=== design 1 ===
==> design_1/clock_wires.png <==
Scale: 4 px per micron.
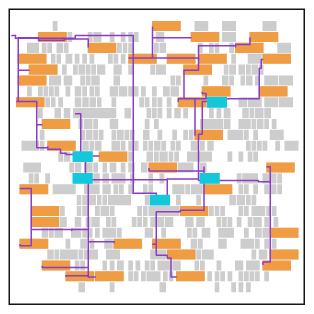

<file path="config.mk">
export PLATFORM = sky130hd
export DESIGN_NAME = stage_release_agent
export DESIGN_NICKNAME = d
export VERILOG_FILES = /design/src/rtl/stage_release_agent.sv
export SDC_FILE = /design/constraint.sdc
export NUM_CORES = 1
export LEC_CHECK = 0
export ABC_AREA = 1
export CAP_MARGIN = 30
export CORE_UTILIZATION = 50
export DETAILED_ROUTE_END_ITERATION = 7
export PLACE_DENSITY = 0.64
export SETUP_SLACK_MARGIN = 0.1
export SLEW_MARGIN = 25
export SYNTH_ARGS = -nofsm -noshare
export SYNTH_HDL_FRONTEND = slang
export SYNTH_SLANG_ARGS = --single-unit
</file>
<file path="constraint.sdc">
create_clock -name clk -period 4.8 [get_ports clk]
set_input_delay 0.96 -clock clk [delete_from_list [all_inputs] [get_ports clk]]
set_output_delay 0.96 -clock clk [all_outputs]
set_load 0.05 [all_outputs]
</file>
<file path="src/rtl/stage_release_agent.sv">
// rtl/stage_release_agent.sv - per-stage reset release, start pulse and watchdog supervisor
module stage_release_agent #(
  parameter int SETTLE_CYCLES  = 4,
  parameter int TIMEOUT_CYCLES = 100,
  parameter int CW             = 32
) (
  input  logic       clk,
  input  logic       rst,
  input  logic       hold_in,
  input  logic       stage_done,
  output logic       stage_rst,
  output logic       start,
  output logic       busy,
  output logic       done,
  output logic       timeout,
  output logic [2:0] phase
);

  typedef enum logic [2:0] {
    ST_HOLD   = 3'd0,
    ST_SETTLE = 3'd1,
    ST_START  = 3'd2,
    ST_RUN    = 3'd3,
    ST_DONE   = 3'd4,
    ST_FAULT  = 3'd5
  } state_t;

  localparam logic [CW-1:0] SETTLE_LAST  = CW'(SETTLE_CYCLES - 1);
  localparam logic [CW-1:0] TIMEOUT_LAST = CW'(TIMEOUT_CYCLES - 1);

  state_t        state;
  state_t        state_nxt;
  logic [CW-1:0] cnt;
  logic [CW-1:0] cnt_nxt;

  // Next-state and counter logic; the counter restarts at zero on every state entry
  always_comb begin
    state_nxt = state;
    cnt_nxt   = cnt;
    if (hold_in && (state != ST_HOLD)) begin
      // Sequencer re-hold aborts anything in progress and drops sticky status
      state_nxt = ST_HOLD;
      cnt_nxt   = '0;
    end else begin
      case (state)
        ST_HOLD: begin
          if (!hold_in) begin
            state_nxt = ST_SETTLE;
            cnt_nxt   = '0;
          end
        end
        ST_SETTLE: begin
          if (cnt == SETTLE_LAST) begin
            state_nxt = ST_START;
            cnt_nxt   = '0;
          end else begin
            cnt_nxt = cnt + CW'(1);
          end
        end
        ST_START: begin
          // stage_done is deliberately not looked at here
          state_nxt = ST_RUN;
          cnt_nxt   = '0;
        end
        ST_RUN: begin
          // Completion beats the watchdog when both land on the same edge
          if (stage_done) begin
            state_nxt = ST_DONE;
            cnt_nxt   = '0;
          end else if (cnt == TIMEOUT_LAST) begin
            state_nxt = ST_FAULT;
            cnt_nxt   = '0;
          end else begin
            cnt_nxt = cnt + CW'(1);
          end
        end
        ST_DONE, ST_FAULT: begin
          state_nxt = state;
        end
        default: begin
          // Unused encodings fall back to the safe held state
          state_nxt = ST_HOLD;
          cnt_nxt   = '0;
        end
      endcase
    end
  end

  // State register with outputs registered from the next state, so they track the state exactly
  always_ff @(posedge clk) begin
    if (!rst) begin
      state     <= ST_HOLD;
      cnt       <= '0;
      stage_rst <= 1'b1;
      start     <= 1'b0;
      busy      <= 1'b0;
      done      <= 1'b0;
      timeout   <= 1'b0;
    end else begin
      state     <= state_nxt;
      cnt       <= cnt_nxt;
      stage_rst <= (state_nxt == ST_HOLD) || (state_nxt == ST_FAULT);
      start     <= (state_nxt == ST_START);
      busy      <= (state_nxt == ST_START) || (state_nxt == ST_RUN);
      done      <= (state_nxt == ST_DONE);
      timeout   <= (state_nxt == ST_FAULT);
    end
  end

  assign phase = state;

endmodule

</file>
=== design 2 ===
`src/rtl/instr_feeder.sv`:
```
// rtl/instr_feeder.sv - program buffer and instruction issue stage; FEEDER_LOOP_EN repeats the program forever
module instr_feeder #(
    parameter int DEPTH = 32,
    parameter int AW    = 5
) (
    input  logic          clk_i,
    input  logic          rst_ni,
    input  logic          load_i,
    input  logic [15:0]   load_data_i,
    input  logic          clear_i,
    input  logic          start_i,
    output logic [15:0]   din_o,
    output logic          run_o,
    input  logic          next_i,
    input  logic          done_i,
    output logic [AW-1:0] pc_o,
    output logic [AW:0]   count_o,
    output logic          full_o,
    output logic          busy_o,
    output logic          halted_o
);

    typedef enum logic [2:0] {
        IDLE  = 3'd0,
        FETCH = 3'd1,
        ISSUE = 3'd2,
        WAIT  = 3'd3,
        HALT  = 3'd4
    } state_t;

    localparam logic [AW:0] DEPTH_CNT = (AW+1)'(DEPTH);

    state_t        state_q;
    logic [AW-1:0] pc_q;
    logic [AW:0]   count_q;
    logic [15:0]   din_q;
    logic          run_q;
    logic          pend_q;     // a next-word read is due on the coming edge
    logic [15:0]   mem_q [DEPTH];

    logic          full;
    logic          loadable;
    logic          mem_we;
    logic [AW:0]   pc_inc;
    logic          has_more;

    assign full     = (count_q == DEPTH_CNT);
    assign loadable = (state_q == IDLE) || (state_q == HALT);
    // clear beats load, and a full buffer silently drops the word
    assign mem_we   = loadable && load_i && !clear_i && !full;
    assign pc_inc   = {1'b0, pc_q} + 1'b1;
    assign has_more = (pc_inc < count_q);

    // program RAM write port; contents survive reset and clear
    always_ff @(posedge clk_i) begin
        if (mem_we) begin
            mem_q[count_q[AW-1:0]] <= load_data_i;
        end
    end

    // issue FSM with registered din/run; the RAM read register doubles as din
    always_ff @(posedge clk_i or negedge rst_ni) begin
        if (!rst_ni) begin
            state_q <= IDLE;
            pc_q    <= '0;
            count_q <= '0;
            din_q   <= '0;
            run_q   <= 1'b0;
            pend_q  <= 1'b0;
        end else begin
            run_q <= 1'b0;
            case (state_q)
                IDLE, HALT: begin
                    pend_q <= 1'b0;
                    if (clear_i) begin
                        count_q <= '0;
                    end else if (load_i && !full) begin
                        count_q <= count_q + 1'b1;
                    end
                    if (start_i) begin
                        if (count_q != '0) begin
                            pc_q    <= '0;
                            state_q <= FETCH;
                        end else begin
                            state_q <= HALT;
                        end
                    end
                end
                FETCH: begin
                    din_q   <= mem_q[pc_q];
                    run_q   <= 1'b1;
                    state_q <= ISSUE;
                end
                ISSUE: begin
                    state_q <= WAIT;
                end
                WAIT: begin
                    pend_q <= 1'b0;
                    if (done_i) begin
                        if (has_more) begin
                            pc_q    <= pc_inc[AW-1:0];
                            state_q <= FETCH;
                        end else begin
`ifdef FEEDER_LOOP_EN
                            pc_q    <= '0;
                            state_q <= FETCH;
`else
                            state_q <= HALT;
`endif
                        end
                    end else if (pend_q) begin
                        din_q <= mem_q[pc_q];
                    end else if (next_i && has_more) begin
                        pc_q   <= pc_inc[AW-1:0];
                        pend_q <= 1'b1;
                    end
                end
                default: begin
                    state_q <= IDLE;
                end
            endcase
        end
    end

    assign din_o    = din_q;
    assign run_o    = run_q;
    assign pc_o     = pc_q;
    assign count_o  = count_q;
    assign full_o   = full;
    assign busy_o   = (state_q == FETCH) || (state_q == ISSUE) || (state_q == WAIT);
    assign halted_o = (state_q == HALT);

endmodule

```
`config.mk`:
```
export PLATFORM = sky130hd
export DESIGN_NAME = instr_feeder
export DESIGN_NICKNAME = d
export VERILOG_FILES = /design/src/rtl/instr_feeder.sv
export SDC_FILE = /design/constraint.sdc
export NUM_CORES = 1
export LEC_CHECK = 0
export CAP_MARGIN = 20
export CORE_ASPECT_RATIO = 2
export CORE_MARGIN = 3
export CORE_UTILIZATION = 48
export DETAILED_ROUTE_END_ITERATION = 10
export GPL_TIMING_DRIVEN = 0
export PLACE_DENSITY = 0.75
export SLEW_MARGIN = 10
export SYNTH_ARGS = -nofsm -noshare
export SYNTH_HDL_FRONTEND = slang
export SYNTH_SLANG_ARGS = --single-unit
```
`constraint.sdc`:
```
create_clock -name clk_i -period 6.2 [get_ports clk_i]
set_input_delay 1.24 -clock clk_i [delete_from_list [all_inputs] [get_ports clk_i]]
set_output_delay 1.24 -clock clk_i [all_outputs]
set_load 0.005 [all_outputs]
```
=== design 3 ===
### src/rtl/ins_fetch.sv
// ins_fetch -- instruction fetch unit.
//
// Reads an instruction word from instruction memory at the current PC. It
// latches the word for the instruction register and holds it until the
// consumer signals 'next'. The PC then advances sequentially, by a
// PC-relative branch, or by a region jump. If memory does not acknowledge a
// read within TIMEOUT cycles, the unit parks in a sticky fault state until
// reset.
//
// Ports:
//   clk, rst            clock (rising edge), synchronous active-high reset
//   start               leave IDLE and begin fetching
//   mem_req, mem_addr   instruction-memory read request and address (= pc)
//   mem_ack, mem_rdata  read data valid strobe and instruction word
//   ins_out, ir_wr      latched instruction and one-cycle IR write strobe
//   ins_valid           ins_out held and awaiting the consumer
//   next                consumer done; advance the PC
//   jmp, jmp_imm26      jump request and target field
//   br_taken, br_imm16  branch request and word offset field
//   pc_out              PC of the instruction currently in ins_out
//   fault               sticky memory-timeout flag
module ins_fetch #(
  parameter logic [31:0] RESET_PC = 32'h0000_3000,
  parameter int unsigned TIMEOUT  = 15
) (
  input  logic        clk,
  input  logic        rst,
  input  logic        start,
  output logic        mem_req,
  output logic [31:0] mem_addr,
  input  logic        mem_ack,
  input  logic [31:0] mem_rdata,
  output logic [31:0] ins_out,
  output logic        ir_wr,
  output logic        ins_valid,
  input  logic        next,
  input  logic        jmp,
  input  logic [25:0] jmp_imm26,
  input  logic        br_taken,
  input  logic [15:0] br_imm16,
  output logic [31:0] pc_out,
  output logic        fault
);

  typedef enum logic [1:0] {
    IDLE  = 2'b00,
    FETCH = 2'b01,
    HOLD  = 2'b10,
    ERR   = 2'b11
  } state_e;

  // The wait counter sits at this value during the last FETCH cycle that
  // may still receive an ack before the unit gives up.
  localparam logic [3:0] WAIT_LAST = 4'(TIMEOUT - 1);

  state_e      state_q;
  logic [31:0] pc_q;
  logic [31:0] pc_out_q;
  logic [31:0] ins_q;
  logic        ir_wr_q;
  logic [3:0]  wait_q;

  logic [31:0] pc_plus4_s;
  logic [31:0] br_off_s;
  logic [31:0] pc_d;

  // Next-PC selection for a HOLD-state advance: jump beats branch beats sequential.
  always_comb begin
    pc_plus4_s = pc_q + 32'd4;
    br_off_s   = {{14{br_imm16[15]}}, br_imm16, 2'b00};
    pc_d       = pc_plus4_s;
    if (jmp) begin
      pc_d = {pc_plus4_s[31:28], jmp_imm26, 2'b00};
    end else if (br_taken) begin
      pc_d = pc_plus4_s + br_off_s;
    end else begin
      pc_d = pc_plus4_s;
    end
  end

  // Fetch state machine together with the PC, instruction latch, strobe and wait counter.
  always_ff @(posedge clk) begin
    if (rst) begin
      state_q  <= IDLE;
      pc_q     <= RESET_PC;
      pc_out_q <= RESET_PC;
      ins_q    <= 32'h0000_0000;
      ir_wr_q  <= 1'b0;
      wait_q   <= 4'd0;
    end else begin
      // ir_wr is a single-cycle pulse; only the ack branch re-arms it.
      ir_wr_q <= 1'b0;
      case (state_q)
        IDLE: begin
          if (start) begin
            state_q <= FETCH;
            wait_q  <= 4'd0;
          end
        end
        FETCH: begin
          // An ack in the final allowed cycle still completes normally.
          if (mem_ack) begin
            ins_q    <= mem_rdata;
            pc_out_q <= pc_q;
            ir_wr_q  <= 1'b1;
            state_q  <= HOLD;
          end else if (wait_q == WAIT_LAST) begin
            wait_q  <= wait_q + 4'd1;
            state_q <= ERR;
          end else begin
            wait_q <= wait_q + 4'd1;
          end
        end
        HOLD: begin
          if (next) begin
            pc_q    <= pc_d;
            wait_q  <= 4'd0;
            state_q <= FETCH;
          end
        end
        ERR: begin
          state_q <= ERR;
        end
        default: begin
          state_q <= IDLE;
        end
      endcase
    end
  end

  // The following outputs decode the state register, so none of them has a
  // combinational path from an input.
  assign mem_req   = (state_q == FETCH);
  assign mem_addr  = pc_q;
  assign ins_valid = (state_q == HOLD);
  assign fault     = (state_q == ERR);
  assign ir_wr     = ir_wr_q;
  assign ins_out   = ins_q;
  assign pc_out    = pc_out_q;

endmodule

### config.mk
export PLATFORM = sky130hd
export DESIGN_NAME = ins_fetch
export DESIGN_NICKNAME = d
export VERILOG_FILES = /design/src/rtl/ins_fetch.sv
export SDC_FILE = /design/constraint.sdc
export NUM_CORES = 1
export LEC_CHECK = 0
export ABC_AREA = 1
export CORE_AREA = 2 2 135 137
export DETAILED_ROUTE_END_ITERATION = 12
export DIE_AREA = 0 0 137 139
export GPL_ROUTABILITY_DRIVEN = 0
export MAX_ROUTING_LAYER = met4
export PLACE_DENSITY = 0.67
export REMOVE_ABC_BUFFERS = 1
export SYNTH_ARGS = -nofsm -noshare
export SYNTH_HDL_FRONTEND = slang
export SYNTH_SLANG_ARGS = --single-unit
export TNS_END_PERCENT = 1
### constraint.sdc
create_clock -name clk -period 4.81 [get_ports clk]
set_input_delay 0.481 -clock clk [delete_from_list [all_inputs] [get_ports clk]]
set_output_delay 0.481 -clock clk [all_outputs]
set_load 0.05 [all_outputs]
==> design_3/ff_map.png <==
Scale: 2 px per micron.
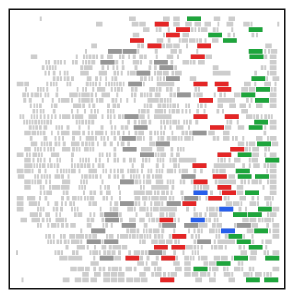
Key: ins_out = green [placed flops 32, where a column on the right]; wait_q = blue [placed flops 4, where lower right]; pc_out = red [placed flops 30]
Another 33 sequential cells are not colored.
Seq area share: 21.68%
area taken by flip-flops and latches: 0.001982 sq mm
seq pwr: 894 uW
Finished Core Util: 51.78%

==> impl_metrics.env, design 3 <==
# flow metrics
export IMPL_area_growth_pct=32.45
export IMPL_async_reset_ff_share_pct=0
export IMPL_critPathCapture="mem_addr[30]$_SDFFE_PP0P_"
export IMPL_yosysUniqueCellTypes=44
export IMPL_fin_crit_ns=3.361
export IMPL_slowest_delay_ns=0.56
export IMPL_ys_sh_xor_pct=3.535
export IMPL_ys_cells=1104
export IMPL_run_status="finished, final reports clean"
export IMPL_cts_resized=0
export IMPL_hold_path_class="flop to flop"
export IMPL_ant_nets=0
export IMPL_wl_microns=23240
export IMPL_hold_path_depth=2
export IMPL_drv_slew=0
export IMPL_design_seq_count=99
export IMPL_comb_power_uw=634
export IMPL_finalClockSkew_ns=0.009775
export IMPL_timing_setup_tns_ns=0
export IMPL_io_pin_count=181
export IMPL_comb_share_pct=47.17
[design 3: per-stage QoR]
step,std cells,cell area (sq um),hold WS [ns],power [mW]
global placement,1477,8826,0.4521,1.536
finish,1493,9143,0.4643,2.307
CTS,1493,9143,0.4671,2.320
floorplan,1065,6728,0.4682,1.288
detailed placement,1477,8826,0.4552,1.539
global route,1493,9143,0.4763,2.411
[design 3: worst min-delay path, cell delays in order, from the launching register on]
cell     delay, ns
dfxtp_1       0.31
nand2_1       0.06
a21oi_1       0.05
[design 3: cells in the mapped netlist (all sizes together), types with 7 or more instances]
cell type / instances / area (sq um)
nand3: 58 / 295.3
nand4: 12 / 75.07
nand2: 368 / 1414
nor2: 91 / 376.6
buf: 15 / 83.83
inv: 115 / 431.7
dfxtp: 99 / 1982
o21ai: 57 / 285.3
o21bai: 8 / 63.81
ha: 39 / 488.0
nor3: 9 / 71.32
a21o: 7 / 52.55
a21oi: 146 / 745.7
xor2: 21 / 191.4
clkbuf: 27 / 102.6
[design 3: sequential cells by signal (all words and copies together), names as in the netlist]
name	cells
ins_out	32
mem_addr	30
pc_out	30
wait_q	4
state_q	2
ir_wr	1
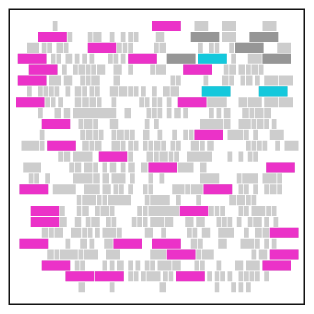
(design_1/ff_map.png)
Scale: 4 px per micron.
Key: cnt = magenta [placed flops 32, where spread over the die]; phase = cyan [placed flops 3]
seq pwr: 338 uW
area taken by flip-flops and latches: 800.8 sq um
Finished Core Util: 58.60%
Seq area share: 28.37%

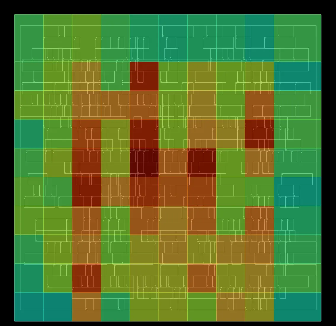
(design_1/congestion_map.png)
routed len/inst: 11.78 microns
busiest grt layer: met2
grt met3 use: 4.527%
met2 GRT Util: 38.68%
GRT Util Overall: 24.16%

Notes on design_1/clock_wires.png above:
Key: clock wires = purple [length 538 microns]; flip-flops = orange [count 40]; clock-net drivers = cyan [count 5]
Position of the flops: spread over the die. There are 6 routed clock nets.
clk latency late pin: 0.29 ns
P_clk: 276 uW
Layout Skew: 0.006157 ns
Clock Power Share: 40.7%

==> impl_metrics.env, design 1 <==
# flow metrics
export IMPL_p_sw_share_pct=25.07
export IMPL_yosysWarnings=0
export IMPL_reg2reg_to="cnt[30]$_SDFFE_PP0P_"
export IMPL_num_rows=25
export IMPL_clk_pin_slew_worst_paths_ns=0.08
export IMPL_cp_num_cells=1
export IMPL_yosysUniqueCellTypes=37
export IMPL_dp_hpwl_microns=4432
export IMPL_ff_type="dfxtp_1"
export IMPL_reg2reg_depth=12
export IMPL_die_w_microns=73.38
export IMPL_switchingPower_uw=169.7
export IMPL_period_used_pct=53.33
export IMPL_setup_violations_final=0
export IMPL_cts_buffers=5
export IMPL_ctsHoldBuffers=0
export IMPL_ys_sh_xor_pct=1.031
export IMPL_worst_pin_slew_ns=0.4938
export IMPL_ys_cells=392
export IMPL_hold_viol_final=0
export IMPL_hp_start="cnt[0]$_SDFFE_PP0P_"
export IMPL_run_status="finished, final reports clean"
export IMPL_max_freq_mhz=390.6
export IMPL_io_pin_count=12
export IMPL_critical_path_top_delay_family="buffers and inverters"
export IMPL_drv_slew=0
export IMPL_grt_pass1_vias=2181
export IMPL_largestPowerGroup="sequential cells"
export IMPL_relSlewSlack_pct=66.97
export IMPL_aoi_share_pct=5.452
export IMPL_finalNetCount=411
export IMPL_log_warning_count=26
export IMPL_power_frac_comb_pct=9.4
export IMPL_cp_max_fo=6
export IMPL_synth_top_cell_area_share_pct=31.43
export IMPL_coreArea_sq_mm=0.004817
export IMPL_setup_ws_ns=2.240
export IMPL_cp_cell_sequence="clkdlybuf4s50_1"
export IMPL_cts_setup_buffers=0
export IMPL_cts_sinks=40
export IMPL_syn_inst=392
export IMPL_ir_drop_uv=170.1
export IMPL_ant_nets=0
export IMPL_synthTopLogicFamily="simple AND/OR/NAND/NOR gates"
design 1: synth_stat cells (2+ instances only):
library cell  number
a21oi_1            5
buf_4              2
dfxtp_1           40
inv_1             57
inv_2             12
nand2_1           91
nand2_2           11
nand2_4            2
nand3_1           24
nand3_2           10
nand4_1           10
nor2_1            66
nor2_2             8
nor2_4             4
nor3_1            13
nor3_2             3
nor3_4             2
nor3b_2            2
o2111ai_1          2
o21ai_0            9
o21ai_1            2
xor2_1             2
design 1: state kept, by name, indices dropped and copies added (netlist names):
register / count
cnt: 32
phase: 3
busy: 1
done: 1
stage_rst: 1
start: 1
timeout: 1
design 1: per-layer routing:
metal | global-route usage, % | routed length [microns] | vias to the layer above
met5 | 0 | 0 | -
met4 | 7.479 | 57 | 0
met3 | 4.527 | 233 | 6
met2 | 38.68 | 2530 | 50
met1 | 32.94 | 2762 | 1058
li1 | - | - | 1249
design 1: cell type report:
type                            count  area (sq um)  share of cell area [%]
Sequential cell                    40         800.8                   28.37
Clock inverter                      3         42.54                   1.507
Multi-Input combinational cell    277          1448                   51.29
Tap cell                           67         83.83                   2.970
Clock buffer                        5         68.82                   2.438
Timing Repair Buffer               11         110.1                   3.901
Inverter                           71         269.0                   9.530
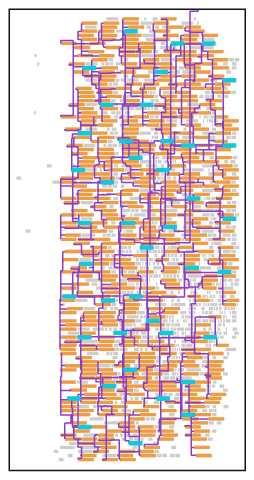
(design_2/clock_wires.png)
Scale: 1.5 px per micron.
Key: flip-flops = orange [count 544]; clock-net drivers = cyan [count 42]; clock wires = purple [length 5,690 microns]
There are 43 routed clock nets.
P_clk: 2.77 mW
Clock Power Share: 27.7%
clk latency late pin: 0.56 ns
Layout Skew: 0.02690 ns

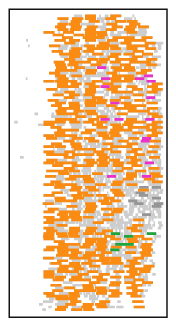
(design_2/ff_map.png)
Scale: 1 px per micron.
Key: din_o = magenta [placed flops 16]; count_o = green [placed flops 6, where lower right]; mem_q = orange [placed flops 512]
Another 10 sequential cells are not colored.
Finished Core Util: 56.30%
seq pwr: 4.22 mW
Seq area share: 64.62%
area taken by flip-flops and latches: 0.01618 sq mm

==> impl_metrics.env, design 2 <==
# flow metrics
export IMPL_cp_cell_sequence="clkbuf_1, or3_1, buf_2, nor2_1, clkdlybuf4s50_1"
export IMPL_top_layer="met4"
export IMPL_place_ws_ns=2.471
export IMPL_slowest_stage="clkdlybuf4s50_1"
export IMPL_antennaDiodeCount=0
export IMPL_rr_startpoint="pc_o[3]$_DFFE_PN0P_"
export IMPL_ant_nets=0
export IMPL_run_status="finished, final reports clean"
export IMPL_post_synth_top_area_cell="edfxtp_1"
export IMPL_wl_microns=55350
export IMPL_io_pin_count=54
export IMPL_worst_pin_slew_ns=1.163
export IMPL_top_usage_layer="met2"
export IMPL_startpoint="count_o[3]$_DFFE_PN0P_"
export IMPL_fin_crit_ns=3.667
export IMPL_rsz0062_at_grt="false"
export IMPL_vias=11580
export IMPL_reg2reg_to="pc_o[3]$_DFFE_PN0P_"
export IMPL_die_w_microns=156.3
## design 2: cell families after synthesis
logic type               after synthesis
AND/OR/NAND/NOR                      160
buffers and inverters                 74
adder cells (fa/ha/maj)               10
flip-flops                           544
multiplexers                         187
AND-OR/OR-AND                        160
XOR/XNOR                               4
## design 2: stage by stage
step / instance area [sq um] / utilization [%]
global placement: 22900 / 51.51
CTS: 25030 / 56.30
detailed placement: 23640 / 53.17
global route: 25030 / 56.30
floorplan: 21680 / -
finish: 25030 / 56.30
## design 2: flip-flops by register name, indices dropped and copies added, names as in the netlist
register  cells
count_o       6
din_o        16
mem_q       512
pc_o          5
pend_q        1
run_o         1
state_q       3
## design 2: area by class of cell
class / count / area share, %
plain buffers: 64 / 1.725
clock buffers: 49 / 4.429
clock inverters: 28 / 1.135
inverters: 10 / 0.1500
multi-input cells: 521 / 20.42
flip-flops and latches: 544 / 64.62
well taps: 555 / 2.774
repair buffers: 96 / 4.744
## design 2: power breakdown
group / leakage, nW / internal (mW) / switching [mW]
Combinational: 2.35 / 1.26 / 1.77
Sequential: 5.01 / 4.12 / 0.0990
Clock: 0.680 / 1.50 / 1.27
Total: 8.04 / 6.88 / 3.13

==> gallery <==
Met3 routing.
image #1
Scale: 2 px per micron.
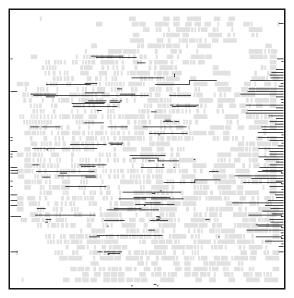
image #2
Scale: 1 px per micron.
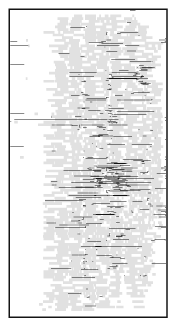
image #3
Scale: 4 px per micron.
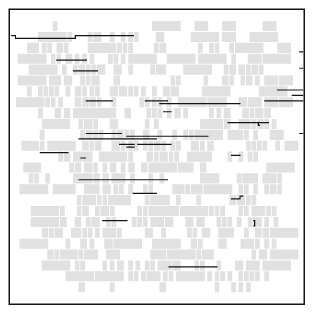
image #2: design 2
image #1: design 3
image #3: design 1
Of these, smallest die: image #3
Of these, largest die: image #2

Key to image #3:
The longest straight run is 22.1 microns. The wires run mostly horizontal. The layer carries 233 microns of wire. 26 nets have wire on it.


=== design 4 ===
==> design_4/ff_map.png <==
Scale: 2 px per micron.
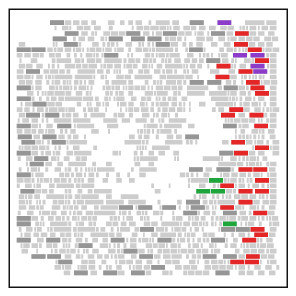

--- src/rtl/ex_mem_stage.sv ---
// EX back end: branch/jump resolution, link value, alignment checks, store formatting, EX/MEM register.
// Latency: redirect/flush combinational, mem_* 1 cycle. Backpressure: stall holds mem_* and gates redirect.
module ex_mem_stage #(
    parameter int XLEN  = 32,
    parameter int REG_W = 5
) (
    input  logic             clk,
    input  logic             rst_n,
    input  logic             ex_valid,
    input  logic [XLEN-1:0]  ex_pc,
    input  logic [XLEN-1:0]  ex_imm,
    input  logic [XLEN-1:0]  ex_rs2_data,
    input  logic [REG_W-1:0] ex_rd,
    input  logic             ex_regwrite,
    input  logic             ex_memread,
    input  logic             ex_memwrite,
    input  logic [2:0]       ex_funct3,
    input  logic             ex_branch,
    input  logic             ex_jal,
    input  logic             ex_jalr,
    input  logic [XLEN-1:0]  alu_result,
    input  logic             alu_zero,
    input  logic             stall,
    input  logic             flush_i,
    output logic             redirect_o,
    output logic [XLEN-1:0]  redirect_pc_o,
    output logic             flush_o,
    output logic             mem_valid,
    output logic             mem_regwrite,
    output logic             mem_memread,
    output logic             mem_memwrite,
    output logic             mem_exc,
    output logic [XLEN-1:0]  mem_pc,
    output logic [XLEN-1:0]  mem_result,
    output logic [XLEN-1:0]  mem_wdata,
    output logic [REG_W-1:0] mem_rd,
    output logic [2:0]       mem_funct3,
    output logic [3:0]       mem_be
);

    logic            live;
    logic            taken;
    logic [XLEN-1:0] target;
    logic            tmis;
    logic            dmis;
    logic            exc;
    logic [XLEN-1:0] result;
    logic [XLEN-1:0] wdata;
    logic [3:0]      be;
    logic [1:0]      addr_lo;

    assign live    = ex_valid & ~flush_i;
    assign taken   = live & (ex_jal | ex_jalr | (ex_branch & ~alu_zero));
    assign target  = ex_jalr ? alu_result : ex_pc + ex_imm;
    assign tmis    = taken & target[1];
    assign addr_lo = alu_result[1:0];

    // A misaligned jump target traps instead of redirecting.
    assign redirect_o    = taken & ~tmis & ~stall & rst_n;
    assign redirect_pc_o = target;
    assign flush_o       = redirect_o;

    always_comb begin
        dmis = 1'b0;
        if (ex_memread | ex_memwrite) begin
            if (ex_funct3[1:0] == 2'b01 && addr_lo[0])
                dmis = 1'b1;
            if (ex_funct3[1:0] == 2'b10 && addr_lo != 2'b00)
                dmis = 1'b1;
            if (ex_memwrite && ex_funct3 > 3'b010)
                dmis = 1'b1;
        end
    end

    assign exc    = live & (tmis | dmis);
    assign result = (ex_jal | ex_jalr) ? ex_pc + XLEN'(4) : alu_result;

    always_comb begin
        case (ex_funct3[1:0])
            2'b00:   wdata = {4{ex_rs2_data[7:0]}};
            2'b01:   wdata = {2{ex_rs2_data[15:0]}};
            default: wdata = ex_rs2_data;
        endcase
    end

    always_comb begin
        be = 4'b0000;
        if (ex_memwrite && !exc) begin
            case (ex_funct3)
                3'b000:  be = 4'b0001 << addr_lo;
                3'b001:  be = 4'b0011 << {addr_lo[1], 1'b0};
                3'b010:  be = 4'b1111;
                default: be = 4'b0000;
            endcase
        end
    end

    always_ff @(posedge clk) begin
        if (!rst_n || flush_i || (!stall && !ex_valid)) begin
            mem_valid    <= 1'b0;
            mem_regwrite <= 1'b0;
            mem_memread  <= 1'b0;
            mem_memwrite <= 1'b0;
            mem_exc      <= 1'b0;
            mem_pc       <= '0;
            mem_result   <= '0;
            mem_wdata    <= '0;
            mem_rd       <= '0;
            mem_funct3   <= '0;
            mem_be       <= '0;
        end else if (!stall) begin
            mem_valid    <= live;
            mem_regwrite <= ex_regwrite & live & ~exc;
            mem_memread  <= ex_memread  & live & ~exc;
            mem_memwrite <= ex_memwrite & live & ~exc;
            mem_exc      <= exc;
            mem_pc       <= ex_pc;
            mem_result   <= result;
            mem_wdata    <= wdata;
            mem_rd       <= ex_rd;
            mem_funct3   <= ex_funct3;
            mem_be       <= be;
        end
    end

endmodule
--- config.mk ---
export PLATFORM = sky130hd
export DESIGN_NAME = ex_mem_stage
export DESIGN_NICKNAME = d
export VERILOG_FILES = /design/src/rtl/ex_mem_stage.sv
export SDC_FILE = /design/constraint.sdc
export NUM_CORES = 1
export LEC_CHECK = 0
export CORE_MARGIN = 3
export CORE_UTILIZATION = 42
export CTS_CLUSTER_SIZE = 12
export DETAILED_ROUTE_END_ITERATION = 7
export GPL_ROUTABILITY_DRIVEN = 1
export GPL_TIMING_DRIVEN = 0
export PLACE_DENSITY = 0.84
export REMOVE_ABC_BUFFERS = 1
export SETUP_SLACK_MARGIN = 0.1
export SLEW_MARGIN = 15
export SYNTH_ARGS = -nofsm -noshare
export SYNTH_HDL_FRONTEND = slang
export SYNTH_SLANG_ARGS = --single-unit
--- constraint.sdc ---
create_clock -name clk -period 3.1 [get_ports clk]
set_input_delay 0.31 -clock clk [delete_from_list [all_inputs] [get_ports clk]]
set_output_delay 0.31 -clock clk [all_outputs]
set_load 0.02 [all_outputs]
=== design 5 ===
--- config.mk ---
export PLATFORM = sky130hd
export DESIGN_NAME = distributor_q
export DESIGN_NICKNAME = d
export VERILOG_FILES = /design/src/rtl/distributor_q_pkg.sv /design/src/rtl/distributor_q_chan_fifo.sv /design/src/rtl/distributor_q.sv
export SDC_FILE = /design/constraint.sdc
export NUM_CORES = 1
export LEC_CHECK = 0
export CORE_AREA = 2 2 213 215
export CTS_CLUSTER_SIZE = 10
export DETAILED_ROUTE_END_ITERATION = 8
export DIE_AREA = 0 0 215 217
export MAX_ROUTING_LAYER = met4
export PLACE_DENSITY = 0.75
export SLEW_MARGIN = 20
export SYNTH_ARGS = -nofsm -noshare
export SYNTH_HDL_FRONTEND = slang
export SYNTH_SLANG_ARGS = --single-unit
--- constraint.sdc ---
create_clock -name clk_i -period 4.9 [get_ports clk_i]
set_input_delay 0.98 -clock clk_i [delete_from_list [all_inputs] [get_ports clk_i]]
set_output_delay 0.98 -clock clk_i [all_outputs]
set_load 0.02 [all_outputs]
--- src/rtl/distributor_q_pkg.sv ---
// Shared types and width helpers for the work distributor and its channel queues.
package distributor_q_pkg;

  typedef enum logic [1:0] {
    SEL_RR    = 2'd0,
    SEL_BCAST = 2'd1,
    SEL_ADDR  = 2'd2
  } sel_mode_e;

  // Index width for n entries; never zero so single-entry cases still get a real port.
  function automatic int idx_w(input int n);
    return (n > 1) ? $clog2(n) : 1;
  endfunction

endpackage

--- src/rtl/distributor_q_chan_fifo.sv ---
// Per-channel first-word-fall-through queue: register array, wrapping pointers, occupancy count.
module distributor_chan_fifo
  import distributor_q_pkg::*;
#(
  parameter int WIDTH = 64,
  parameter int DEPTH = 2
) (
  input  logic             clk_i,
  input  logic             rst_i,
  input  logic [WIDTH-1:0] din_i,
  input  logic             wr_en_i,
  input  logic             rd_en_i,
  output logic [WIDTH-1:0] dout_o,
  output logic             empty_o,
  output logic             empty_nxt_o,
  output logic             nfull_o
);

  localparam int PW = idx_w(DEPTH);
  localparam int CW = $clog2(DEPTH + 1);

  logic [WIDTH-1:0] mem_q [DEPTH];
  logic [PW-1:0]    wr_ptr_q, wr_ptr_d;
  logic [PW-1:0]    rd_ptr_q, rd_ptr_d;
  logic [CW-1:0]    count_q, count_d;
  logic             empty_q;
  logic             push, pop;

  always_comb begin
    push     = wr_en_i;
    pop      = rd_en_i & ~empty_q;
    wr_ptr_d = wr_ptr_q;
    rd_ptr_d = rd_ptr_q;
    count_d  = count_q;
    if (push) wr_ptr_d = (wr_ptr_q == PW'(DEPTH - 1)) ? '0 : wr_ptr_q + 1'b1;
    if (pop)  rd_ptr_d = (rd_ptr_q == PW'(DEPTH - 1)) ? '0 : rd_ptr_q + 1'b1;
    case ({push, pop})
      2'b10:   count_d = count_q + 1'b1;
      2'b01:   count_d = count_q - 1'b1;
      default: count_d = count_q;
    endcase
  end

  always_ff @(posedge clk_i or posedge rst_i) begin
    if (rst_i) begin
      wr_ptr_q <= '0;
      rd_ptr_q <= '0;
      count_q  <= '0;
      empty_q  <= 1'b1;
    end else begin
      wr_ptr_q <= wr_ptr_d;
      rd_ptr_q <= rd_ptr_d;
      count_q  <= count_d;
      empty_q  <= (count_d == '0);
    end
  end

  // Storage needs no reset: contents are only visible while the count says they are valid.
  always_ff @(posedge clk_i) begin
    if (push) mem_q[wr_ptr_q] <= din_i;
  end

  assign dout_o      = mem_q[rd_ptr_q];
  assign empty_o     = empty_q;
  assign empty_nxt_o = (count_d == '0);
  assign nfull_o     = (count_q != CW'(DEPTH));

endmodule

--- src/rtl/distributor_q.sv ---
// Work distributor: routes one upstream item stream to N channel queues (round-robin, broadcast, addressed).
module distributor_q
  import distributor_q_pkg::*;
#(
  parameter int WIDTH     = 64,
  parameter int N         = 4,
  parameter int DEPTH     = 2,
  parameter int SKIP_FULL = 1
) (
  input  logic                  clk_i,
  input  logic                  rst_i,
  input  logic [WIDTH-1:0]      din_i,
  input  logic                  wr_en_i,
  input  logic                  bcast_i,
  input  logic                  addr_en_i,
  input  logic [idx_w(N)-1:0]   addr_i,
  output logic                  full_o,
  output logic [WIDTH*N-1:0]    dout_o,
  input  logic [N-1:0]          rd_en_i,
  output logic [N-1:0]          empty_o,
  output logic                  idle_o
);

  localparam int AW = idx_w(N);

  logic [N-1:0]  nfull, empty_nxt, push_mask, push_vec;
  logic [AW-1:0] next_r_q, next_r_d, rr_sel;
  logic          rr_found, full, accept, idle_q;
  sel_mode_e     mode;

  assign mode = bcast_i ? SEL_BCAST : (addr_en_i ? SEL_ADDR : SEL_RR);

  // Lowest cyclic offset from next_r wins, hence the descending scan.
  always_comb begin
    rr_found = 1'b0;
    rr_sel   = next_r_q;
    if (SKIP_FULL != 0) begin
      for (int k = N - 1; k >= 0; k--) begin
        if (nfull[(int'(next_r_q) + k) % N]) begin
          rr_found = 1'b1;
          rr_sel   = AW'((int'(next_r_q) + k) % N);
        end
      end
    end else begin
      rr_found = nfull[next_r_q];
    end
  end

  always_comb begin
    full      = 1'b1;
    push_mask = '0;
    case (mode)
      SEL_BCAST: begin
        full      = ~&nfull;
        push_mask = '1;
      end
      SEL_ADDR: begin
        if (int'(addr_i) < N) begin
          full              = ~nfull[addr_i];
          push_mask[addr_i] = 1'b1;
        end
      end
      default: begin
        full              = ~rr_found;
        push_mask[rr_sel] = 1'b1;
      end
    endcase
    accept   = wr_en_i & ~full;
    push_vec = push_mask & {N{accept}};
  end

  always_comb begin
    next_r_d = next_r_q;
    if (accept && mode == SEL_RR)
      next_r_d = (int'(rr_sel) == N - 1) ? '0 : rr_sel + 1'b1;
  end

  always_ff @(posedge clk_i or posedge rst_i) begin
    if (rst_i) begin
      next_r_q <= '0;
      idle_q   <= 1'b1;
    end else begin
      next_r_q <= next_r_d;
      idle_q   <= &empty_nxt;
    end
  end

  for (genvar i = 0; i < N; i++) begin : g_chan
    distributor_chan_fifo #(
      .WIDTH(WIDTH),
      .DEPTH(DEPTH)
    ) u_fifo (
      .clk_i      (clk_i),
      .rst_i      (rst_i),
      .din_i      (din_i),
      .wr_en_i    (push_vec[i]),
      .rd_en_i    (rd_en_i[i]),
      .dout_o     (dout_o[WIDTH*i +: WIDTH]),
      .empty_o    (empty_o[i]),
      .empty_nxt_o(empty_nxt[i]),
      .nfull_o    (nfull[i])
    );
  end

  assign full_o = full;
  assign idle_o = idle_q;

endmodule


==> screenshots <==
Routing congestion.
panel A
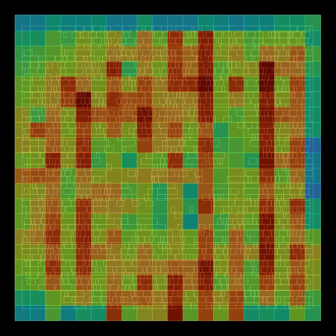
panel B
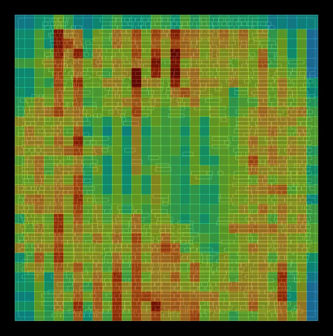
The one with the most wire per cell is panel B.
The one with the highest utilization is panel A.
- design 5 = panel B
- design 4 = panel A

==> design_5/clock_wires.png <==
Scale: 1.5 px per micron.
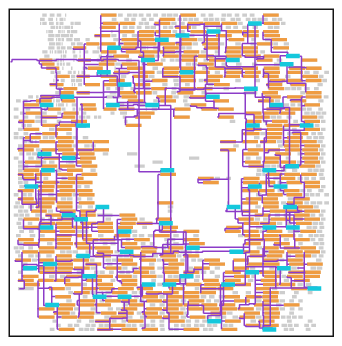
Key: flip-flops = orange [count 535]; clock wires = purple [length 5,940 microns]; clock-net drivers = cyan [count 60]
Position of the flops: spread over the die.
Layout Skew: 0.01535 ns
P_clk: 3.91 mW

==> impl_metrics.env, design 5 <==
# flow metrics
export IMPL_run_status="finished, final reports clean"
export IMPL_cts_buffer_depth=3
export IMPL_critical_path_class="primary input to output port"
export IMPL_ys_cells=929
export IMPL_nNonClkBuffers=350
export IMPL_dp_hpwl_microns=26660
export IMPL_crit_buf_inv=3
export IMPL_period_used_pct=81.26
export IMPL_grt_remaining_overflow=0
export IMPL_cts_tree="done"
export IMPL_drive_gt1_share_pct=27.47
export IMPL_comb_share_pct=14.30
export IMPL_io_pin_count=337
export IMPL_syn_inst=929
export IMPL_ff2ff_setup_slack_ns=1.38
export IMPL_setup_violations_final=0
export IMPL_design_seq_count=535
export IMPL_flop_area_sq_mm=0.01597
export IMPL_grt_pass1_vias=10230
export IMPL_buf_share_pct=13.74
export IMPL_inverters_excl_clock=10
export IMPL_reg2reg_depth=11
export IMPL_ys_sh_adder_pct=0.5062
export IMPL_dpl_cell_area_sq_mm=0.02394
export IMPL_use_met3_pct=3.732
[design 5: registers in the layout, summed over array words and instances, names as in the netlist]
name,flops
g_chan.u_fifo.count_q,8
next_r_q,2
g_chan.u_fifo.mem_q,512
g_chan.u_fifo.empty_o,4
g_chan.u_fifo.wr_ptr_q,4
idle_o,1
g_chan.u_fifo.rd_ptr_q,4
[design 5: cells in the mapped netlist (2+ instances only)]
library cell,count
a21oi_1,3
dfstp_2,5
and2_1,4
edfxtp_1,512
clkbuf_1,8
buf_4,4
ha_1,8
buf_2,20
xnor2_1,8
nand3_1,2
a221o_1,2
o21ai_0,2
mux2_2,258
nor3b_1,2
inv_1,10
nand2_1,4
nor2b_2,3
nand2b_1,2
xor2_1,12
a211oi_2,4
nor2b_1,11
dfrtp_1,18
nor2_1,14
[design 5: per-stage QoR]
stage,cells,power (mW),utilization [%]
5_1_grt,1926,16.22,57.28
3_5_place_dp,1847,11.83,53.56
2_1_floorplan,929,9.344,-
6_report,1926,15.59,57.28
4_1_cts,1925,15.79,57.27
3_3_place_gp,1847,11.74,53.56
[design 5: where the power goes]
part           switching (mW)  internal [mW]
Combinational            2.55           2.55
Clock                    1.59           2.32
Sequential              0.701           5.88
Total                    4.84           10.7
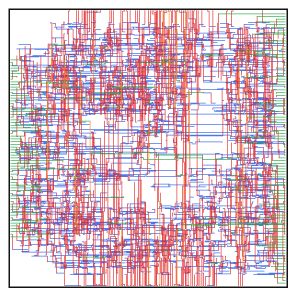
(design_4/layers.png)
Scale: 2 px per micron.
Key: M1 = blue [wire length 11,300 microns]; M4 = orange [wire length 851 microns]; M3 = green [wire length 1,740 microns]; M2 = red [wire length 13,100 microns]
routed len/inst: 18.07 microns
overall routed net length: 26,930 microns
GRT Util Overall: 26.68%

About design_4/ff_map.png:
Key: mem_rd = purple [placed flops 5, where upper right]; mem_wdata = red [placed flops 32, where a column on the right]; mem_be = green [placed flops 4]
Another 72 sequential cells are not colored.
Finished Core Util: 69.15%
area taken by flip-flops and latches: 0.002262 sq mm
Seq area share: 19.45%

==> impl_metrics.env, design 4 <==
# flow metrics
export IMPL_run_status="finished, final reports clean"
export IMPL_finalClockSkew_ns=0
export IMPL_synthTopLogicFamily="simple AND/OR/NAND/NOR gates"
export IMPL_firstDrtPassIters=5
export IMPL_nNonClkBuffers=322
export IMPL_clock_power_share_pct=39.7
export IMPL_via_per_inst=5.468
export IMPL_rr_startpoint="mem_result[29]$_SDFFE_PP0N_"
export IMPL_p_sw_share_pct=31.39
export IMPL_simple_gate_share_pct=22.78
export IMPL_cts_buffer_depth=2
export IMPL_post_synth_top_area_cell="dfxtp_1"
export IMPL_coreArea_sq_mm=0.01682
export IMPL_critPathLaunchType="primary input"
export IMPL_cts_tree="done"
export IMPL_clkLatencyLatePin_ns=0.40
export IMPL_cp_max_fo=3
export IMPL_hold_path_depth=3
export IMPL_drive_gt1_share_pct=14.33
export IMPL_htree_levels=4
export IMPL_postSynthSeqShare_pct=30.81
export IMPL_yosysUniqueCellTypes=72
## design 4: power by group through the flow
stage               Clock [mW]  Sequential, mW  Combinational, mW
floorplan                    0            1.59              0.639
global placement             0            1.54               1.35
detailed placement           0            1.54               1.34
CTS                       2.00            1.51               1.42
global route              2.08            1.52               1.60
finish                    1.97            1.51               1.48
## design 4: timing repair
action,CTS,global route
endpoints found under the setup margin,31,23
cloned,0,1
setup buffers,8,6
gates resized,210,65
hold buffers,0,0
pin swaps,28,24
## design 4: flip-flops by register name, indices dropped and copies added, names as in the netlist, 3 cells and up
register    count
mem_wdata      32
mem_result     32
mem_rd          5
mem_pc         32
mem_funct3      3
mem_be          4
## design 4: critical path: stages
cell and delay, ns:
clkdlybuf4s15_1 0.22, ha_4 0.26, buf_4 0.14, and2_2 0.17, a221o_1 0.42, nor4b_4 0.39
buf_4 0.18, nor2_4 0.03, xor2_1 0.18, mux2_4 0.27, buf_6 0.13
## design 4: metal layers
layer  vias to the layer above  track usage [%]  share of wire [%]
met4                         0            9.412                3.2
met2                       314            45.94                 49
li1                       3980                -                  -
met5                         -                0                  0
met1                      3798            32.49                 42
met3                        55            6.561                6.5

=== design 6 ===
===== src/rtl/imem_loader.sv =====
// -----------------------------------------------------------------------------
// imem_loader
//
// Fills the instruction memory from a UART byte stream. A load frame is a
// 16-bit big-endian word count LEN, then LEN words, each sent MSB first.
// Words are written to consecutive addresses starting at 0 through port A of
// the instruction memory. The CPU is held (cpu_hold high) for the whole load.
//
// Ports:
//   clock        system clock, rising edge
//   reset_n      asynchronous active-low reset
//   start        single-cycle pulse, begins a load when idle
//   rx_data      received byte
//   rx_valid     rx_data strobe, one cycle per byte, back-to-back allowed
//   mem_we       instruction memory write enable (wea), single-cycle pulses
//   mem_addr     instruction memory write address (addra)
//   mem_din      instruction memory write data (dina)
//   cpu_hold     high while loading; gates PC_write at the top level
//   load_done    sticky success flag, cleared by the next accepted start
//   load_error   sticky illegal-length flag, cleared by the next accepted start
//   words_loaded words written in the current or last load
// -----------------------------------------------------------------------------
module imem_loader #(
  parameter int unsigned ADDR_WIDTH = 10,
  parameter int unsigned DATA_WIDTH = 32
) (
  input  logic                  clock,
  input  logic                  reset_n,
  input  logic                  start,
  input  logic [7:0]            rx_data,
  input  logic                  rx_valid,
  output logic                  mem_we,
  output logic [ADDR_WIDTH-1:0] mem_addr,
  output logic [DATA_WIDTH-1:0] mem_din,
  output logic                  cpu_hold,
  output logic                  load_done,
  output logic                  load_error,
  output logic [ADDR_WIDTH:0]   words_loaded
);

  // Largest legal word count: the full memory capacity.
  localparam logic [16:0] MaxLen = 17'(1) << ADDR_WIDTH;

  typedef enum logic [2:0] {
    StIdle,
    StLenHi,
    StLenLo,
    StData,
    StDone,
    StError
  } state_e;

  state_e                 state_q;
  logic [15:0]            len_q;
  logic [1:0]             byte_idx_q;
  // Holds the first three bytes of the word in flight; separate from mem_din
  // so the next word can start shifting while a write is still presented.
  logic [DATA_WIDTH-9:0]  shift_q;

  logic [15:0]            len_full;
  logic                   len_ok;
  logic [ADDR_WIDTH:0]    words_inc;
  logic                   last_word;

  always_comb begin
    // Length as it will be once the low byte currently on rx_data is taken.
    len_full  = {len_q[15:8], rx_data};
    len_ok    = (len_full != 16'd0) && ({1'b0, len_full} <= MaxLen);
    words_inc = words_loaded + (ADDR_WIDTH + 1)'(1);
    last_word = (17'(words_inc) == {1'b0, len_q});
  end

  always_ff @(posedge clock or negedge reset_n) begin
    if (!reset_n) begin
      state_q      <= StIdle;
      len_q        <= '0;
      byte_idx_q   <= '0;
      shift_q      <= '0;
      mem_we       <= 1'b0;
      mem_addr     <= '0;
      mem_din      <= '0;
      cpu_hold     <= 1'b0;
      load_done    <= 1'b0;
      load_error   <= 1'b0;
      words_loaded <= '0;
    end else begin
      // Write enable is a one-cycle pulse unless re-armed below.
      mem_we <= 1'b0;

      case (state_q)
        StIdle: begin
          // A byte arriving with start is dropped: rx_valid is not looked at here.
          if (start) begin
            state_q      <= StLenHi;
            cpu_hold     <= 1'b1;
            load_done    <= 1'b0;
            load_error   <= 1'b0;
            words_loaded <= '0;
            mem_addr     <= '0;
          end
        end

        StLenHi: begin
          if (rx_valid) begin
            len_q[15:8] <= rx_data;
            state_q     <= StLenLo;
          end
        end

        StLenLo: begin
          if (rx_valid) begin
            len_q[7:0] <= rx_data;
            if (len_ok) begin
              byte_idx_q <= '0;
              state_q    <= StData;
            end else begin
              state_q <= StError;
            end
          end
        end

        StData: begin
          if (rx_valid) begin
            shift_q    <= {shift_q[DATA_WIDTH-17:0], rx_data};
            byte_idx_q <= byte_idx_q + 2'd1;
            if (byte_idx_q == 2'd3) begin
              mem_din <= {shift_q, rx_data};
              mem_we  <= 1'b1;
            end
          end
          // End of the write cycle: advance. The address wrap after the very
          // last word of a full-capacity load is harmless since we leave DATA.
          if (mem_we) begin
            mem_addr     <= mem_addr + ADDR_WIDTH'(1);
            words_loaded <= words_inc;
            if (last_word) begin
              state_q <= StDone;
            end
          end
        end

        StDone: begin
          cpu_hold  <= 1'b0;
          load_done <= 1'b1;
          state_q   <= StIdle;
        end

        StError: begin
          cpu_hold   <= 1'b0;
          load_error <= 1'b1;
          state_q    <= StIdle;
        end

        default: begin
          state_q <= StIdle;
        end
      endcase
    end
  end

endmodule


===== config.mk =====
export PLATFORM = sky130hd
export DESIGN_NAME = imem_loader
export DESIGN_NICKNAME = d
export VERILOG_FILES = /design/src/rtl/imem_loader.sv
export SDC_FILE = /design/constraint.sdc
export NUM_CORES = 1
export LEC_CHECK = 0
export ABC_AREA = 0
export CORE_MARGIN = 1.5
export CORE_UTILIZATION = 30
export CTS_CLUSTER_SIZE = 28
export DETAILED_ROUTE_END_ITERATION = 8
export GPL_TIMING_DRIVEN = 1
export PLACE_DENSITY = 0.45
export SYNTH_ARGS = -nofsm -noshare
export SYNTH_HDL_FRONTEND = slang
export SYNTH_SLANG_ARGS = --single-unit

===== constraint.sdc =====
create_clock -name clock -period 2.8 [get_ports clock]
set_input_delay 0.56 -clock clock [delete_from_list [all_inputs] [get_ports clock]]
set_output_delay 0.56 -clock clock [all_outputs]
set_load 0.005 [all_outputs]

=== design 7 ===
==> src/rtl/hs_rx_buffer.sv <==
`default_nettype none
// ============================================================================
// Module      : hs_rx_buffer
// Description : Parametrised valid/ready receive buffer. Stores up to DEPTH
//               words in FIFO order and presents them first-word-fall-through
//               on a master valid/ready port, with occupancy, almost-full and
//               an accepted-word counter.
// Revision    : 1.0 - initial release
// ============================================================================
module hs_rx_buffer #(
  parameter int unsigned DATA_W    = 16,
  parameter int unsigned DEPTH     = 4,
  parameter int unsigned AFULL_LVL = DEPTH - 1,
  parameter int unsigned CNT_W     = 32
) (
  input  logic                         clk,
  input  logic                         rst,
  input  logic                         flush,
  input  logic [DATA_W-1:0]            s_data,
  input  logic                         s_valid,
  output logic                         s_ready,
  output logic [DATA_W-1:0]            m_data,
  output logic                         m_valid,
  input  logic                         m_ready,
  output logic [$clog2(DEPTH+1)-1:0]   level,
  output logic                         almost_full,
  output logic [CNT_W-1:0]             xfer_cnt
);

  localparam int unsigned c_ptr_w = $clog2(DEPTH);
  localparam int unsigned c_lvl_w = $clog2(DEPTH + 1);

  // Storage and pointer state
  logic [DATA_W-1:0]  mem_q [DEPTH];
  logic [DATA_W-1:0]  mem_d [DEPTH];
  logic [c_ptr_w-1:0] wr_ptr_q, wr_ptr_d;
  logic [c_ptr_w-1:0] rd_ptr_q, rd_ptr_d;
  logic [c_lvl_w-1:0] level_q, level_d;
  logic               s_ready_q, s_ready_d;
  logic               afull_q, afull_d;
  logic [CNT_W-1:0]   cnt_q, cnt_d;

  // Handshake qualifiers, derived only from registered state plus the
  // partner's valid/ready, so there is no m_ready->s_ready path.
  logic w_push;
  logic w_pop;

  assign m_valid = (level_q != '0);
  assign w_push  = s_valid & s_ready_q;
  assign w_pop   = m_valid & m_ready;

  // Head word is forced to zero when nothing valid is stored so that reset
  // and flush present a clean bus without clearing the storage array.
  assign m_data      = m_valid ? mem_q[rd_ptr_q] : '0;
  assign s_ready     = s_ready_q;
  assign level       = level_q;
  assign almost_full = afull_q;
  assign xfer_cnt    = cnt_q;

  // Next-state computation for pointers, level, flags and counter
  always_comb begin
    wr_ptr_d = wr_ptr_q;
    rd_ptr_d = rd_ptr_q;
    level_d  = level_q;
    cnt_d    = cnt_q;

    // An accepted word counts even if a flush discards it in the same cycle.
    if (w_push) begin
      cnt_d = cnt_q + CNT_W'(1);
    end

    if (flush) begin
      wr_ptr_d = '0;
      rd_ptr_d = '0;
      level_d  = '0;
    end else begin
      if (w_push) begin
        wr_ptr_d = wr_ptr_q + c_ptr_w'(1);
      end
      if (w_pop) begin
        rd_ptr_d = rd_ptr_q + c_ptr_w'(1);
      end
      case ({w_push, w_pop})
        2'b10:   level_d = level_q + c_lvl_w'(1);
        2'b01:   level_d = level_q - c_lvl_w'(1);
        default: level_d = level_q;
      endcase
    end

    // Flags are registered from level_d so they track level with no lag.
    s_ready_d = (level_d != c_lvl_w'(DEPTH));
    afull_d   = (32'(level_d) >= AFULL_LVL);
  end

  // Storage write; a word pushed during a flush is dropped
  always_comb begin
    mem_d = mem_q;
    if (w_push && !flush) begin
      mem_d[wr_ptr_q] = s_data;
    end
  end

  // Control state register with synchronous reset
  always_ff @(posedge clk) begin
    if (rst) begin
      wr_ptr_q  <= '0;
      rd_ptr_q  <= '0;
      level_q   <= '0;
      s_ready_q <= 1'b1;
      afull_q   <= 1'b0;
      cnt_q     <= '0;
    end else begin
      wr_ptr_q  <= wr_ptr_d;
      rd_ptr_q  <= rd_ptr_d;
      level_q   <= level_d;
      s_ready_q <= s_ready_d;
      afull_q   <= afull_d;
      cnt_q     <= cnt_d;
    end
  end

  // Storage array register; contents are don't-care until written
  always_ff @(posedge clk) begin
    mem_q <= mem_d;
  end

endmodule
`default_nettype wire

==> config.mk <==
export PLATFORM = sky130hd
export DESIGN_NAME = hs_rx_buffer
export DESIGN_NICKNAME = d
export VERILOG_FILES = /design/src/rtl/hs_rx_buffer.sv
export SDC_FILE = /design/constraint.sdc
export NUM_CORES = 1
export LEC_CHECK = 0
export CAP_MARGIN = 0
export CORE_MARGIN = 3
export CORE_UTILIZATION = 45
export DETAILED_ROUTE_END_ITERATION = 8
export PLACE_DENSITY = 0.74
export SLEW_MARGIN = 20
export SYNTH_ARGS = -nofsm -noshare
export SYNTH_HDL_FRONTEND = slang
export SYNTH_SLANG_ARGS = --single-unit
==> constraint.sdc <==
create_clock -name clk -period 3.3 [get_ports clk]
set_clock_uncertainty 0.1 [all_clocks]
set_input_delay 0.495 -clock clk [delete_from_list [all_inputs] [get_ports clk]]
set_output_delay 0.495 -clock clk [all_outputs]
set_load 0.01 [all_outputs]
=== design 8 ===
<file path="src/rtl/coh_msg_sched_if.sv">
`default_nettype none
// ============================================================================
//  Module      : coh_msg_sched_if
//  Description : Signal bundle between the coherence message scheduler and
//                its environment: per-cache request/message ports, the shared
//                broadcast bus, snoop acknowledges and completion reporting.
//  Revision    : 1.0
// ============================================================================
interface coh_msg_sched_if #(
    parameter int CACHE_NUM  = 4,
    parameter int ADDR_WIDTH = 32
);
    localparam int ID_W  = $clog2(CACHE_NUM);
    localparam int MSG_W = 4 + 2*ID_W + ADDR_WIDTH;

    logic [CACHE_NUM-1:0]       msg_req;
    logic [CACHE_NUM*MSG_W-1:0] msg;
    logic [CACHE_NUM-1:0]       msg_gnt;
    logic                       bus_valid;
    logic [MSG_W-1:0]           bus_msg;
    logic                       bus_ready;
    logic [CACHE_NUM-1:0]       snoop_ack;
    logic [CACHE_NUM-1:0]       msg_done;
    logic                       timeout_err;
    logic                       busy;

    // Scheduler side: owns the broadcast bus
    modport master (
        input  msg_req, msg, bus_ready, snoop_ack,
        output msg_gnt, bus_valid, bus_msg, msg_done, timeout_err, busy
    );

    // Environment side: caches and bus fabric
    modport slave (
        output msg_req, msg, bus_ready, snoop_ack,
        input  msg_gnt, bus_valid, bus_msg, msg_done, timeout_err, busy
    );
endinterface
`default_nettype wire

</file>
<file path="src/rtl/coh_msg_sched.sv">
`default_nettype none
// ============================================================================
//  Module      : coh_msg_sched
//  Description : Round-robin scheduler that serialises coherence messages
//                from CACHE_NUM caches onto one broadcast bus, collects snoop
//                acks from every non-source cache and reports completion or
//                ack timeout to the source.
//  Revision    : 1.0
// ============================================================================
module coh_msg_sched #(
    parameter int CACHE_NUM   = 4,
    parameter int ADDR_WIDTH  = 32,
    parameter int ACK_TIMEOUT = 255
) (
    input  wire logic           clk,
    input  wire logic           rst,
    coh_msg_sched_if.master     bus
);
    localparam int ID_W  = $clog2(CACHE_NUM);
    localparam int MSG_W = 4 + 2*ID_W + ADDR_WIDTH;
    // Timer only ever needs to reach ACK_TIMEOUT-1
    localparam int TMR_W = (ACK_TIMEOUT > 1) ? $clog2(ACK_TIMEOUT) : 1;

    typedef enum logic [1:0] {
        S_IDLE     = 2'd0,
        S_SEND     = 2'd1,
        S_WAIT_ACK = 2'd2
    } state_t;

    state_t                 r_state;
    state_t                 w_state_nxt;
    logic [ID_W-1:0]        r_rr_ptr;
    logic [ID_W-1:0]        r_src;
    logic [CACHE_NUM-1:0]   r_pending;
    logic [TMR_W-1:0]       r_timer;
    logic [MSG_W-1:0]       r_bus_msg;
    logic [CACHE_NUM-1:0]   r_msg_done;
    logic                   r_timeout_err;

    logic [MSG_W-1:0]       w_slot [CACHE_NUM];
    logic                   w_gnt_any;
    logic [ID_W-1:0]        w_gnt_idx;
    logic [ID_W:0]          w_scan_sum;
    logic [ID_W-1:0]        w_scan_idx;
    logic [CACHE_NUM-1:0]   w_pend_nxt;
    logic                   w_all_acked;
    logic                   w_tmo;
    logic [ID_W-1:0]        w_src_inc;

    // Split the flat message vector into per-cache slots
    for (genvar g = 0; g < CACHE_NUM; g++) begin : g_slot
        assign w_slot[g] = bus.msg[g*MSG_W +: MSG_W];
    end

    // Round-robin scan: first requester at or above rr_ptr, wrapping modulo CACHE_NUM
    always_comb begin
        w_gnt_any  = 1'b0;
        w_gnt_idx  = '0;
        w_scan_sum = '0;
        w_scan_idx = '0;
        for (int k = 0; k < CACHE_NUM; k++) begin
            w_scan_sum = {1'b0, r_rr_ptr} + (ID_W+1)'(k);
            if (w_scan_sum >= (ID_W+1)'(CACHE_NUM)) begin
                w_scan_sum = w_scan_sum - (ID_W+1)'(CACHE_NUM);
            end
            w_scan_idx = w_scan_sum[ID_W-1:0];
            if (!w_gnt_any && bus.msg_req[w_scan_idx]) begin
                w_gnt_any = 1'b1;
                w_gnt_idx = w_scan_idx;
            end
        end
    end

    // Acks against the source bit are harmless: its pending bit is already clear
    assign w_pend_nxt  = r_pending & ~bus.snoop_ack;
    assign w_all_acked = (w_pend_nxt == '0);
    assign w_tmo       = (r_timer == TMR_W'(ACK_TIMEOUT - 1));
    assign w_src_inc   = (r_src == ID_W'(CACHE_NUM - 1)) ? '0 : r_src + 1'b1;

    // State register
    always_ff @(posedge clk) begin
        if (rst) begin
            r_state <= S_IDLE;
        end else begin
            r_state <= w_state_nxt;
        end
    end

    // Next-state logic
    always_comb begin
        w_state_nxt = r_state;
        unique case (r_state)
            S_IDLE:     if (w_gnt_any)               w_state_nxt = S_SEND;
            S_SEND:     if (bus.bus_ready)           w_state_nxt = S_WAIT_ACK;
            S_WAIT_ACK: if (w_all_acked || w_tmo)    w_state_nxt = S_IDLE;
            default:                                 w_state_nxt = S_IDLE;
        endcase
    end

    // Message latch, ack bookkeeping, round-robin pointer and result pulses
    always_ff @(posedge clk) begin
        if (rst) begin
            r_rr_ptr      <= '0;
            r_src         <= '0;
            r_pending     <= '0;
            r_timer       <= '0;
            r_bus_msg     <= '0;
            r_msg_done    <= '0;
            r_timeout_err <= 1'b0;
        end else begin
            r_msg_done    <= '0;
            r_timeout_err <= 1'b0;
            unique case (r_state)
                S_IDLE: begin
                    if (w_gnt_any) begin
                        r_bus_msg <= w_slot[w_gnt_idx];
                        r_src     <= w_gnt_idx;
                    end
                end
                S_SEND: begin
                    if (bus.bus_ready) begin
                        r_pending <= ~(CACHE_NUM'(1) << r_src);
                        r_timer   <= '0;
                    end
                end
                S_WAIT_ACK: begin
                    r_pending <= w_pend_nxt;
                    r_timer   <= r_timer + 1'b1;
                    // A final ack in the timeout cycle counts as completion
                    if (w_all_acked) begin
                        r_msg_done <= CACHE_NUM'(1) << r_src;
                        r_rr_ptr   <= w_src_inc;
                    end else if (w_tmo) begin
                        r_timeout_err <= 1'b1;
                        r_rr_ptr      <= w_src_inc;
                    end
                end
                default: ;
            endcase
        end
    end

    assign bus.msg_gnt     = (r_state == S_IDLE && w_gnt_any && !rst)
                             ? (CACHE_NUM'(1) << w_gnt_idx) : '0;
    assign bus.bus_valid   = (r_state == S_SEND);
    assign bus.bus_msg     = r_bus_msg;
    assign bus.msg_done    = r_msg_done;
    assign bus.timeout_err = r_timeout_err;
    assign bus.busy        = (r_state != S_IDLE);

endmodule
`default_nettype wire

</file>
<file path="src/flat_wrapper.sv">
// flat-port wrapper written by rule: the top's interface ports become plain ports
module coh_msg_sched_flat 
#(
    parameter int CACHE_NUM   = 4,
    parameter int ADDR_WIDTH  = 32,
    parameter int ACK_TIMEOUT = 255
)
  (clk, rst, bus_msg_req, bus_msg, bus_bus_ready, bus_snoop_ack, bus_msg_gnt, bus_bus_valid, bus_bus_msg, bus_msg_done, bus_timeout_err, bus_busy);
  coh_msg_sched_if #(.CACHE_NUM(CACHE_NUM), .ADDR_WIDTH(ADDR_WIDTH)) bus_i ();
  input  wire logic clk;
  input  wire logic rst;
  input wire logic [$bits(bus_i.msg_req)-1:0] bus_msg_req;
  input wire logic [$bits(bus_i.msg)-1:0] bus_msg;
  input wire logic [$bits(bus_i.bus_ready)-1:0] bus_bus_ready;
  input wire logic [$bits(bus_i.snoop_ack)-1:0] bus_snoop_ack;
  output wire logic [$bits(bus_i.msg_gnt)-1:0] bus_msg_gnt;
  output wire logic [$bits(bus_i.bus_valid)-1:0] bus_bus_valid;
  output wire logic [$bits(bus_i.bus_msg)-1:0] bus_bus_msg;
  output wire logic [$bits(bus_i.msg_done)-1:0] bus_msg_done;
  output wire logic [$bits(bus_i.timeout_err)-1:0] bus_timeout_err;
  output wire logic [$bits(bus_i.busy)-1:0] bus_busy;
  assign bus_i.msg_req = bus_msg_req;
  assign bus_i.msg = bus_msg;
  assign bus_i.bus_ready = bus_bus_ready;
  assign bus_i.snoop_ack = bus_snoop_ack;
  assign bus_msg_gnt = bus_i.msg_gnt;
  assign bus_bus_valid = bus_i.bus_valid;
  assign bus_bus_msg = bus_i.bus_msg;
  assign bus_msg_done = bus_i.msg_done;
  assign bus_timeout_err = bus_i.timeout_err;
  assign bus_busy = bus_i.busy;
  coh_msg_sched #(.CACHE_NUM(CACHE_NUM), .ADDR_WIDTH(ADDR_WIDTH), .ACK_TIMEOUT(ACK_TIMEOUT)) u_core (.clk(clk), .rst(rst), .bus(bus_i));
endmodule
</file>
<file path="config.mk">
export PLATFORM = sky130hd
export DESIGN_NAME = coh_msg_sched_flat
export DESIGN_NICKNAME = d
export VERILOG_FILES = /design/src/rtl/coh_msg_sched_if.sv /design/src/rtl/coh_msg_sched.sv /design/src/flat_wrapper.sv
export SDC_FILE = /design/constraint.sdc
export NUM_CORES = 1
export LEC_CHECK = 0
export CORE_MARGIN = 5
export CORE_UTILIZATION = 43
export CTS_CLUSTER_SIZE = 25
export DETAILED_ROUTE_END_ITERATION = 8
export PLACE_DENSITY = 0.95
export SLEW_MARGIN = 20
export SYNTH_ARGS = -nofsm -noshare
export SYNTH_HDL_FRONTEND = slang
export SYNTH_SLANG_ARGS = --single-unit
</file>
<file path="constraint.sdc">
create_clock -name clk -period 4.4 [get_ports clk]
set_input_delay 0.66 -clock clk [delete_from_list [all_inputs] [get_ports clk]]
set_output_delay 0.66 -clock clk [all_outputs]
set_load 0.005 [all_outputs]
</file>
==> design_6/ff_map.png <==
Scale: 2 px per micron.
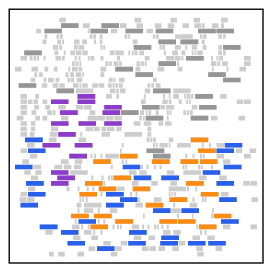
Key: shift_q = orange [placed flops 24]; len_q = purple [placed flops 16, where middle left]; mem_din = blue [placed flops 32]
Finished Core Util: 39.88%
area taken by flip-flops and latches: 0.002552 sq mm

==> impl_metrics.env, design 6 <==
# flow metrics
export IMPL_run_status="finished, violations left"
export IMPL_failed_checks="DRC"
export IMPL_edf_count=0
export IMPL_grt_max_degree=43
export IMPL_yosys_stat_area_sq_mm=0.004548
export IMPL_grt_usage_pct=14.16
export IMPL_power_frac_comb_pct=29.3
export IMPL_drcViolationCount=2
export IMPL_ys_sh_adder_pct=0.8253
export IMPL_reg2reg_depth=7
export IMPL_die_w_microns=126.1
export IMPL_antennaDiodeCount=0
export IMPL_rsz0062_at_grt="false"
export IMPL_setup_ws_ns=0.4983
export IMPL_ant_nets=0
export IMPL_die_height_microns=126.1
export IMPL_critical_path_class="primary input to flop"
export IMPL_largestPowerGroup="sequential cells"
export IMPL_htree_levels=3
export IMPL_root_buffer="clkbuf_16"
export IMPL_cts_buffer_depth=2
export IMPL_routedWlPerCell_microns=15.42
export IMPL_cp_num_cells=7
export IMPL_floorplan_nets=440
export IMPL_seq_cell_power_mw=2.35
export IMPL_dpl_cell_count=678
export IMPL_reg2reg_to="state_q[2]$_DFFE_PN0P_"
export IMPL_p_sw_share_pct=31.16
export IMPL_grt_pass1_vias=3348
export IMPL_cts_resized=0
export IMPL_via_per_inst=4.869
## design 6: per-layer routing
metal,vias up,part of all wire (%),global-route usage (%)
met4,0,1.7,5.680
met1,1652,49,19.90
li1,1642,-,-
met3,11,3.9,2.209
met2,74,46,21.95
met5,-,0,0
## design 6: area by class of cell
type / count / area (sq um) / share of cell area [%]
multi-input combinational: 296 / 1878 / 32.16
clock inverter: 5 / 40.04 / 0.6855
inverter: 7 / 26.28 / 0.4499
clock buffer: 11 / 252.7 / 4.327
sequential: 102 / 2552 / 43.70
tap: 184 / 230.2 / 3.942
timing repair buffer: 89 / 860.8 / 14.74
## design 6: flip-flops by register name, indices dropped and copies added, names as in the netlist
name	count
byte_idx_q	2
cpu_hold	1
len_q	16
load_done	1
load_error	1
mem_addr	10
mem_din	32
mem_we	1
shift_q	24
state_q	3
words_loaded	11
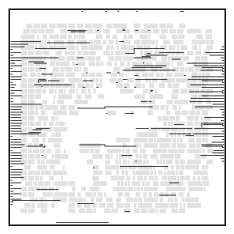
(design_8/m3.png)
Scale: 2 px per micron.
The layer holds 7.3% of the routed length. 155 nets have wire on it. The layer carries 1,180 microns of wire.
grt met3 use: 5.960%
vias: 4,712
overall routed net length: 16,080 microns

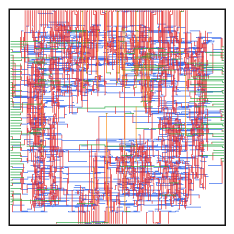
(design_8/layers.png)
Scale: 2 px per micron.
Key: M3 = green [wire length 1,180 microns]; M4 = orange [wire length 602 microns]; M2 = red [wire length 8,050 microns]; M1 = blue [wire length 6,250 microns]
routed len/inst: 20.02 microns
GRT Util Overall: 26.54%

==> impl_metrics.env, design 8 <==
# flow metrics
export IMPL_ff2ff_setup_slack_ns=1.99
export IMPL_end_kind="output port"
export IMPL_floorplan_nets=657
export IMPL_period_used_pct=90.59
export IMPL_finalClockSkew_ns=0.01212
export IMPL_fin_area_sq_mm=0.006470
export IMPL_p_per_area_mw_per_mm2=292.5
export IMPL_grt_antenna_before_repair=0
export IMPL_ys_cells=480
export IMPL_worst_pin_slew_ns=1.108
export IMPL_firstDrtPassIters=4
export IMPL_grt_first_pass_wirelength_microns=24050
export IMPL_die_height_microns=107.2
export IMPL_yosysWarnings=0
export IMPL_maxCapViolCount=0
export IMPL_num_rows=35
export IMPL_use_met1_pct=30.81
export IMPL_top_layer="met4"
export IMPL_ctsHoldBuffers=0
export IMPL_cts_resized=0
export IMPL_ant_nets=0
export IMPL_power_share_sequential_pct=35.5
export IMPL_drive_gt1_share_pct=9.347
export IMPL_dpl_cell_count=787
export IMPL_critical_path_class="primary input to output port"
export IMPL_io_buffers=221
export IMPL_postLayoutCoreUtil_pct=70.02
export IMPL_reg2reg_depth=5
export IMPL_synthTopLogicFamily="AND-OR/OR-AND gates"
export IMPL_cts_tree="done"
export IMPL_post_synth_top_area_cell="dfxtp_1"
export IMPL_synth_area_sq_mm=0.004063
export IMPL_drt_first_iter_violations=290
export IMPL_run_status="finished, final reports clean"
export IMPL_die_w_microns=107.2
export IMPL_root_buffer="clkbuf_8"
export IMPL_hold_path_depth=2
export IMPL_setup_violations_final=0
export IMPL_comb_power_uw=653
export IMPL_finalNetCount=846
design 8: worst max-delay path, cell delays in order:
cell and delay [ns]:
clkdlybuf4s50_1 0.63, nor3_1 0.28, a311oi_1 0.10, nor2b_4 0.84
nor3b_1 0.28, clkdlybuf4s50_1 0.53
design 8: worst max-delay path by stage:
stage          cells after the start              to  slack [ns]      startpoint
4_1_cts                            6  bus_msg_gnt[2]        0.43  bus_msg_req[0]
3_3_place_gp                       6  bus_msg_gnt[2]        0.56  bus_msg_req[0]
6_report                           6  bus_msg_gnt[2]        0.41  bus_msg_req[0]
3_5_place_dp                       6  bus_msg_gnt[2]        0.45  bus_msg_req[0]
5_1_grt                            6  bus_msg_gnt[2]        0.30  bus_msg_req[0]
2_1_floorplan                      6  bus_msg_gnt[0]        1.92  bus_msg_req[0]
design 8: area by class of cell:
class	count	area, sq um	area share, %
tap	129	161.4	2.495
inverter	10	37.54	0.5802
clock inverter	7	97.59	1.508
sequential	63	1261	19.49
multi-input combinational	359	2544	39.32
clock buffer	9	123.9	1.915
timing repair buffer	226	2245	34.69
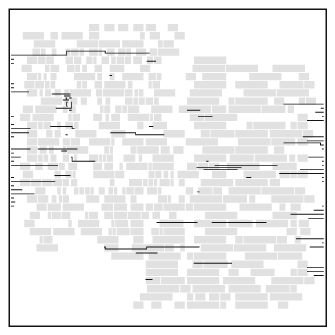
(design_7/m3.png)
Scale: 3 px per micron.
69 nets have wire on it. The longest straight run is 20.7 microns. The layer carries 471 microns of wire. The layer holds 5.4% of the routed length.
overall routed net length: 8756 microns
grt met3 use: 3.891%
vias: 2,974

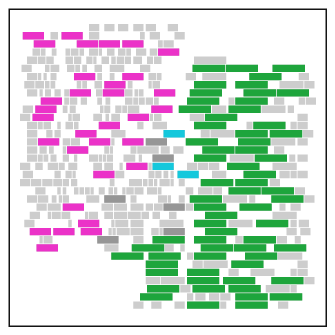
(design_7/ff_map.png)
Scale: 3 px per micron.
Key: mem_q = green [placed flops 64]; level = cyan [placed flops 3]; xfer_cnt = magenta [placed flops 32]
seq pwr: 1.42 mW
Finished Core Util: 58.98%
Seq area share: 49.39%
area taken by flip-flops and latches: 0.002743 sq mm

==> impl_metrics.env, design 7 <==
# flow metrics
export IMPL_run_status="finished, final reports clean"
export IMPL_ant_nets=0
export IMPL_hold_viol_final=0
export IMPL_hp_start="wr_ptr_q[1]$_SDFFE_PP0N_"
export IMPL_gp_congestion=0.8511
export IMPL_clkLatencyLatePin_ns=0.36
export IMPL_ys_sh_xor_pct=3.167
export IMPL_mux_area_share_pct=8.880
export IMPL_fin_crit_ns=2.796
export IMPL_yosys_stat_area_sq_mm=0.004424
export IMPL_ff_type="edfxtp_1"
export IMPL_yosysWarnings=0
export IMPL_place_ws_ns=0.4824
export IMPL_async_reset_ff_share_pct=0
export IMPL_num_rows=35
export IMPL_layout_top_cell="clkdlybuf4s50_1"
export IMPL_drcViolationCount=0
[design 7: through the flow]
| stage | hold WS (ns) | utilization (%) | instance area (sq um) |
|---|---|---|---|
| floorplan | 0.3692 | - | 4424 |
| global placement | 0.3812 | 56.80 | 5348 |
| detailed placement | 0.3928 | 56.80 | 5348 |
| CTS | 0.4058 | 58.98 | 5553 |
| global route | 0.4350 | 58.98 | 5553 |
| finish | 0.4032 | 58.98 | 5553 |
[design 7: registers in the layout (all words and copies together) (netlist names)]
register     flops
almost_full      1
level            3
mem_q           64
rd_ptr_q         2
s_ready          1
wr_ptr_q         2
xfer_cnt        32
[design 7: metal layers]
metal	track usage, %	up-vias	wire (microns)
li1	-	1433	-
met1	22.64	1424	3977
met2	27.18	103	4211
met3	3.891	14	471
met4	4.311	0	97
met5	0	-	0
[design 7: kinds of logic after synthesis]
| kind of cell | Yosys count |
|---|---|
| multiplexers | 19 |
| buffers and inverters | 22 |
| XOR/XNOR | 16 |
| AND/OR/NAND/NOR | 125 |
| adder cells (fa/ha/maj) | 7 |
| flip-flops | 105 |
| AND-OR/OR-AND | 41 |

==> screenshots <==
Routing congestion.
shot_01.png
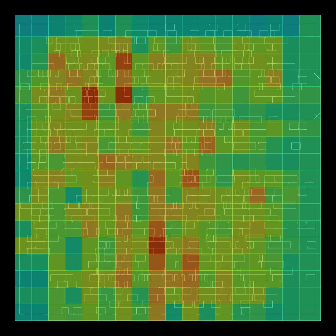
shot_02.png
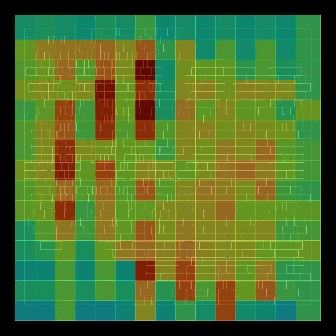
shot_03.png
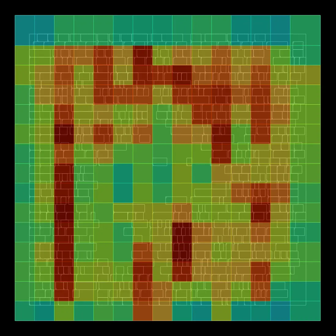
The one with the most wire per cell is shot_03.png.
The one with the highest track usage is shot_03.png.
design 7 -> shot_02.png
design 6 -> shot_01.png
design 8 -> shot_03.png


=== design 9 ===
==> design_9/ff_map.png <==
Scale: 3 px per micron.
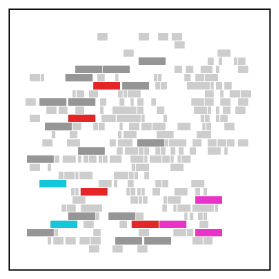

### src/rtl/br_sched_pkg.sv
// Shared types and constants for the branch tag scheduler.
// Branch capacity is fixed here; a tag is the index of its slot in the age queue.
package br_sched_pkg;

    localparam int NUM_BR_TAGS = 4;
    localparam int BR_TAG_LEN  = $clog2(NUM_BR_TAGS);

    typedef logic [BR_TAG_LEN-1:0]  br_tag_t;
    typedef logic [NUM_BR_TAGS-1:0] br_mask_t;
    typedef logic [BR_TAG_LEN:0]    br_cnt_t;

    // Distance from the oldest slot; the queue size is a power of two, so wrap is free.
    function automatic br_tag_t br_age(input br_tag_t tag, input br_tag_t head);
        return tag - head;
    endfunction

endpackage

### src/rtl/br_age_arbiter.sv
// Oldest-first picker over resolution ports; ties go to the lowest port index.
// Latency: combinational.
// Backpressure: eligible losers get ready=0 and hold; valid but ineligible ports are drained.
module br_age_arbiter
    import br_sched_pkg::*;
#(
    parameter int NUM_PORTS = 2
) (
    input  logic [NUM_PORTS-1:0]            req_valid,
    input  logic [NUM_PORTS-1:0]            req_eligible,
    input  logic [NUM_PORTS*BR_TAG_LEN-1:0] req_tag,
    input  logic [BR_TAG_LEN-1:0]           head,
    output logic [NUM_PORTS-1:0]            win_onehot,
    output logic                            win_valid,
    output logic [NUM_PORTS-1:0]            ready
);

    br_tag_t best_age;
    br_tag_t port_age;

    always_comb begin
        win_onehot = '0;
        win_valid  = 1'b0;
        best_age   = '0;
        port_age   = '0;
        for (int p = 0; p < NUM_PORTS; p++) begin
            port_age = br_age(req_tag[p*BR_TAG_LEN +: BR_TAG_LEN], head);
            // Strict less-than keeps the lower index on an age tie.
            if (req_eligible[p] && (!win_valid || (port_age < best_age))) begin
                win_onehot    = '0;
                win_onehot[p] = 1'b1;
                win_valid     = 1'b1;
                best_age      = port_age;
            end
        end
        ready = (req_valid & ~req_eligible) | win_onehot;
    end

endmodule

### src/rtl/branch_tag_scheduler.sv
// Branch tag allocator/resolver; optional BR_SCHED_STATS_EN adds saturating pulse counters.
// Latency: alloc grant combinational; resolve/kill pulses one cycle after the winning report.
// Backpressure: alloc refused when full or during a kill; losing resolution ports hold via res_ready=0.
module branch_tag_scheduler
    import br_sched_pkg::*;
#(
    parameter int NUM_RES_PORTS = 2
) (
    input  logic                              clock,
    input  logic                              reset,
    input  logic                              alloc_req,
    output logic                              alloc_gnt,
    output logic [BR_TAG_LEN-1:0]             alloc_tag,
    output logic [NUM_BR_TAGS-1:0]            alloc_mask,
    input  logic [NUM_RES_PORTS-1:0]          res_valid,
    input  logic [NUM_RES_PORTS*BR_TAG_LEN-1:0] res_tag,
    input  logic [NUM_RES_PORTS-1:0]          res_mispredict,
    output logic [NUM_RES_PORTS-1:0]          res_ready,
    output logic                              resolve,
    output logic [BR_TAG_LEN-1:0]             resolve_tag,
    output logic                              kill,
    output logic [BR_TAG_LEN-1:0]             kill_tag,
    output logic [NUM_BR_TAGS-1:0]            kill_mask,
    output logic                              full,
    output logic                              busy
`ifdef BR_SCHED_STATS_EN
    ,
    output logic [31:0]                       stat_resolved,
    output logic [31:0]                       stat_killed
`endif
);

    br_mask_t valid_q, resolved_q, valid_d, resolved_d;
    br_tag_t  head_q, tail_q;
    br_cnt_t  count_q;

    logic [NUM_RES_PORTS-1:0] res_eligible;
    logic [NUM_RES_PORTS-1:0] win_onehot;
    logic                     win_valid;
    br_tag_t                  win_tag;
    br_tag_t                  win_age;
    logic                     win_mispredict;
    logic                     mispredict_accepted;
    logic                     correct_accepted;
    logic                     retire;
    br_mask_t                 squash_mask;

    always_comb begin
        res_eligible = '0;
        for (int p = 0; p < NUM_RES_PORTS; p++) begin
            res_eligible[p] = res_valid[p]
                            & valid_q[res_tag[p*BR_TAG_LEN +: BR_TAG_LEN]]
                            & ~resolved_q[res_tag[p*BR_TAG_LEN +: BR_TAG_LEN]];
        end
    end

    br_age_arbiter #(.NUM_PORTS(NUM_RES_PORTS)) u_arb (
        .req_valid    (res_valid),
        .req_eligible (res_eligible),
        .req_tag      (res_tag),
        .head         (head_q),
        .win_onehot   (win_onehot),
        .win_valid    (win_valid),
        .ready        (res_ready)
    );

    always_comb begin
        win_tag        = '0;
        win_mispredict = 1'b0;
        for (int p = 0; p < NUM_RES_PORTS; p++) begin
            if (win_onehot[p]) begin
                win_tag        = win_tag | res_tag[p*BR_TAG_LEN +: BR_TAG_LEN];
                win_mispredict = win_mispredict | res_mispredict[p];
            end
        end
    end

    assign mispredict_accepted = win_valid & win_mispredict;
    assign correct_accepted    = win_valid & ~win_mispredict;
    assign win_age             = br_age(win_tag, head_q);

    // Killed slot and everything younger: age at or beyond the killed tag's age.
    always_comb begin
        squash_mask = '0;
        for (int i = 0; i < NUM_BR_TAGS; i++) begin
            squash_mask[i] = valid_q[i] & (br_age(BR_TAG_LEN'(i), head_q) >= win_age);
        end
    end

    assign full       = (count_q == br_cnt_t'(NUM_BR_TAGS));
    assign busy       = (count_q != '0);
    assign retire     = valid_q[head_q] & resolved_q[head_q];
    assign alloc_gnt  = alloc_req & ~full & ~kill & ~mispredict_accepted;
    assign alloc_tag  = tail_q;
    assign alloc_mask = valid_q;

    always_comb begin
        valid_d    = valid_q;
        resolved_d = resolved_q;
        if (retire) begin
            valid_d[head_q]    = 1'b0;
            resolved_d[head_q] = 1'b0;
        end
        if (correct_accepted) begin
            resolved_d[win_tag] = 1'b1;
        end
        if (mispredict_accepted) begin
            valid_d    = valid_d & ~squash_mask;
            resolved_d = resolved_d & ~squash_mask;
        end
        if (alloc_gnt) begin
            valid_d[tail_q]    = 1'b1;
            resolved_d[tail_q] = 1'b0;
        end
    end

    always_ff @(posedge clock or posedge reset) begin
        if (reset) begin
            valid_q     <= '0;
            resolved_q  <= '0;
            head_q      <= '0;
            tail_q      <= '0;
            count_q     <= '0;
            resolve     <= 1'b0;
            resolve_tag <= '0;
            kill        <= 1'b0;
            kill_tag    <= '0;
            kill_mask   <= '0;
        end else begin
            valid_q    <= valid_d;
            resolved_q <= resolved_d;
            if (retire) begin
                head_q <= head_q + br_tag_t'(1);
            end
            if (mispredict_accepted) begin
                tail_q  <= win_tag;
                count_q <= br_cnt_t'(win_age) - br_cnt_t'(retire);
            end else begin
                if (alloc_gnt) begin
                    tail_q <= tail_q + br_tag_t'(1);
                end
                count_q <= count_q + br_cnt_t'(alloc_gnt) - br_cnt_t'(retire);
            end
            resolve <= correct_accepted;
            kill    <= mispredict_accepted;
            if (correct_accepted) begin
                resolve_tag <= win_tag;
            end
            if (mispredict_accepted) begin
                kill_tag  <= win_tag;
                kill_mask <= squash_mask;
            end
        end
    end

`ifdef BR_SCHED_STATS_EN
    always_ff @(posedge clock or posedge reset) begin
        if (reset) begin
            stat_resolved <= '0;
            stat_killed   <= '0;
        end else begin
            if (resolve && (stat_resolved != 32'hFFFF_FFFF)) begin
                stat_resolved <= stat_resolved + 32'd1;
            end
            if (kill && (stat_killed != 32'hFFFF_FFFF)) begin
                stat_killed <= stat_killed + 32'd1;
            end
        end
    end
`endif

endmodule

### config.mk
export PLATFORM = sky130hd
export DESIGN_NAME = branch_tag_scheduler
export DESIGN_NICKNAME = d
export VERILOG_FILES = /design/src/rtl/br_sched_pkg.sv /design/src/rtl/br_age_arbiter.sv /design/src/rtl/branch_tag_scheduler.sv
export SDC_FILE = /design/constraint.sdc
export NUM_CORES = 1
export LEC_CHECK = 0
export CORE_MARGIN = 5
export CORE_UTILIZATION = 30
export CTS_BUF_LIST = sky130_fd_sc_hd__clkbuf_8
export DETAILED_ROUTE_END_ITERATION = 10
export PLACE_DENSITY = 0.48
export SKIP_CTS_REPAIR_TIMING = 1
export SLEW_MARGIN = 5
export SYNTH_ARGS = -nofsm -noshare
export SYNTH_HDL_FRONTEND = slang
export SYNTH_HIERARCHICAL = 1
export SYNTH_SLANG_ARGS = --single-unit
### constraint.sdc
create_clock -name clock -period 4.3 [get_ports clock]
set_input_delay 0.43 -clock clock [delete_from_list [all_inputs] [get_ports clock]]
set_output_delay 0.43 -clock clock [all_outputs]
set_load 0.1 [all_outputs]
=== design 10 ===
--- config.mk ---
export PLATFORM = sky130hd
export DESIGN_NAME = gate_vector_exerciser
export DESIGN_NICKNAME = d
export VERILOG_FILES = /design/src/rtl/gate_ex_pkg.sv /design/src/rtl/gate_ex_hold_ctr.sv /design/src/rtl/gate_vector_exerciser.sv
export SDC_FILE = /design/constraint.sdc
export NUM_CORES = 1
export LEC_CHECK = 0
export ABC_CLOCK_PERIOD_IN_PS = 2300
export CORE_MARGIN = 2
export CORE_UTILIZATION = 50
export CTS_CLUSTER_SIZE = 14
export DETAILED_ROUTE_END_ITERATION = 8
export PLACE_DENSITY = 0.77
export SLEW_MARGIN = 10
export SYNTH_ARGS = -nofsm -noshare
export SYNTH_HDL_FRONTEND = slang
export SYNTH_SLANG_ARGS = --single-unit
--- constraint.sdc ---
create_clock -name clk -period 2.3 [get_ports clk]
set_clock_uncertainty 0.2 [all_clocks]
set_input_delay 0.46 -clock clk [delete_from_list [all_inputs] [get_ports clk]]
set_output_delay 0.46 -clock clk [all_outputs]
set_load 0.02 [all_outputs]
--- src/rtl/gate_ex_pkg.sv ---
//------------------------------------------------------------------------------
// Module   : gate_ex_pkg
// Brief    : Shared types and helpers for the gate vector exerciser.
// Revision : 1.0 - initial release
//------------------------------------------------------------------------------
`default_nettype none

package gate_ex_pkg;

  typedef enum logic [1:0] {
    ST_IDLE  = 2'd0,
    ST_DRIVE = 2'd1,
    ST_DONE  = 2'd2
  } gate_ex_state_e;

  localparam int C_DEFAULT_HOLD = 3;

  // Expected gate response: AND reduction of the low 'width' bits of vec.
  function automatic logic f_and_reduce(input logic [31:0] vec, input int width);
    logic r;
    r = 1'b1;
    for (int i = 0; i < 32; i++) begin
      if (i < width) r = r & vec[i];
    end
    return r;
  endfunction

endpackage

`default_nettype wire

--- src/rtl/gate_ex_hold_ctr.sv ---
//------------------------------------------------------------------------------
// Module   : gate_ex_hold_ctr
// Brief    : Modulo-HOLD cycle counter with a terminal-count flag.
// Revision : 1.0 - initial release
//------------------------------------------------------------------------------
`default_nettype none

module gate_ex_hold_ctr
  import gate_ex_pkg::*;
#(
  parameter int HOLD = C_DEFAULT_HOLD
) (
  input  logic clk,
  input  logic rst_n,
  input  logic clear,
  input  logic en,
  output logic tc
);

  localparam int C_CNT_W = (HOLD > 1) ? $clog2(HOLD) : 1;
  localparam logic [C_CNT_W-1:0] C_TC_VAL = C_CNT_W'(HOLD - 1);

  logic [C_CNT_W-1:0] r_cnt;
  logic               w_tc;

  assign w_tc = (r_cnt == C_TC_VAL);
  assign tc   = w_tc;

  always_ff @(posedge clk or negedge rst_n) begin
    if (!rst_n) begin
      r_cnt <= '0;
    end else if (clear) begin
      r_cnt <= '0;
    end else if (en) begin
      r_cnt <= w_tc ? '0 : r_cnt + 1'b1;
    end
  end

endmodule

`default_nettype wire

--- src/rtl/gate_vector_exerciser.sv ---
//------------------------------------------------------------------------------
// Module   : gate_vector_exerciser
// Brief    : Drives all input vectors to a gate under test in ascending order,
//            checks each response against the AND reduction, reports result.
//            Define GATE_EX_FIRST_FAIL_EN to add fail_vec/fail_seen capture.
// Revision : 1.0 - initial release
//------------------------------------------------------------------------------
`default_nettype none

module gate_vector_exerciser
  import gate_ex_pkg::*;
#(
  parameter int WIDTH = 2,
  parameter int HOLD  = C_DEFAULT_HOLD,
  parameter int ERR_W = 8
) (
  input  logic             clk,
  input  logic             rst_n,
  input  logic             start,
  output logic [WIDTH-1:0] vec_out,
  input  logic             dut_y,
  output logic             busy,
  output logic             done,
  output logic             pass,
`ifdef GATE_EX_FIRST_FAIL_EN
  output logic [WIDTH-1:0] fail_vec,
  output logic             fail_seen,
`endif
  output logic [ERR_W-1:0] err_cnt
);

  localparam logic [ERR_W-1:0] C_ERR_MAX = '1;

  gate_ex_state_e   r_state;
  gate_ex_state_e   w_next_state;
  logic [WIDTH-1:0] r_vec;
  logic [ERR_W-1:0] r_err;
  logic [ERR_W-1:0] w_err_next;
  logic             r_pass;
  logic             w_launch;
  logic             w_tc;
  logic             w_compare;
  logic             w_mismatch;
  logic             w_last;

  // Start is honoured only outside an active run.
  assign w_launch   = start && ((r_state == ST_IDLE) || (r_state == ST_DONE));
  assign w_compare  = (r_state == ST_DRIVE) && w_tc;
  assign w_mismatch = w_compare && (dut_y != f_and_reduce(32'(r_vec), WIDTH));
  assign w_last     = w_compare && (&r_vec);
  assign w_err_next = (w_mismatch && (r_err != C_ERR_MAX)) ? r_err + 1'b1 : r_err;

  gate_ex_hold_ctr #(
    .HOLD (HOLD)
  ) u_hold_ctr (
    .clk   (clk),
    .rst_n (rst_n),
    .clear (w_launch),
    .en    (r_state == ST_DRIVE),
    .tc    (w_tc)
  );

  always_ff @(posedge clk or negedge rst_n) begin
    if (!rst_n) r_state <= ST_IDLE;
    else        r_state <= w_next_state;
  end

  always_comb begin
    w_next_state = r_state;
    case (r_state)
      ST_IDLE:  if (w_launch) w_next_state = ST_DRIVE;
      ST_DRIVE: if (w_last)   w_next_state = ST_DONE;
      ST_DONE:  if (w_launch) w_next_state = ST_DRIVE;
      default:  w_next_state = ST_IDLE;
    endcase
  end

  always_ff @(posedge clk or negedge rst_n) begin
    if (!rst_n) begin
      r_vec  <= '0;
      r_err  <= '0;
      r_pass <= 1'b0;
    end else if (w_launch) begin
      r_vec  <= '0;
      r_err  <= '0;
      r_pass <= 1'b0;
    end else if (w_compare) begin
      r_err <= w_err_next;
      r_vec <= w_last ? '0 : r_vec + 1'b1;
      // Pass must include the mismatch detected on the final compare edge.
      if (w_last) r_pass <= (w_err_next == '0);
    end
  end

`ifdef GATE_EX_FIRST_FAIL_EN
  logic [WIDTH-1:0] r_fail_vec;
  logic             r_fail_seen;

  always_ff @(posedge clk or negedge rst_n) begin
    if (!rst_n) begin
      r_fail_vec  <= '0;
      r_fail_seen <= 1'b0;
    end else if (w_launch) begin
      r_fail_vec  <= '0;
      r_fail_seen <= 1'b0;
    end else if (w_mismatch && !r_fail_seen) begin
      r_fail_vec  <= r_vec;
      r_fail_seen <= 1'b1;
    end
  end

  assign fail_vec  = r_fail_vec;
  assign fail_seen = r_fail_seen;
`endif

  assign vec_out = r_vec;
  assign busy    = (r_state == ST_DRIVE);
  assign done    = (r_state == ST_DONE);
  assign pass    = r_pass;
  assign err_cnt = r_err;

endmodule

`default_nettype wire

=== design 11 ===
### src/rtl/data_transfer.sv
// Banked FIFO: NUM_BANKS single-port banks striped round-robin by pointer,
// registered read data with a one-clock latency and one-cycle error pulses.
module data_transfer #(
    parameter int DATA_W     = 16,
    parameter int NUM_BANKS  = 4,
    parameter int BANK_DEPTH = 4,
    localparam int DEPTH  = NUM_BANKS * BANK_DEPTH,
    localparam int BANK_W = $clog2(NUM_BANKS),
    localparam int ROW_W  = $clog2(BANK_DEPTH),
    localparam int PTR_W  = BANK_W + ROW_W,
    localparam int CNT_W  = $clog2(DEPTH + 1)
) (
    input  logic              clk,
    input  logic              rst,
    input  logic [DATA_W-1:0] a,
    input  logic              wr,
    input  logic              rd,
    output logic [DATA_W-1:0] out,
    output logic              out_valid,
    output logic              full,
    output logic              empty,
    output logic [CNT_W-1:0]  count,
    output logic              wr_err,
    output logic              rd_err
);

    logic [DATA_W-1:0] mem_r [NUM_BANKS][BANK_DEPTH];

    logic [PTR_W-1:0]  wptr_r;
    logic [PTR_W-1:0]  rptr_r;
    logic [CNT_W-1:0]  count_r;
    logic [DATA_W-1:0] out_r;
    logic              out_valid_r;
    logic              wr_err_r;
    logic              rd_err_r;

    logic              full_s;
    logic              empty_s;
    logic              rd_ok_s;
    logic              wr_ok_s;
    logic [CNT_W-1:0]  count_nxt_s;
    logic [BANK_W-1:0] wbank_s;
    logic [ROW_W-1:0]  wrow_s;
    logic [BANK_W-1:0] rbank_s;
    logic [ROW_W-1:0]  rrow_s;

    assign full_s  = (count_r == CNT_W'(DEPTH));
    assign empty_s = (count_r == {CNT_W{1'b0}});

    // Low pointer bits select the bank so consecutive words stripe across banks.
    assign wbank_s = wptr_r[BANK_W-1:0];
    assign wrow_s  = wptr_r[PTR_W-1:BANK_W];
    assign rbank_s = rptr_r[BANK_W-1:0];
    assign rrow_s  = rptr_r[PTR_W-1:BANK_W];

    // Accept decisions and next occupancy; a read frees the slot a full-time write needs.
    always_comb begin
        rd_ok_s     = 1'b0;
        wr_ok_s     = 1'b0;
        count_nxt_s = count_r;
        rd_ok_s     = rd & ~empty_s;
        wr_ok_s     = wr & (~full_s | rd_ok_s);
        case ({wr_ok_s, rd_ok_s})
            2'b10:   count_nxt_s = count_r + CNT_W'(1);
            2'b01:   count_nxt_s = count_r - CNT_W'(1);
            default: count_nxt_s = count_r;
        endcase
    end

    // Bank storage; contents survive reset, but reset blocks any write.
    always_ff @(posedge clk) begin
        if (rst && wr_ok_s) begin
            mem_r[wbank_s][wrow_s] <= a;
        end
    end

    // Pointers, occupancy, read data register and status pulses.
    always_ff @(posedge clk) begin
        if (!rst) begin
            wptr_r      <= {PTR_W{1'b0}};
            rptr_r      <= {PTR_W{1'b0}};
            count_r     <= {CNT_W{1'b0}};
            out_r       <= {DATA_W{1'b0}};
            out_valid_r <= 1'b0;
            wr_err_r    <= 1'b0;
            rd_err_r    <= 1'b0;
        end else begin
            if (wr_ok_s) begin
                wptr_r <= wptr_r + PTR_W'(1);
            end
            if (rd_ok_s) begin
                rptr_r <= rptr_r + PTR_W'(1);
                out_r  <= mem_r[rbank_s][rrow_s];
            end
            count_r     <= count_nxt_s;
            out_valid_r <= rd_ok_s;
            wr_err_r    <= wr & ~wr_ok_s;
            rd_err_r    <= rd & ~rd_ok_s;
        end
    end

    assign out       = out_r;
    assign out_valid = out_valid_r;
    assign full      = full_s;
    assign empty     = empty_s;
    assign count     = count_r;
    assign wr_err    = wr_err_r;
    assign rd_err    = rd_err_r;

endmodule

### config.mk
export PLATFORM = sky130hd
export DESIGN_NAME = data_transfer
export DESIGN_NICKNAME = d
export VERILOG_FILES = /design/src/rtl/data_transfer.sv
export SDC_FILE = /design/constraint.sdc
export NUM_CORES = 1
export LEC_CHECK = 0
export ABC_AREA = 1
export CAP_MARGIN = 20
export CORE_MARGIN = 2
export CORE_UTILIZATION = 52
export CTS_CLUSTER_SIZE = 10
export DETAILED_ROUTE_END_ITERATION = 10
export GPL_ROUTABILITY_DRIVEN = 0
export PLACE_DENSITY = 0.68
export SETUP_SLACK_MARGIN = 0.5
export SKIP_CTS_REPAIR_TIMING = 1
export SLEW_MARGIN = 40
export SYNTH_ARGS = -nofsm -noshare
export SYNTH_HDL_FRONTEND = slang
export SYNTH_SLANG_ARGS = --single-unit
### constraint.sdc
create_clock -name clk -period 4.05 [get_ports clk]
set_input_delay 0.81 -clock clk [delete_from_list [all_inputs] [get_ports clk]]
set_output_delay 0.81 -clock clk [all_outputs]
set_load 0.02 [all_outputs]
=== design 12 ===
[src/rtl/uart_tx_arbiter.sv]
// Two-requester front end for a shared UART TX: arbitrates, latches the byte, strobes TX and tracks BUSY.
// Define ARB_FIXED_PRIO_EN for fixed priority (requester 0 wins ties); default build is round-robin.
module uart_tx_arbiter #(
    parameter int unsigned DATA_WIDTH   = 8,
    parameter int unsigned BUSY_TIMEOUT = 16
) (
    input  logic                  clk,
    input  logic                  rst_n,
    input  logic                  req0_valid,
    input  logic [DATA_WIDTH-1:0] req0_data,
    input  logic                  req0_par_en,
    output logic                  req0_ready,
    input  logic                  req1_valid,
    input  logic [DATA_WIDTH-1:0] req1_data,
    input  logic                  req1_par_en,
    output logic                  req1_ready,
    output logic [DATA_WIDTH-1:0] tx_data,
    output logic                  tx_par_en,
    output logic                  tx_data_valid,
    input  logic                  tx_busy,
    output logic                  grant,
    output logic                  err_timeout
);

    localparam int unsigned       CNT_W    = $clog2(BUSY_TIMEOUT);
    localparam logic [CNT_W-1:0]  CNT_LAST = CNT_W'(BUSY_TIMEOUT - 1);

    typedef enum logic [1:0] {
        S_IDLE      = 2'd0,
        S_LOAD      = 2'd1,
        S_WAIT_BUSY = 2'd2,
        S_WAIT_DONE = 2'd3
    } state_t;

    state_t                state_q, state_d;
    logic [CNT_W-1:0]      cnt_q, cnt_d;
    logic                  ptr_q, ptr_d;
    logic [DATA_WIDTH-1:0] tx_data_d;
    logic                  tx_par_en_d;
    logic                  tx_data_valid_d;
    logic                  grant_d;
    logic                  err_timeout_d;
    logic                  winner_c;
    logic                  offer_c;

    // Winner selection; ptr_q holds the last requester served.
    always_comb begin
`ifdef ARB_FIXED_PRIO_EN
        winner_c = ~req0_valid;
`else
        winner_c = (req0_valid & req1_valid) ? ~ptr_q : ~req0_valid;
`endif
    end

    assign offer_c    = rst_n & (state_q == S_IDLE) & ~tx_busy;
    assign req0_ready = offer_c & req0_valid & ~winner_c;
    assign req1_ready = offer_c & req1_valid & winner_c;

    always_comb begin
        state_d         = state_q;
        cnt_d           = cnt_q;
        ptr_d           = ptr_q;
        tx_data_d       = tx_data;
        tx_par_en_d     = tx_par_en;
        grant_d         = grant;
        tx_data_valid_d = 1'b0;
        err_timeout_d   = 1'b0;
        case (state_q)
            S_IDLE: begin
                if (req0_ready | req1_ready) begin
                    tx_data_d   = winner_c ? req1_data : req0_data;
                    tx_par_en_d = winner_c ? req1_par_en : req0_par_en;
                    grant_d     = winner_c;
                    ptr_d       = winner_c;
                    state_d     = S_LOAD;
                end
            end
            S_LOAD: begin
                tx_data_valid_d = 1'b1;
                cnt_d           = '0;
                state_d         = S_WAIT_BUSY;
            end
            S_WAIT_BUSY: begin
                if (tx_busy) begin
                    cnt_d   = '0;
                    state_d = S_WAIT_DONE;
                end else if (cnt_q == CNT_LAST) begin
                    err_timeout_d = 1'b1;
                    cnt_d         = '0;
                    state_d       = S_IDLE;
                end else begin
                    cnt_d = cnt_q + CNT_W'(1);
                end
            end
            S_WAIT_DONE: begin
                if (!tx_busy) begin
                    state_d = S_IDLE;
                end
            end
            default: begin
                state_d = S_IDLE;
            end
        endcase
    end

    // Pointer resets to 1 so requester 0 wins the first tie.
    always_ff @(posedge clk or negedge rst_n) begin
        if (!rst_n) begin
            state_q       <= S_IDLE;
            cnt_q         <= '0;
            ptr_q         <= 1'b1;
            tx_data       <= '0;
            tx_par_en     <= 1'b0;
            tx_data_valid <= 1'b0;
            grant         <= 1'b0;
            err_timeout   <= 1'b0;
        end else begin
            state_q       <= state_d;
            cnt_q         <= cnt_d;
            ptr_q         <= ptr_d;
            tx_data       <= tx_data_d;
            tx_par_en     <= tx_par_en_d;
            tx_data_valid <= tx_data_valid_d;
            grant         <= grant_d;
            err_timeout   <= err_timeout_d;
        end
    end

endmodule

[config.mk]
export PLATFORM = sky130hd
export DESIGN_NAME = uart_tx_arbiter
export DESIGN_NICKNAME = d
export VERILOG_FILES = /design/src/rtl/uart_tx_arbiter.sv
export SDC_FILE = /design/constraint.sdc
export NUM_CORES = 1
export LEC_CHECK = 0
export ABC_AREA = 1
export CAP_MARGIN = 20
export CELL_PAD_IN_SITES_DETAIL_PLACEMENT = 1
export CELL_PAD_IN_SITES_GLOBAL_PLACEMENT = 1
export CORE_MARGIN = 2
export CORE_UTILIZATION = 31
export DETAILED_ROUTE_END_ITERATION = 8
export GPL_ROUTABILITY_DRIVEN = 0
export PLACE_DENSITY_LB_ADDON = 0.1
export SYNTH_ARGS = -nofsm -noshare
export SYNTH_HDL_FRONTEND = slang
export SYNTH_SLANG_ARGS = --single-unit
[constraint.sdc]
create_clock -name clk -period 1.8 [get_ports clk]
set_input_delay 0.36 -clock clk [delete_from_list [all_inputs] [get_ports clk]]
set_output_delay 0.36 -clock clk [all_outputs]
set_load 0.05 [all_outputs]
==> design_12/layers.png <==
Scale: 4 px per micron.
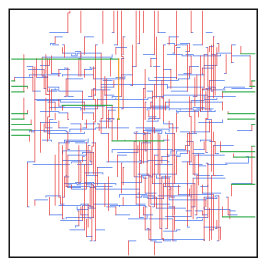
Key: M4 = orange [wire length 15.0 microns]; M2 = red [wire length 1,560 microns]; M1 = blue [wire length 1,140 microns]; M3 = green [wire length 136 microns]
routed len/inst: 12.36 microns
overall routed net length: 2855 microns

==> impl_metrics.env, design 12 <==
# flow metrics
export IMPL_grt_remaining_overflow=0
export IMPL_crit_path_frequent_cell="nand2_2"
export IMPL_setup_violations_final=2
export IMPL_use_met3_pct=4.412
export IMPL_floorplan_nets=164
export IMPL_vias=1031
export IMPL_htree_levels=1
export IMPL_synth_top_cell_area_share_pct=43.80
export IMPL_ys_cells=135
export IMPL_largest_reg_flops=8
export IMPL_slowest_delay_ns=0.41
export IMPL_layout_top_cell="nand2_1"
export IMPL_worst_pin_slew_ns=0.3130
export IMPL_grt_max_degree=19
export IMPL_run_status="finished, violations left"
export IMPL_critical_path_class="flop to output port"
export IMPL_grt_first_pass_wirelength_microns=4643
export IMPL_setup_ws_ns=-0.02092
export IMPL_dr_wl_met3_microns=136
export IMPL_critPathLaunchType="flop"
export IMPL_rsz0062_at_grt="true"
export IMPL_die_w_microns=61.60
export IMPL_synth_most_common_cell="nand2_1"
export IMPL_regMostFlops="tx_data"
export IMPL_cts_buffers=3
export IMPL_synthTopCellsByCount="nand2_1 (47), inv_1 (19), dfrtp_1 (18)"
export IMPL_met2WireLength_microns=1563
export IMPL_failed_checks="setup timing"
export IMPL_crit_buf_inv=2
export IMPL_cp_cell_sequence="inv_2, ha_4, nand2_2, nor2_2, nand2_2, nor2_4, buf_12"
export IMPL_fin_area_sq_mm=0.001575
export IMPL_clkLatencyLatePin_ns=0.30
export IMPL_antennaDiodeCount=0
export IMPL_drt_first_iter_violations=4
export IMPL_lay_top_cells="nand2_1 (46), buf_4 (27), clkdlybuf4s50_1 (22), dfrtp_1 (18), inv_1 (17)"
## design 12: path summary, 6_finish.rpt
kind                                         from                      end  depth (start not counted)
min                                         rst_n  tx_data_valid$_DFF_PN0_                          1
max in group asynchronous                   rst_n        ptr_q$_DFFE_PN1P_                          3
min in group clk                ptr_q$_DFFE_PN1P_        ptr_q$_DFFE_PN1P_                          2
max                        state_q[0]$_DFFE_PN0P_               req1_ready                          7
min reg2reg                     ptr_q$_DFFE_PN1P_        ptr_q$_DFFE_PN1P_                          2
max reg2reg                state_q[0]$_DFFE_PN0P_   state_q[0]$_DFFE_PN0P_                         11
## design 12: cell type report
class | count | area [sq um] | share of cell area (%)
clock buffers | 4 | 26.28 | 1.668
repair buffers | 51 | 462.9 | 29.39
multi-input cells | 93 | 478.0 | 30.34
flip-flops and latches | 19 | 476.7 | 30.26
well taps | 44 | 55.05 | 3.495
inverters | 20 | 76.32 | 4.845
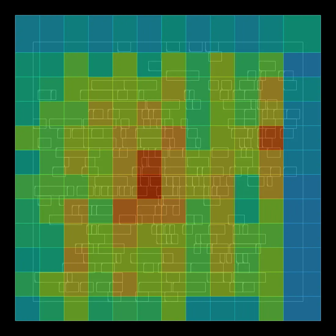
(design_9/congestion_map.png)
Finished Core Util: 39.76%
routed len/inst: 14.81 microns
met1 Use GR: 16.91%
grt met3 use: 2.091%

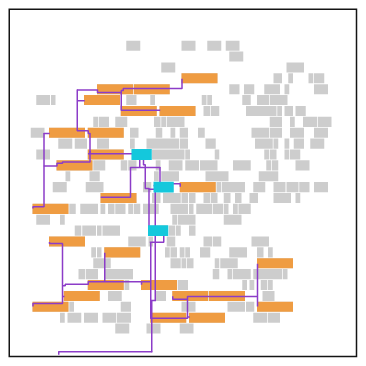
(design_9/clock_wires.png)
Scale: 4 px per micron.
Key: clock-net drivers = cyan [count 3]; clock wires = purple [length 379 microns]; flip-flops = orange [count 25]
There are 4 routed clock nets.
clk latency late pin: 0.27 ns
Layout Skew: 0.003843 ns

## Picture notes: design_9/ff_map.png
Key: resolved_q = red [placed flops 4]; count_q = magenta [placed flops 3]; alloc_tag = cyan [placed flops 2]
area taken by flip-flops and latches: 625.6 sq um
Seq area share: 28.06%

==> impl_metrics.env, design 9 <==
# flow metrics
export IMPL_run_status="finished, final reports clean"
export IMPL_gp_congestion=0.7800
export IMPL_dp_hpwl_microns=3393
export IMPL_aoi_share_pct=18.63
export IMPL_via_per_inst=4.769
export IMPL_worst_pin_slew_ns=0.9761
export IMPL_maxCapViolCount=0
export IMPL_clk_pin_slew_worst_paths_ns=0.09
export IMPL_cts_tree="done"
export IMPL_crit_buf_inv=3
export IMPL_yosys_stat_area_sq_mm=0.001753
export IMPL_async_reset_ff_share_pct=100.0
export IMPL_firstDrtPassIters=4
export IMPL_log_warning_count=34
export IMPL_synth_flops=25
export IMPL_io_buffers=31
export IMPL_yosysWarnings=6
export IMPL_critPathRequiredTime_ns=4.46
export IMPL_root_buffer="clkbuf_8"
export IMPL_period_used_pct=88.91
export IMPL_vias=1383
export IMPL_lay_top_cells="clkdlybuf4s50_1 (28), dfrtp_1 (25), nand2_1 (23), ha_1 (19), inv_1 (14)"
export IMPL_wl_microns=4296
export IMPL_arrival_ns=3.99
export IMPL_hold_path_class="flop to flop"
export IMPL_yosysUniqueCellTypes=43
design 9: synthesized netlist by cell type (3+ instances only):
cell type   n  area share [%]
xnor2_1     9             4.5
nand2_1    23             4.9
o211a_1     3             1.7
and2_1      5             1.8
a21oi_1    12             3.4
a22oi_1     5             2.1
dfrtp_1    25              36
o21ai_0     9             2.6
nor2_1     11             2.4
nand2b_1    4             1.4
inv_1      13             2.8
ha_1       19              14
design 9: layer usage:
layer  track usage, %  up-vias  wire length [microns]
met4            3.824        0                     42
li1                 -      703                      -
met2            20.86       22                   2002
met5                0        -                      0
met3            2.091        2                    184
met1            16.91      656                   2067
design 9: final cells by class:
class                      instances  area (sq um)
fill                             589          3378
multi-input combinational        138          1064
sequential                        25         625.6
timing repair buffer              35         345.3
tap                               72         90.09
inverter                          16         60.06
clock buffer                       3         41.29
clock inverter                     1         3.754
design 9: sequential cells by signal, indices dropped and copies added (netlist names):
name         cells
alloc_mask       4
count_q          3
resolve_tag      2
head_q           2
kill             1
alloc_tag        2
resolved_q       4
kill_mask        4
resolve          1
kill_tag         2
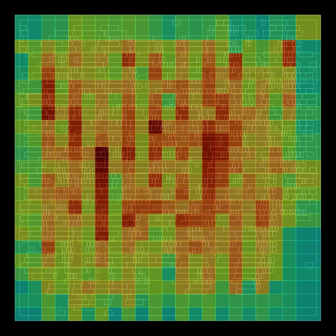
(design_11/congestion_map.png)
met1 Use GR: 33.51%
busiest grt layer: met2

==> impl_metrics.env, design 11 <==
# flow metrics
export IMPL_wl_met1_microns=12110
export IMPL_synthTopCellsByCount="nand2_1 (385), edfxtp_1 (256), nand3_1 (189)"
export IMPL_ff_type="edfxtp_1"
export IMPL_run_status="finished, final reports clean"
export IMPL_nNonClkBuffers=65
export IMPL_root_buffer="clkbuf_16"
export IMPL_min_to="out[1]$_SDFFE_PN0N_"
export IMPL_layout_cells_non_filler=1583
export IMPL_top_layer="met4"
export IMPL_maxCapViolCount=0
export IMPL_hp_start="out[1]$_SDFFE_PN0N_"
export IMPL_design_seq_count=290
export IMPL_multi_input_comb_cells=691
export IMPL_syn_inst=1210
export IMPL_arrival_ns=2.91
export IMPL_yosys_stat_area_sq_mm=0.01228
export IMPL_vias=8325
export IMPL_setup_violations_final=0
export IMPL_relSlewSlack_pct=43.55
export IMPL_io_buffers=45
export IMPL_ff2ff_setup_slack_ns=1.46
export IMPL_fp_util_pct=52.64
export IMPL_synth_most_common_cell="nand2_1"
export IMPL_regMostFlops="mem_r"
export IMPL_worst_pin_slew_ns=0.8441
export IMPL_critPathRequiredTime_ns=4.26
export IMPL_finalNetCount=1283
==> design 11: metrics by stage <==
step           setup WS (ns)  hold slack (ns)
6_report               1.348           0.5235
5_1_grt                1.266           0.5549
4_1_cts                1.302           0.5250
3_5_place_dp          0.7937           0.5150
3_3_place_gp          0.8203           0.5086
2_1_floorplan          1.414           0.4726
==> design 11: how the worst max path moves through the flow <==
stage	to	slack, ns	depth (start not counted)
6_report	mem_r[2][61]$_DFFE_PP_	1.35	8
5_1_grt	empty	1.27	4
3_5_place_dp	mem_r[1][42]$_DFFE_PP_	0.79	7
2_1_floorplan	mem_r[0][0]$_DFFE_PP_	1.41	5
4_1_cts	mem_r[1][36]$_DFFE_PP_	1.30	7
3_3_place_gp	mem_r[1][46]$_DFFE_PP_	0.82	7
==> design 11: critical path, cell delays in order <==
cell and delay (ns):
clkdlybuf4s50_1 0.47, inv_1 0.05, nand2_1 0.10, nand2_2 0.12
nor2_2 0.30, nand3_1 0.26, nor2_2 0.48, buf_4 0.30
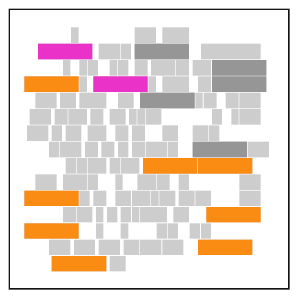
(design_10/ff_map.png)
Scale: 6 px per micron.
Key: err_cnt = orange [placed flops 8]; vec_out = magenta [placed flops 2]
Finished Core Util: 65.57%
area taken by flip-flops and latches: 375.4 sq um
Seq area share: 33.52%

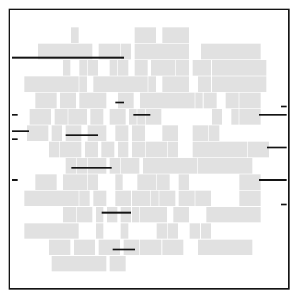
(design_10/m3.png)
Scale: 6 px per micron.
The layer carries 59.1 microns of wire. The wires run mostly horizontal. The longest straight run is 18.4 microns. The layer holds 3.2% of the routed length. 14 nets have wire on it.
overall routed net length: 1843 microns
grt met3 use: 3.529%
vias: 767

==> impl_metrics.env, design 10 <==
# flow metrics
export IMPL_async_reset_ff_share_pct=100.0
export IMPL_holdWs_ns=0.2318
export IMPL_simple_gate_share_pct=29.15
export IMPL_antennaDiodeCount=0
export IMPL_top_usage_layer="met2"
export IMPL_timing_setup_tns_ns=0
export IMPL_grt_usage_pct=20.63
export IMPL_maxCapViolCount=0
export IMPL_run_status="finished, final reports clean"
export IMPL_layout_cells_non_filler=139
export IMPL_ff_type="dfrtp_1"
export IMPL_yosysUniqueCellTypes=36
export IMPL_drv_slew=0
export IMPL_worst_pin_slew_ns=0.3701
export IMPL_ctsHoldBuffers=0
export IMPL_design_seq_count=15
export IMPL_clkLatencyLatePin_ns=0.29
export IMPL_synth_flops=15
export IMPL_cts_buffers=3
export IMPL_dr_wl_met3_microns=59
export IMPL_critical_path_class="flop to output port"
export IMPL_gp_congestion=0.8740
export IMPL_ys_cells=95
export IMPL_drcViolationCount=0
export IMPL_met2WireLength_microns=788
export IMPL_drive_gt1_share_pct=11.40
export IMPL_num_rows=15
export IMPL_cts_tree="done"
export IMPL_log_warning_count=26
[design 10: synth_stat cells (all sizes together), types with 3 or more instances]
master,number
dfrtp,15
inv,3
nand2,7
nand2b,3
nand3,9
nor2,6
nor2b,3
nor3,3
o211ai,4
o21ai,7
o31ai,3
or2,3
[design 10: critical path, cell delays in order, from the launching register on]
cell and delay [ns]:
dfrtp_1 0.45, nand2b_1 0.18, inv_1 0.05, clkdlybuf4s50_1 0.59
[design 10: final timing paths]
| check | startpoint | end | slack (ns) | cells past startpoint |
|---|---|---|---|---|
| worst min register to register | pass$_DFFE_PN0P_ | pass$_DFFE_PN0P_ | 0.33 | 2 |
| worst min-delay path | rst_n | err_cnt[6]$_DFFE_PN0P_ | 0.23 | 1 |
| max in group asynchronous | rst_n | err_cnt[1]$_DFFE_PN0P_ | 1.23 | 2 |
| worst max-delay path | r_state[0]$_DFFE_PN0P_ | done | 0.08 | 3 |
| worst max register to register | err_cnt[0]$_DFFE_PN0P_ | pass$_DFFE_PN0P_ | 0.17 | 6 |
| min in group clk | pass$_DFFE_PN0P_ | pass$_DFFE_PN0P_ | 0.33 | 2 |

=== design 13 ===
--- config.mk ---
export PLATFORM = sky130hd
export DESIGN_NAME = ex_branch_resolve
export DESIGN_NICKNAME = d
export VERILOG_FILES = /design/src/rtl/ex_branch_resolve.sv
export SDC_FILE = /design/constraint.sdc
export NUM_CORES = 1
export LEC_CHECK = 0
export CAP_MARGIN = 0
export CORE_MARGIN = 1
export CORE_UTILIZATION = 46
export CTS_BUF_LIST = sky130_fd_sc_hd__clkbuf_16
export CTS_CLUSTER_DIAMETER = 50
export DETAILED_ROUTE_END_ITERATION = 16
export PLACE_DENSITY = 0.84
export RECOVER_POWER = 50
export SYNTH_ARGS = -nofsm -noshare
export SYNTH_HDL_FRONTEND = slang
export SYNTH_SLANG_ARGS = --single-unit
--- constraint.sdc ---
create_clock -name clk -period 2.55 [get_ports clk]
set_input_delay 0.255 -clock clk [delete_from_list [all_inputs] [get_ports clk]]
set_output_delay 0.255 -clock clk [all_outputs]
set_load 0.05 [all_outputs]
--- src/rtl/ex_branch_resolve.sv ---
// ex_branch_resolve: execute-stage back end that resolves RV32I branches,
// JAL and JALR. It issues a front-end redirect on taken control transfers,
// squashes wrong-path beats while that redirect is pending, and forwards
// writeback results through a one-entry valid/ready output register.
// Optional build macro: BRANCH_STATS_EN adds the stat_branches and
// stat_taken counters.
module ex_branch_resolve #(
   parameter int XLEN = 32,
   parameter int RD_W = 5
) (
   input  logic            clk,
   input  logic            reset,
   input  logic            in_valid,
   output logic            in_ready,
   input  logic [1:0]      in_kind,
   input  logic [2:0]      in_funct3,
   input  logic [XLEN-1:0] in_pc,
   input  logic [XLEN-1:0] in_imm,
   input  logic [RD_W-1:0] in_rd,
   input  logic [XLEN-1:0] in_alu_out,
   input  logic            in_zero,
   input  logic            in_neg,
   input  logic            in_carry,
   input  logic            in_overflow,
   output logic            out_valid,
   input  logic            out_ready,
   output logic [RD_W-1:0] out_rd,
   output logic [XLEN-1:0] out_data,
   output logic            redirect_valid,
   input  logic            redirect_ready,
   output logic [XLEN-1:0] redirect_pc
`ifdef BRANCH_STATS_EN
   ,
   output logic [31:0]     stat_branches,
   output logic [31:0]     stat_taken
`endif
);

   localparam logic [1:0] KIND_ALU    = 2'd0;
   localparam logic [1:0] KIND_BRANCH = 2'd1;
   localparam logic [1:0] KIND_JAL    = 2'd2;
   localparam logic [1:0] KIND_JALR   = 2'd3;

   typedef enum logic {
      S_RUN,
      S_REDIRECT
   } state_t;

   state_t          state_q, state_d;
   logic            out_valid_q, out_valid_d;
   logic [RD_W-1:0] out_rd_q, out_rd_d;
   logic [XLEN-1:0] out_data_q, out_data_d;
   logic [XLEN-1:0] redirect_pc_q, redirect_pc_d;
   logic            accept_live;
   logic            taken;
   logic [XLEN-1:0] link_addr;
   logic [XLEN-1:0] rel_target;

   // Branch condition from the ALU flags of SUB rs1-rs2; 010/011 never taken.
   function automatic logic branch_taken(input logic [2:0] f3, input logic z,
                                         input logic n, input logic c,
                                         input logic v);
      logic t;
      case (f3)
         3'b000:  t = z;
         3'b001:  t = ~z;
         3'b100:  t = n ^ v;
         3'b101:  t = ~(n ^ v);
         3'b110:  t = c;
         3'b111:  t = ~c;
         default: t = 1'b0;
      endcase
      return t;
   endfunction

   // Handshake, branch resolution and next-state for FSM, output entry and redirect.
   always_comb begin
      state_d       = state_q;
      out_valid_d   = out_valid_q & ~out_ready;
      out_rd_d      = out_rd_q;
      out_data_d    = out_data_q;
      redirect_pc_d = redirect_pc_q;

      // While a redirect is pending every beat is wrong-path, so it is always taken and dropped.
      in_ready    = (state_q == S_REDIRECT) | ~out_valid_q | out_ready;
      accept_live = in_valid & in_ready & (state_q == S_RUN);
      taken       = branch_taken(in_funct3, in_zero, in_neg, in_carry, in_overflow);
      link_addr   = in_pc + XLEN'(4);
      rel_target  = in_pc + in_imm;

      case (state_q)
         S_RUN: begin
            if (accept_live) begin
               case (in_kind)
                  KIND_ALU: begin
                     out_valid_d = 1'b1;
                     out_rd_d    = in_rd;
                     out_data_d  = in_alu_out;
                  end
                  KIND_BRANCH: begin
                     if (taken) begin
                        redirect_pc_d = rel_target;
                        state_d       = S_REDIRECT;
                     end
                  end
                  KIND_JAL: begin
                     out_valid_d   = 1'b1;
                     out_rd_d      = in_rd;
                     out_data_d    = link_addr;
                     redirect_pc_d = rel_target;
                     state_d       = S_REDIRECT;
                  end
                  KIND_JALR: begin
                     out_valid_d   = 1'b1;
                     out_rd_d      = in_rd;
                     out_data_d    = link_addr;
                     redirect_pc_d = {in_alu_out[XLEN-1:1], 1'b0};
                     state_d       = S_REDIRECT;
                  end
               endcase
            end
         end
         S_REDIRECT: begin
            if (redirect_ready) begin
               state_d = S_RUN;
            end
         end
         default: state_d = S_RUN;
      endcase
   end

   // State, output entry and redirect target registers.
   always_ff @(posedge clk) begin
      if (reset) begin
         state_q       <= S_RUN;
         out_valid_q   <= 1'b0;
         out_rd_q      <= '0;
         out_data_q    <= '0;
         redirect_pc_q <= '0;
      end else begin
         state_q       <= state_d;
         out_valid_q   <= out_valid_d;
         out_rd_q      <= out_rd_d;
         out_data_q    <= out_data_d;
         redirect_pc_q <= redirect_pc_d;
      end
   end

   assign out_valid      = out_valid_q;
   assign out_rd         = out_rd_q;
   assign out_data       = out_data_q;
   assign redirect_valid = (state_q == S_REDIRECT);
   assign redirect_pc    = redirect_pc_q;

`ifdef BRANCH_STATS_EN
   logic [31:0] stat_branches_q, stat_branches_d;
   logic [31:0] stat_taken_q, stat_taken_d;

   // Count resolved (non-squashed) conditional branches and the taken subset.
   always_comb begin
      stat_branches_d = stat_branches_q;
      stat_taken_d    = stat_taken_q;
      if (accept_live && in_kind == KIND_BRANCH) begin
         stat_branches_d = stat_branches_q + 32'd1;
         if (taken) begin
            stat_taken_d = stat_taken_q + 32'd1;
         end
      end
   end

   // Statistics counter registers, wrapping at 2^32.
   always_ff @(posedge clk) begin
      if (reset) begin
         stat_branches_q <= '0;
         stat_taken_q    <= '0;
      end else begin
         stat_branches_q <= stat_branches_d;
         stat_taken_q    <= stat_taken_d;
      end
   end

   assign stat_branches = stat_branches_q;
   assign stat_taken    = stat_taken_q;
`endif

endmodule
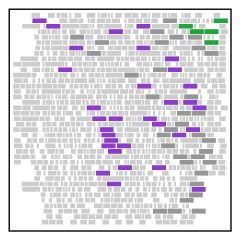
(design_13/ff_map.png)
Scale: 2 px per micron.
Key: out_rd = green [placed flops 5, where upper right]; redirect_pc = purple [placed flops 32]
area taken by flip-flops and latches: 0.001421 sq mm
seq pwr: 1.26 mW
Finished Core Util: 79.02%

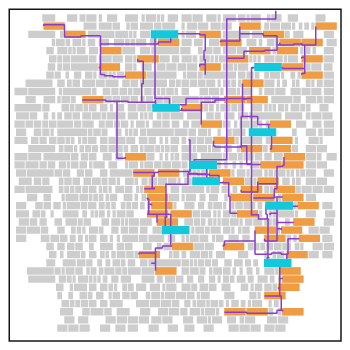
(design_13/clock_wires.png)
Scale: 3 px per micron.
Key: clock-net drivers = cyan [count 9]; flip-flops = orange [count 71]; clock wires = purple [length 930 microns]
There are 10 routed clock nets.
clk latency late pin: 0.34 ns
P_clk: 1.45 mW
Clock Power Share: 30.6%

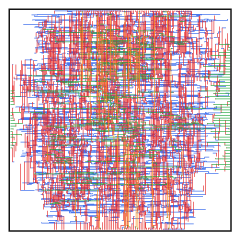
(design_13/layers.png)
Scale: 2 px per micron.
Key: M2 = red [wire length 10,600 microns]; M4 = orange [wire length 1,120 microns]; M1 = blue [wire length 9,070 microns]; M3 = green [wire length 2,200 microns]
routed len/inst: 19.85 microns
GRT Util Overall: 34.06%
overall routed net length: 23,000 microns

==> impl_metrics.env <==
# flow metrics
export IMPL_htree_levels=3
export IMPL_ys_sh_adder_pct=7.819
export IMPL_critPathRequiredTime_ns=2.80
export IMPL_power_leakage_nw=3.862
export IMPL_multi_input_comb_cells=596
export IMPL_ys_sh_xor_pct=8.308
export IMPL_fin_area_sq_mm=0.009022
export IMPL_crit_buf_inv=1
export IMPL_clk_pin_slew_worst_paths_ns=0.06
export IMPL_yosys_stat_area_sq_mm=0.005376
export IMPL_synth_top_cell_area_share_pct=26.44
export IMPL_critical_path_class="primary input to flop"
export IMPL_synth_area_sq_mm=0.005376
export IMPL_synth_most_common_cell="nor2_1"
export IMPL_relSlewSlack_pct=52.65
export IMPL_hold_path_class="primary input to flop"
export IMPL_synthTopCellsByCount="nor2_1 (112), nand2_1 (79), a21oi_1 (75)"
export IMPL_slowest_stage="clkdlybuf4s50_1"
export IMPL_combGateArea_sq_mm=0.004081
export IMPL_run_status="finished, final reports clean"
export IMPL_total_power_mw=4.724
export IMPL_coreArea_sq_mm=0.01142
export IMPL_period_used_pct=98.58
export IMPL_yosysUniqueCellTypes=57
export IMPL_cp_num_cells=10
-- routing by layer --
layer,wire (microns),track usage (%),part of all wire [%],vias up
met5,0,0,0,-
met4,1124,16.07,4.9,0
met3,2201,5.409,9.6,113
met2,10610,53.88,46,491
met1,9068,45.25,39,3221
li1,-,-,-,3207
-- final timing paths --
path | start | end | slack, ns
worst max-delay path | in_pc[3] | redirect_pc[24]$_SDFFE_PP0P_ | 0.04
worst max register to register | out_valid$_SDFF_PP0_ | out_data[4]$_SDFFE_PP0P_ | 0.56
worst min register to register | out_rd[4]$_SDFFE_PP0P_ | out_rd[4]$_SDFFE_PP0P_ | 0.45
worst min-delay path | reset | out_data[30]$_SDFFE_PP0P_ | 0.38
-- report_power, final --
part / switching (mW) / internal [mW] / leakage, nW
clock network: 0.497 / 0.950 / 0.168
registers: 0.0583 / 1.21 / 0.584
logic: 1.16 / 0.857 / 3.11
total: 1.71 / 3.01 / 3.86
-- stage by stage --
step                TNS (ns)  hold slack, ns  worst slack, ns
finish                     0          0.3806          0.03614
global route         -0.1754          0.3894         -0.09233
global placement      -5.695          0.4416          -0.3852
detailed placement    -7.433          0.4487          -0.4303
CTS                        0          0.3669        0.0001625
floorplan                  0          0.3910           0.2134


==> screenshots <==
Sequential cells colored by netlist name.
Plate I
Scale: 2 px per micron.
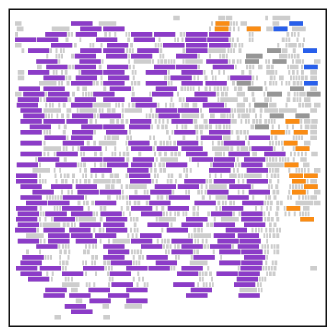
Plate II
Scale: 4 px per micron.
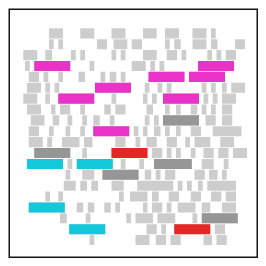
Plate III
Scale: 1 px per micron.
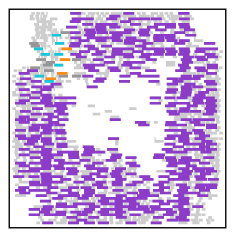
Plate IV
Scale: 2 px per micron.
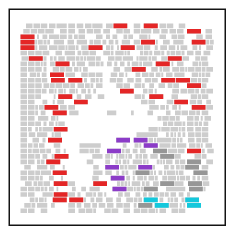
Plate III: design 5
Plate II: design 12
Plate IV: design 8
Plate I: design 11
Of these, smallest die: Plate II
Of these, most sequential cells: Plate III


## Gallery

Clock distribution.
picture 1
Scale: 3 px per micron.
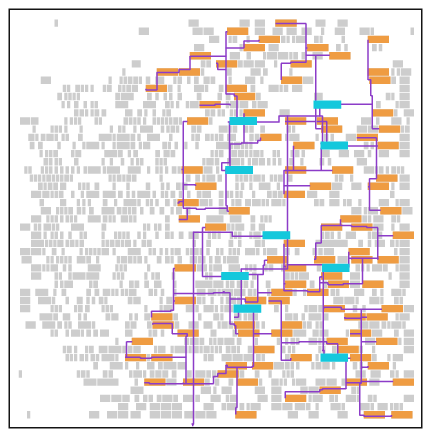
picture 2
Scale: 2 px per micron.
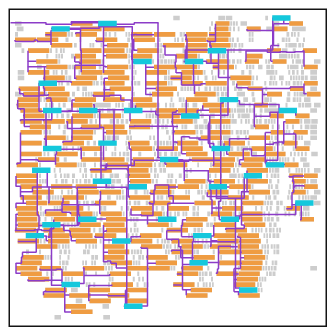
picture 3
Scale: 6 px per micron.
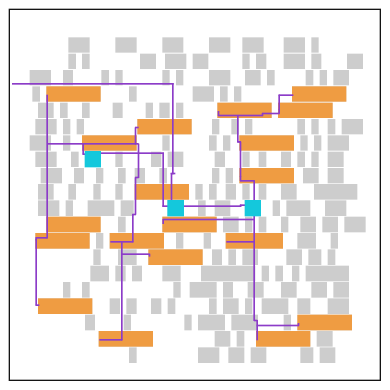
picture 4
Scale: 8 px per micron.
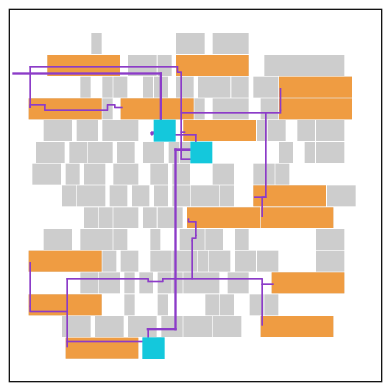
picture 5
Scale: 3 px per micron.
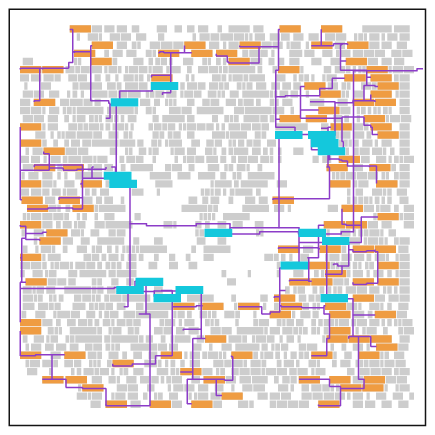
picture 6
Scale: 3 px per micron.
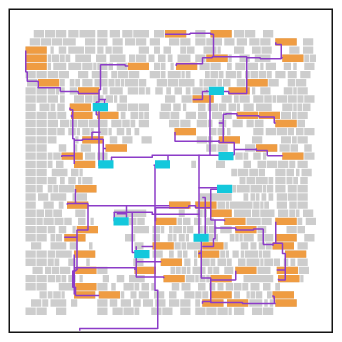
picture 3: design 12
picture 2: design 11
picture 6: design 8
picture 4: design 10
picture 1: design 3
picture 5: design 4
The one with the largest die is picture 2.
The one with the smallest die is picture 4.

Key to picture 5:
Key: clock-net drivers = cyan [count 17]; flip-flops = orange [count 113]; clock wires = purple [length 1,710 microns]
Position of the flops: spread over the die. There are 18 routed clock nets.

Power and IR drop assume default switching activity.
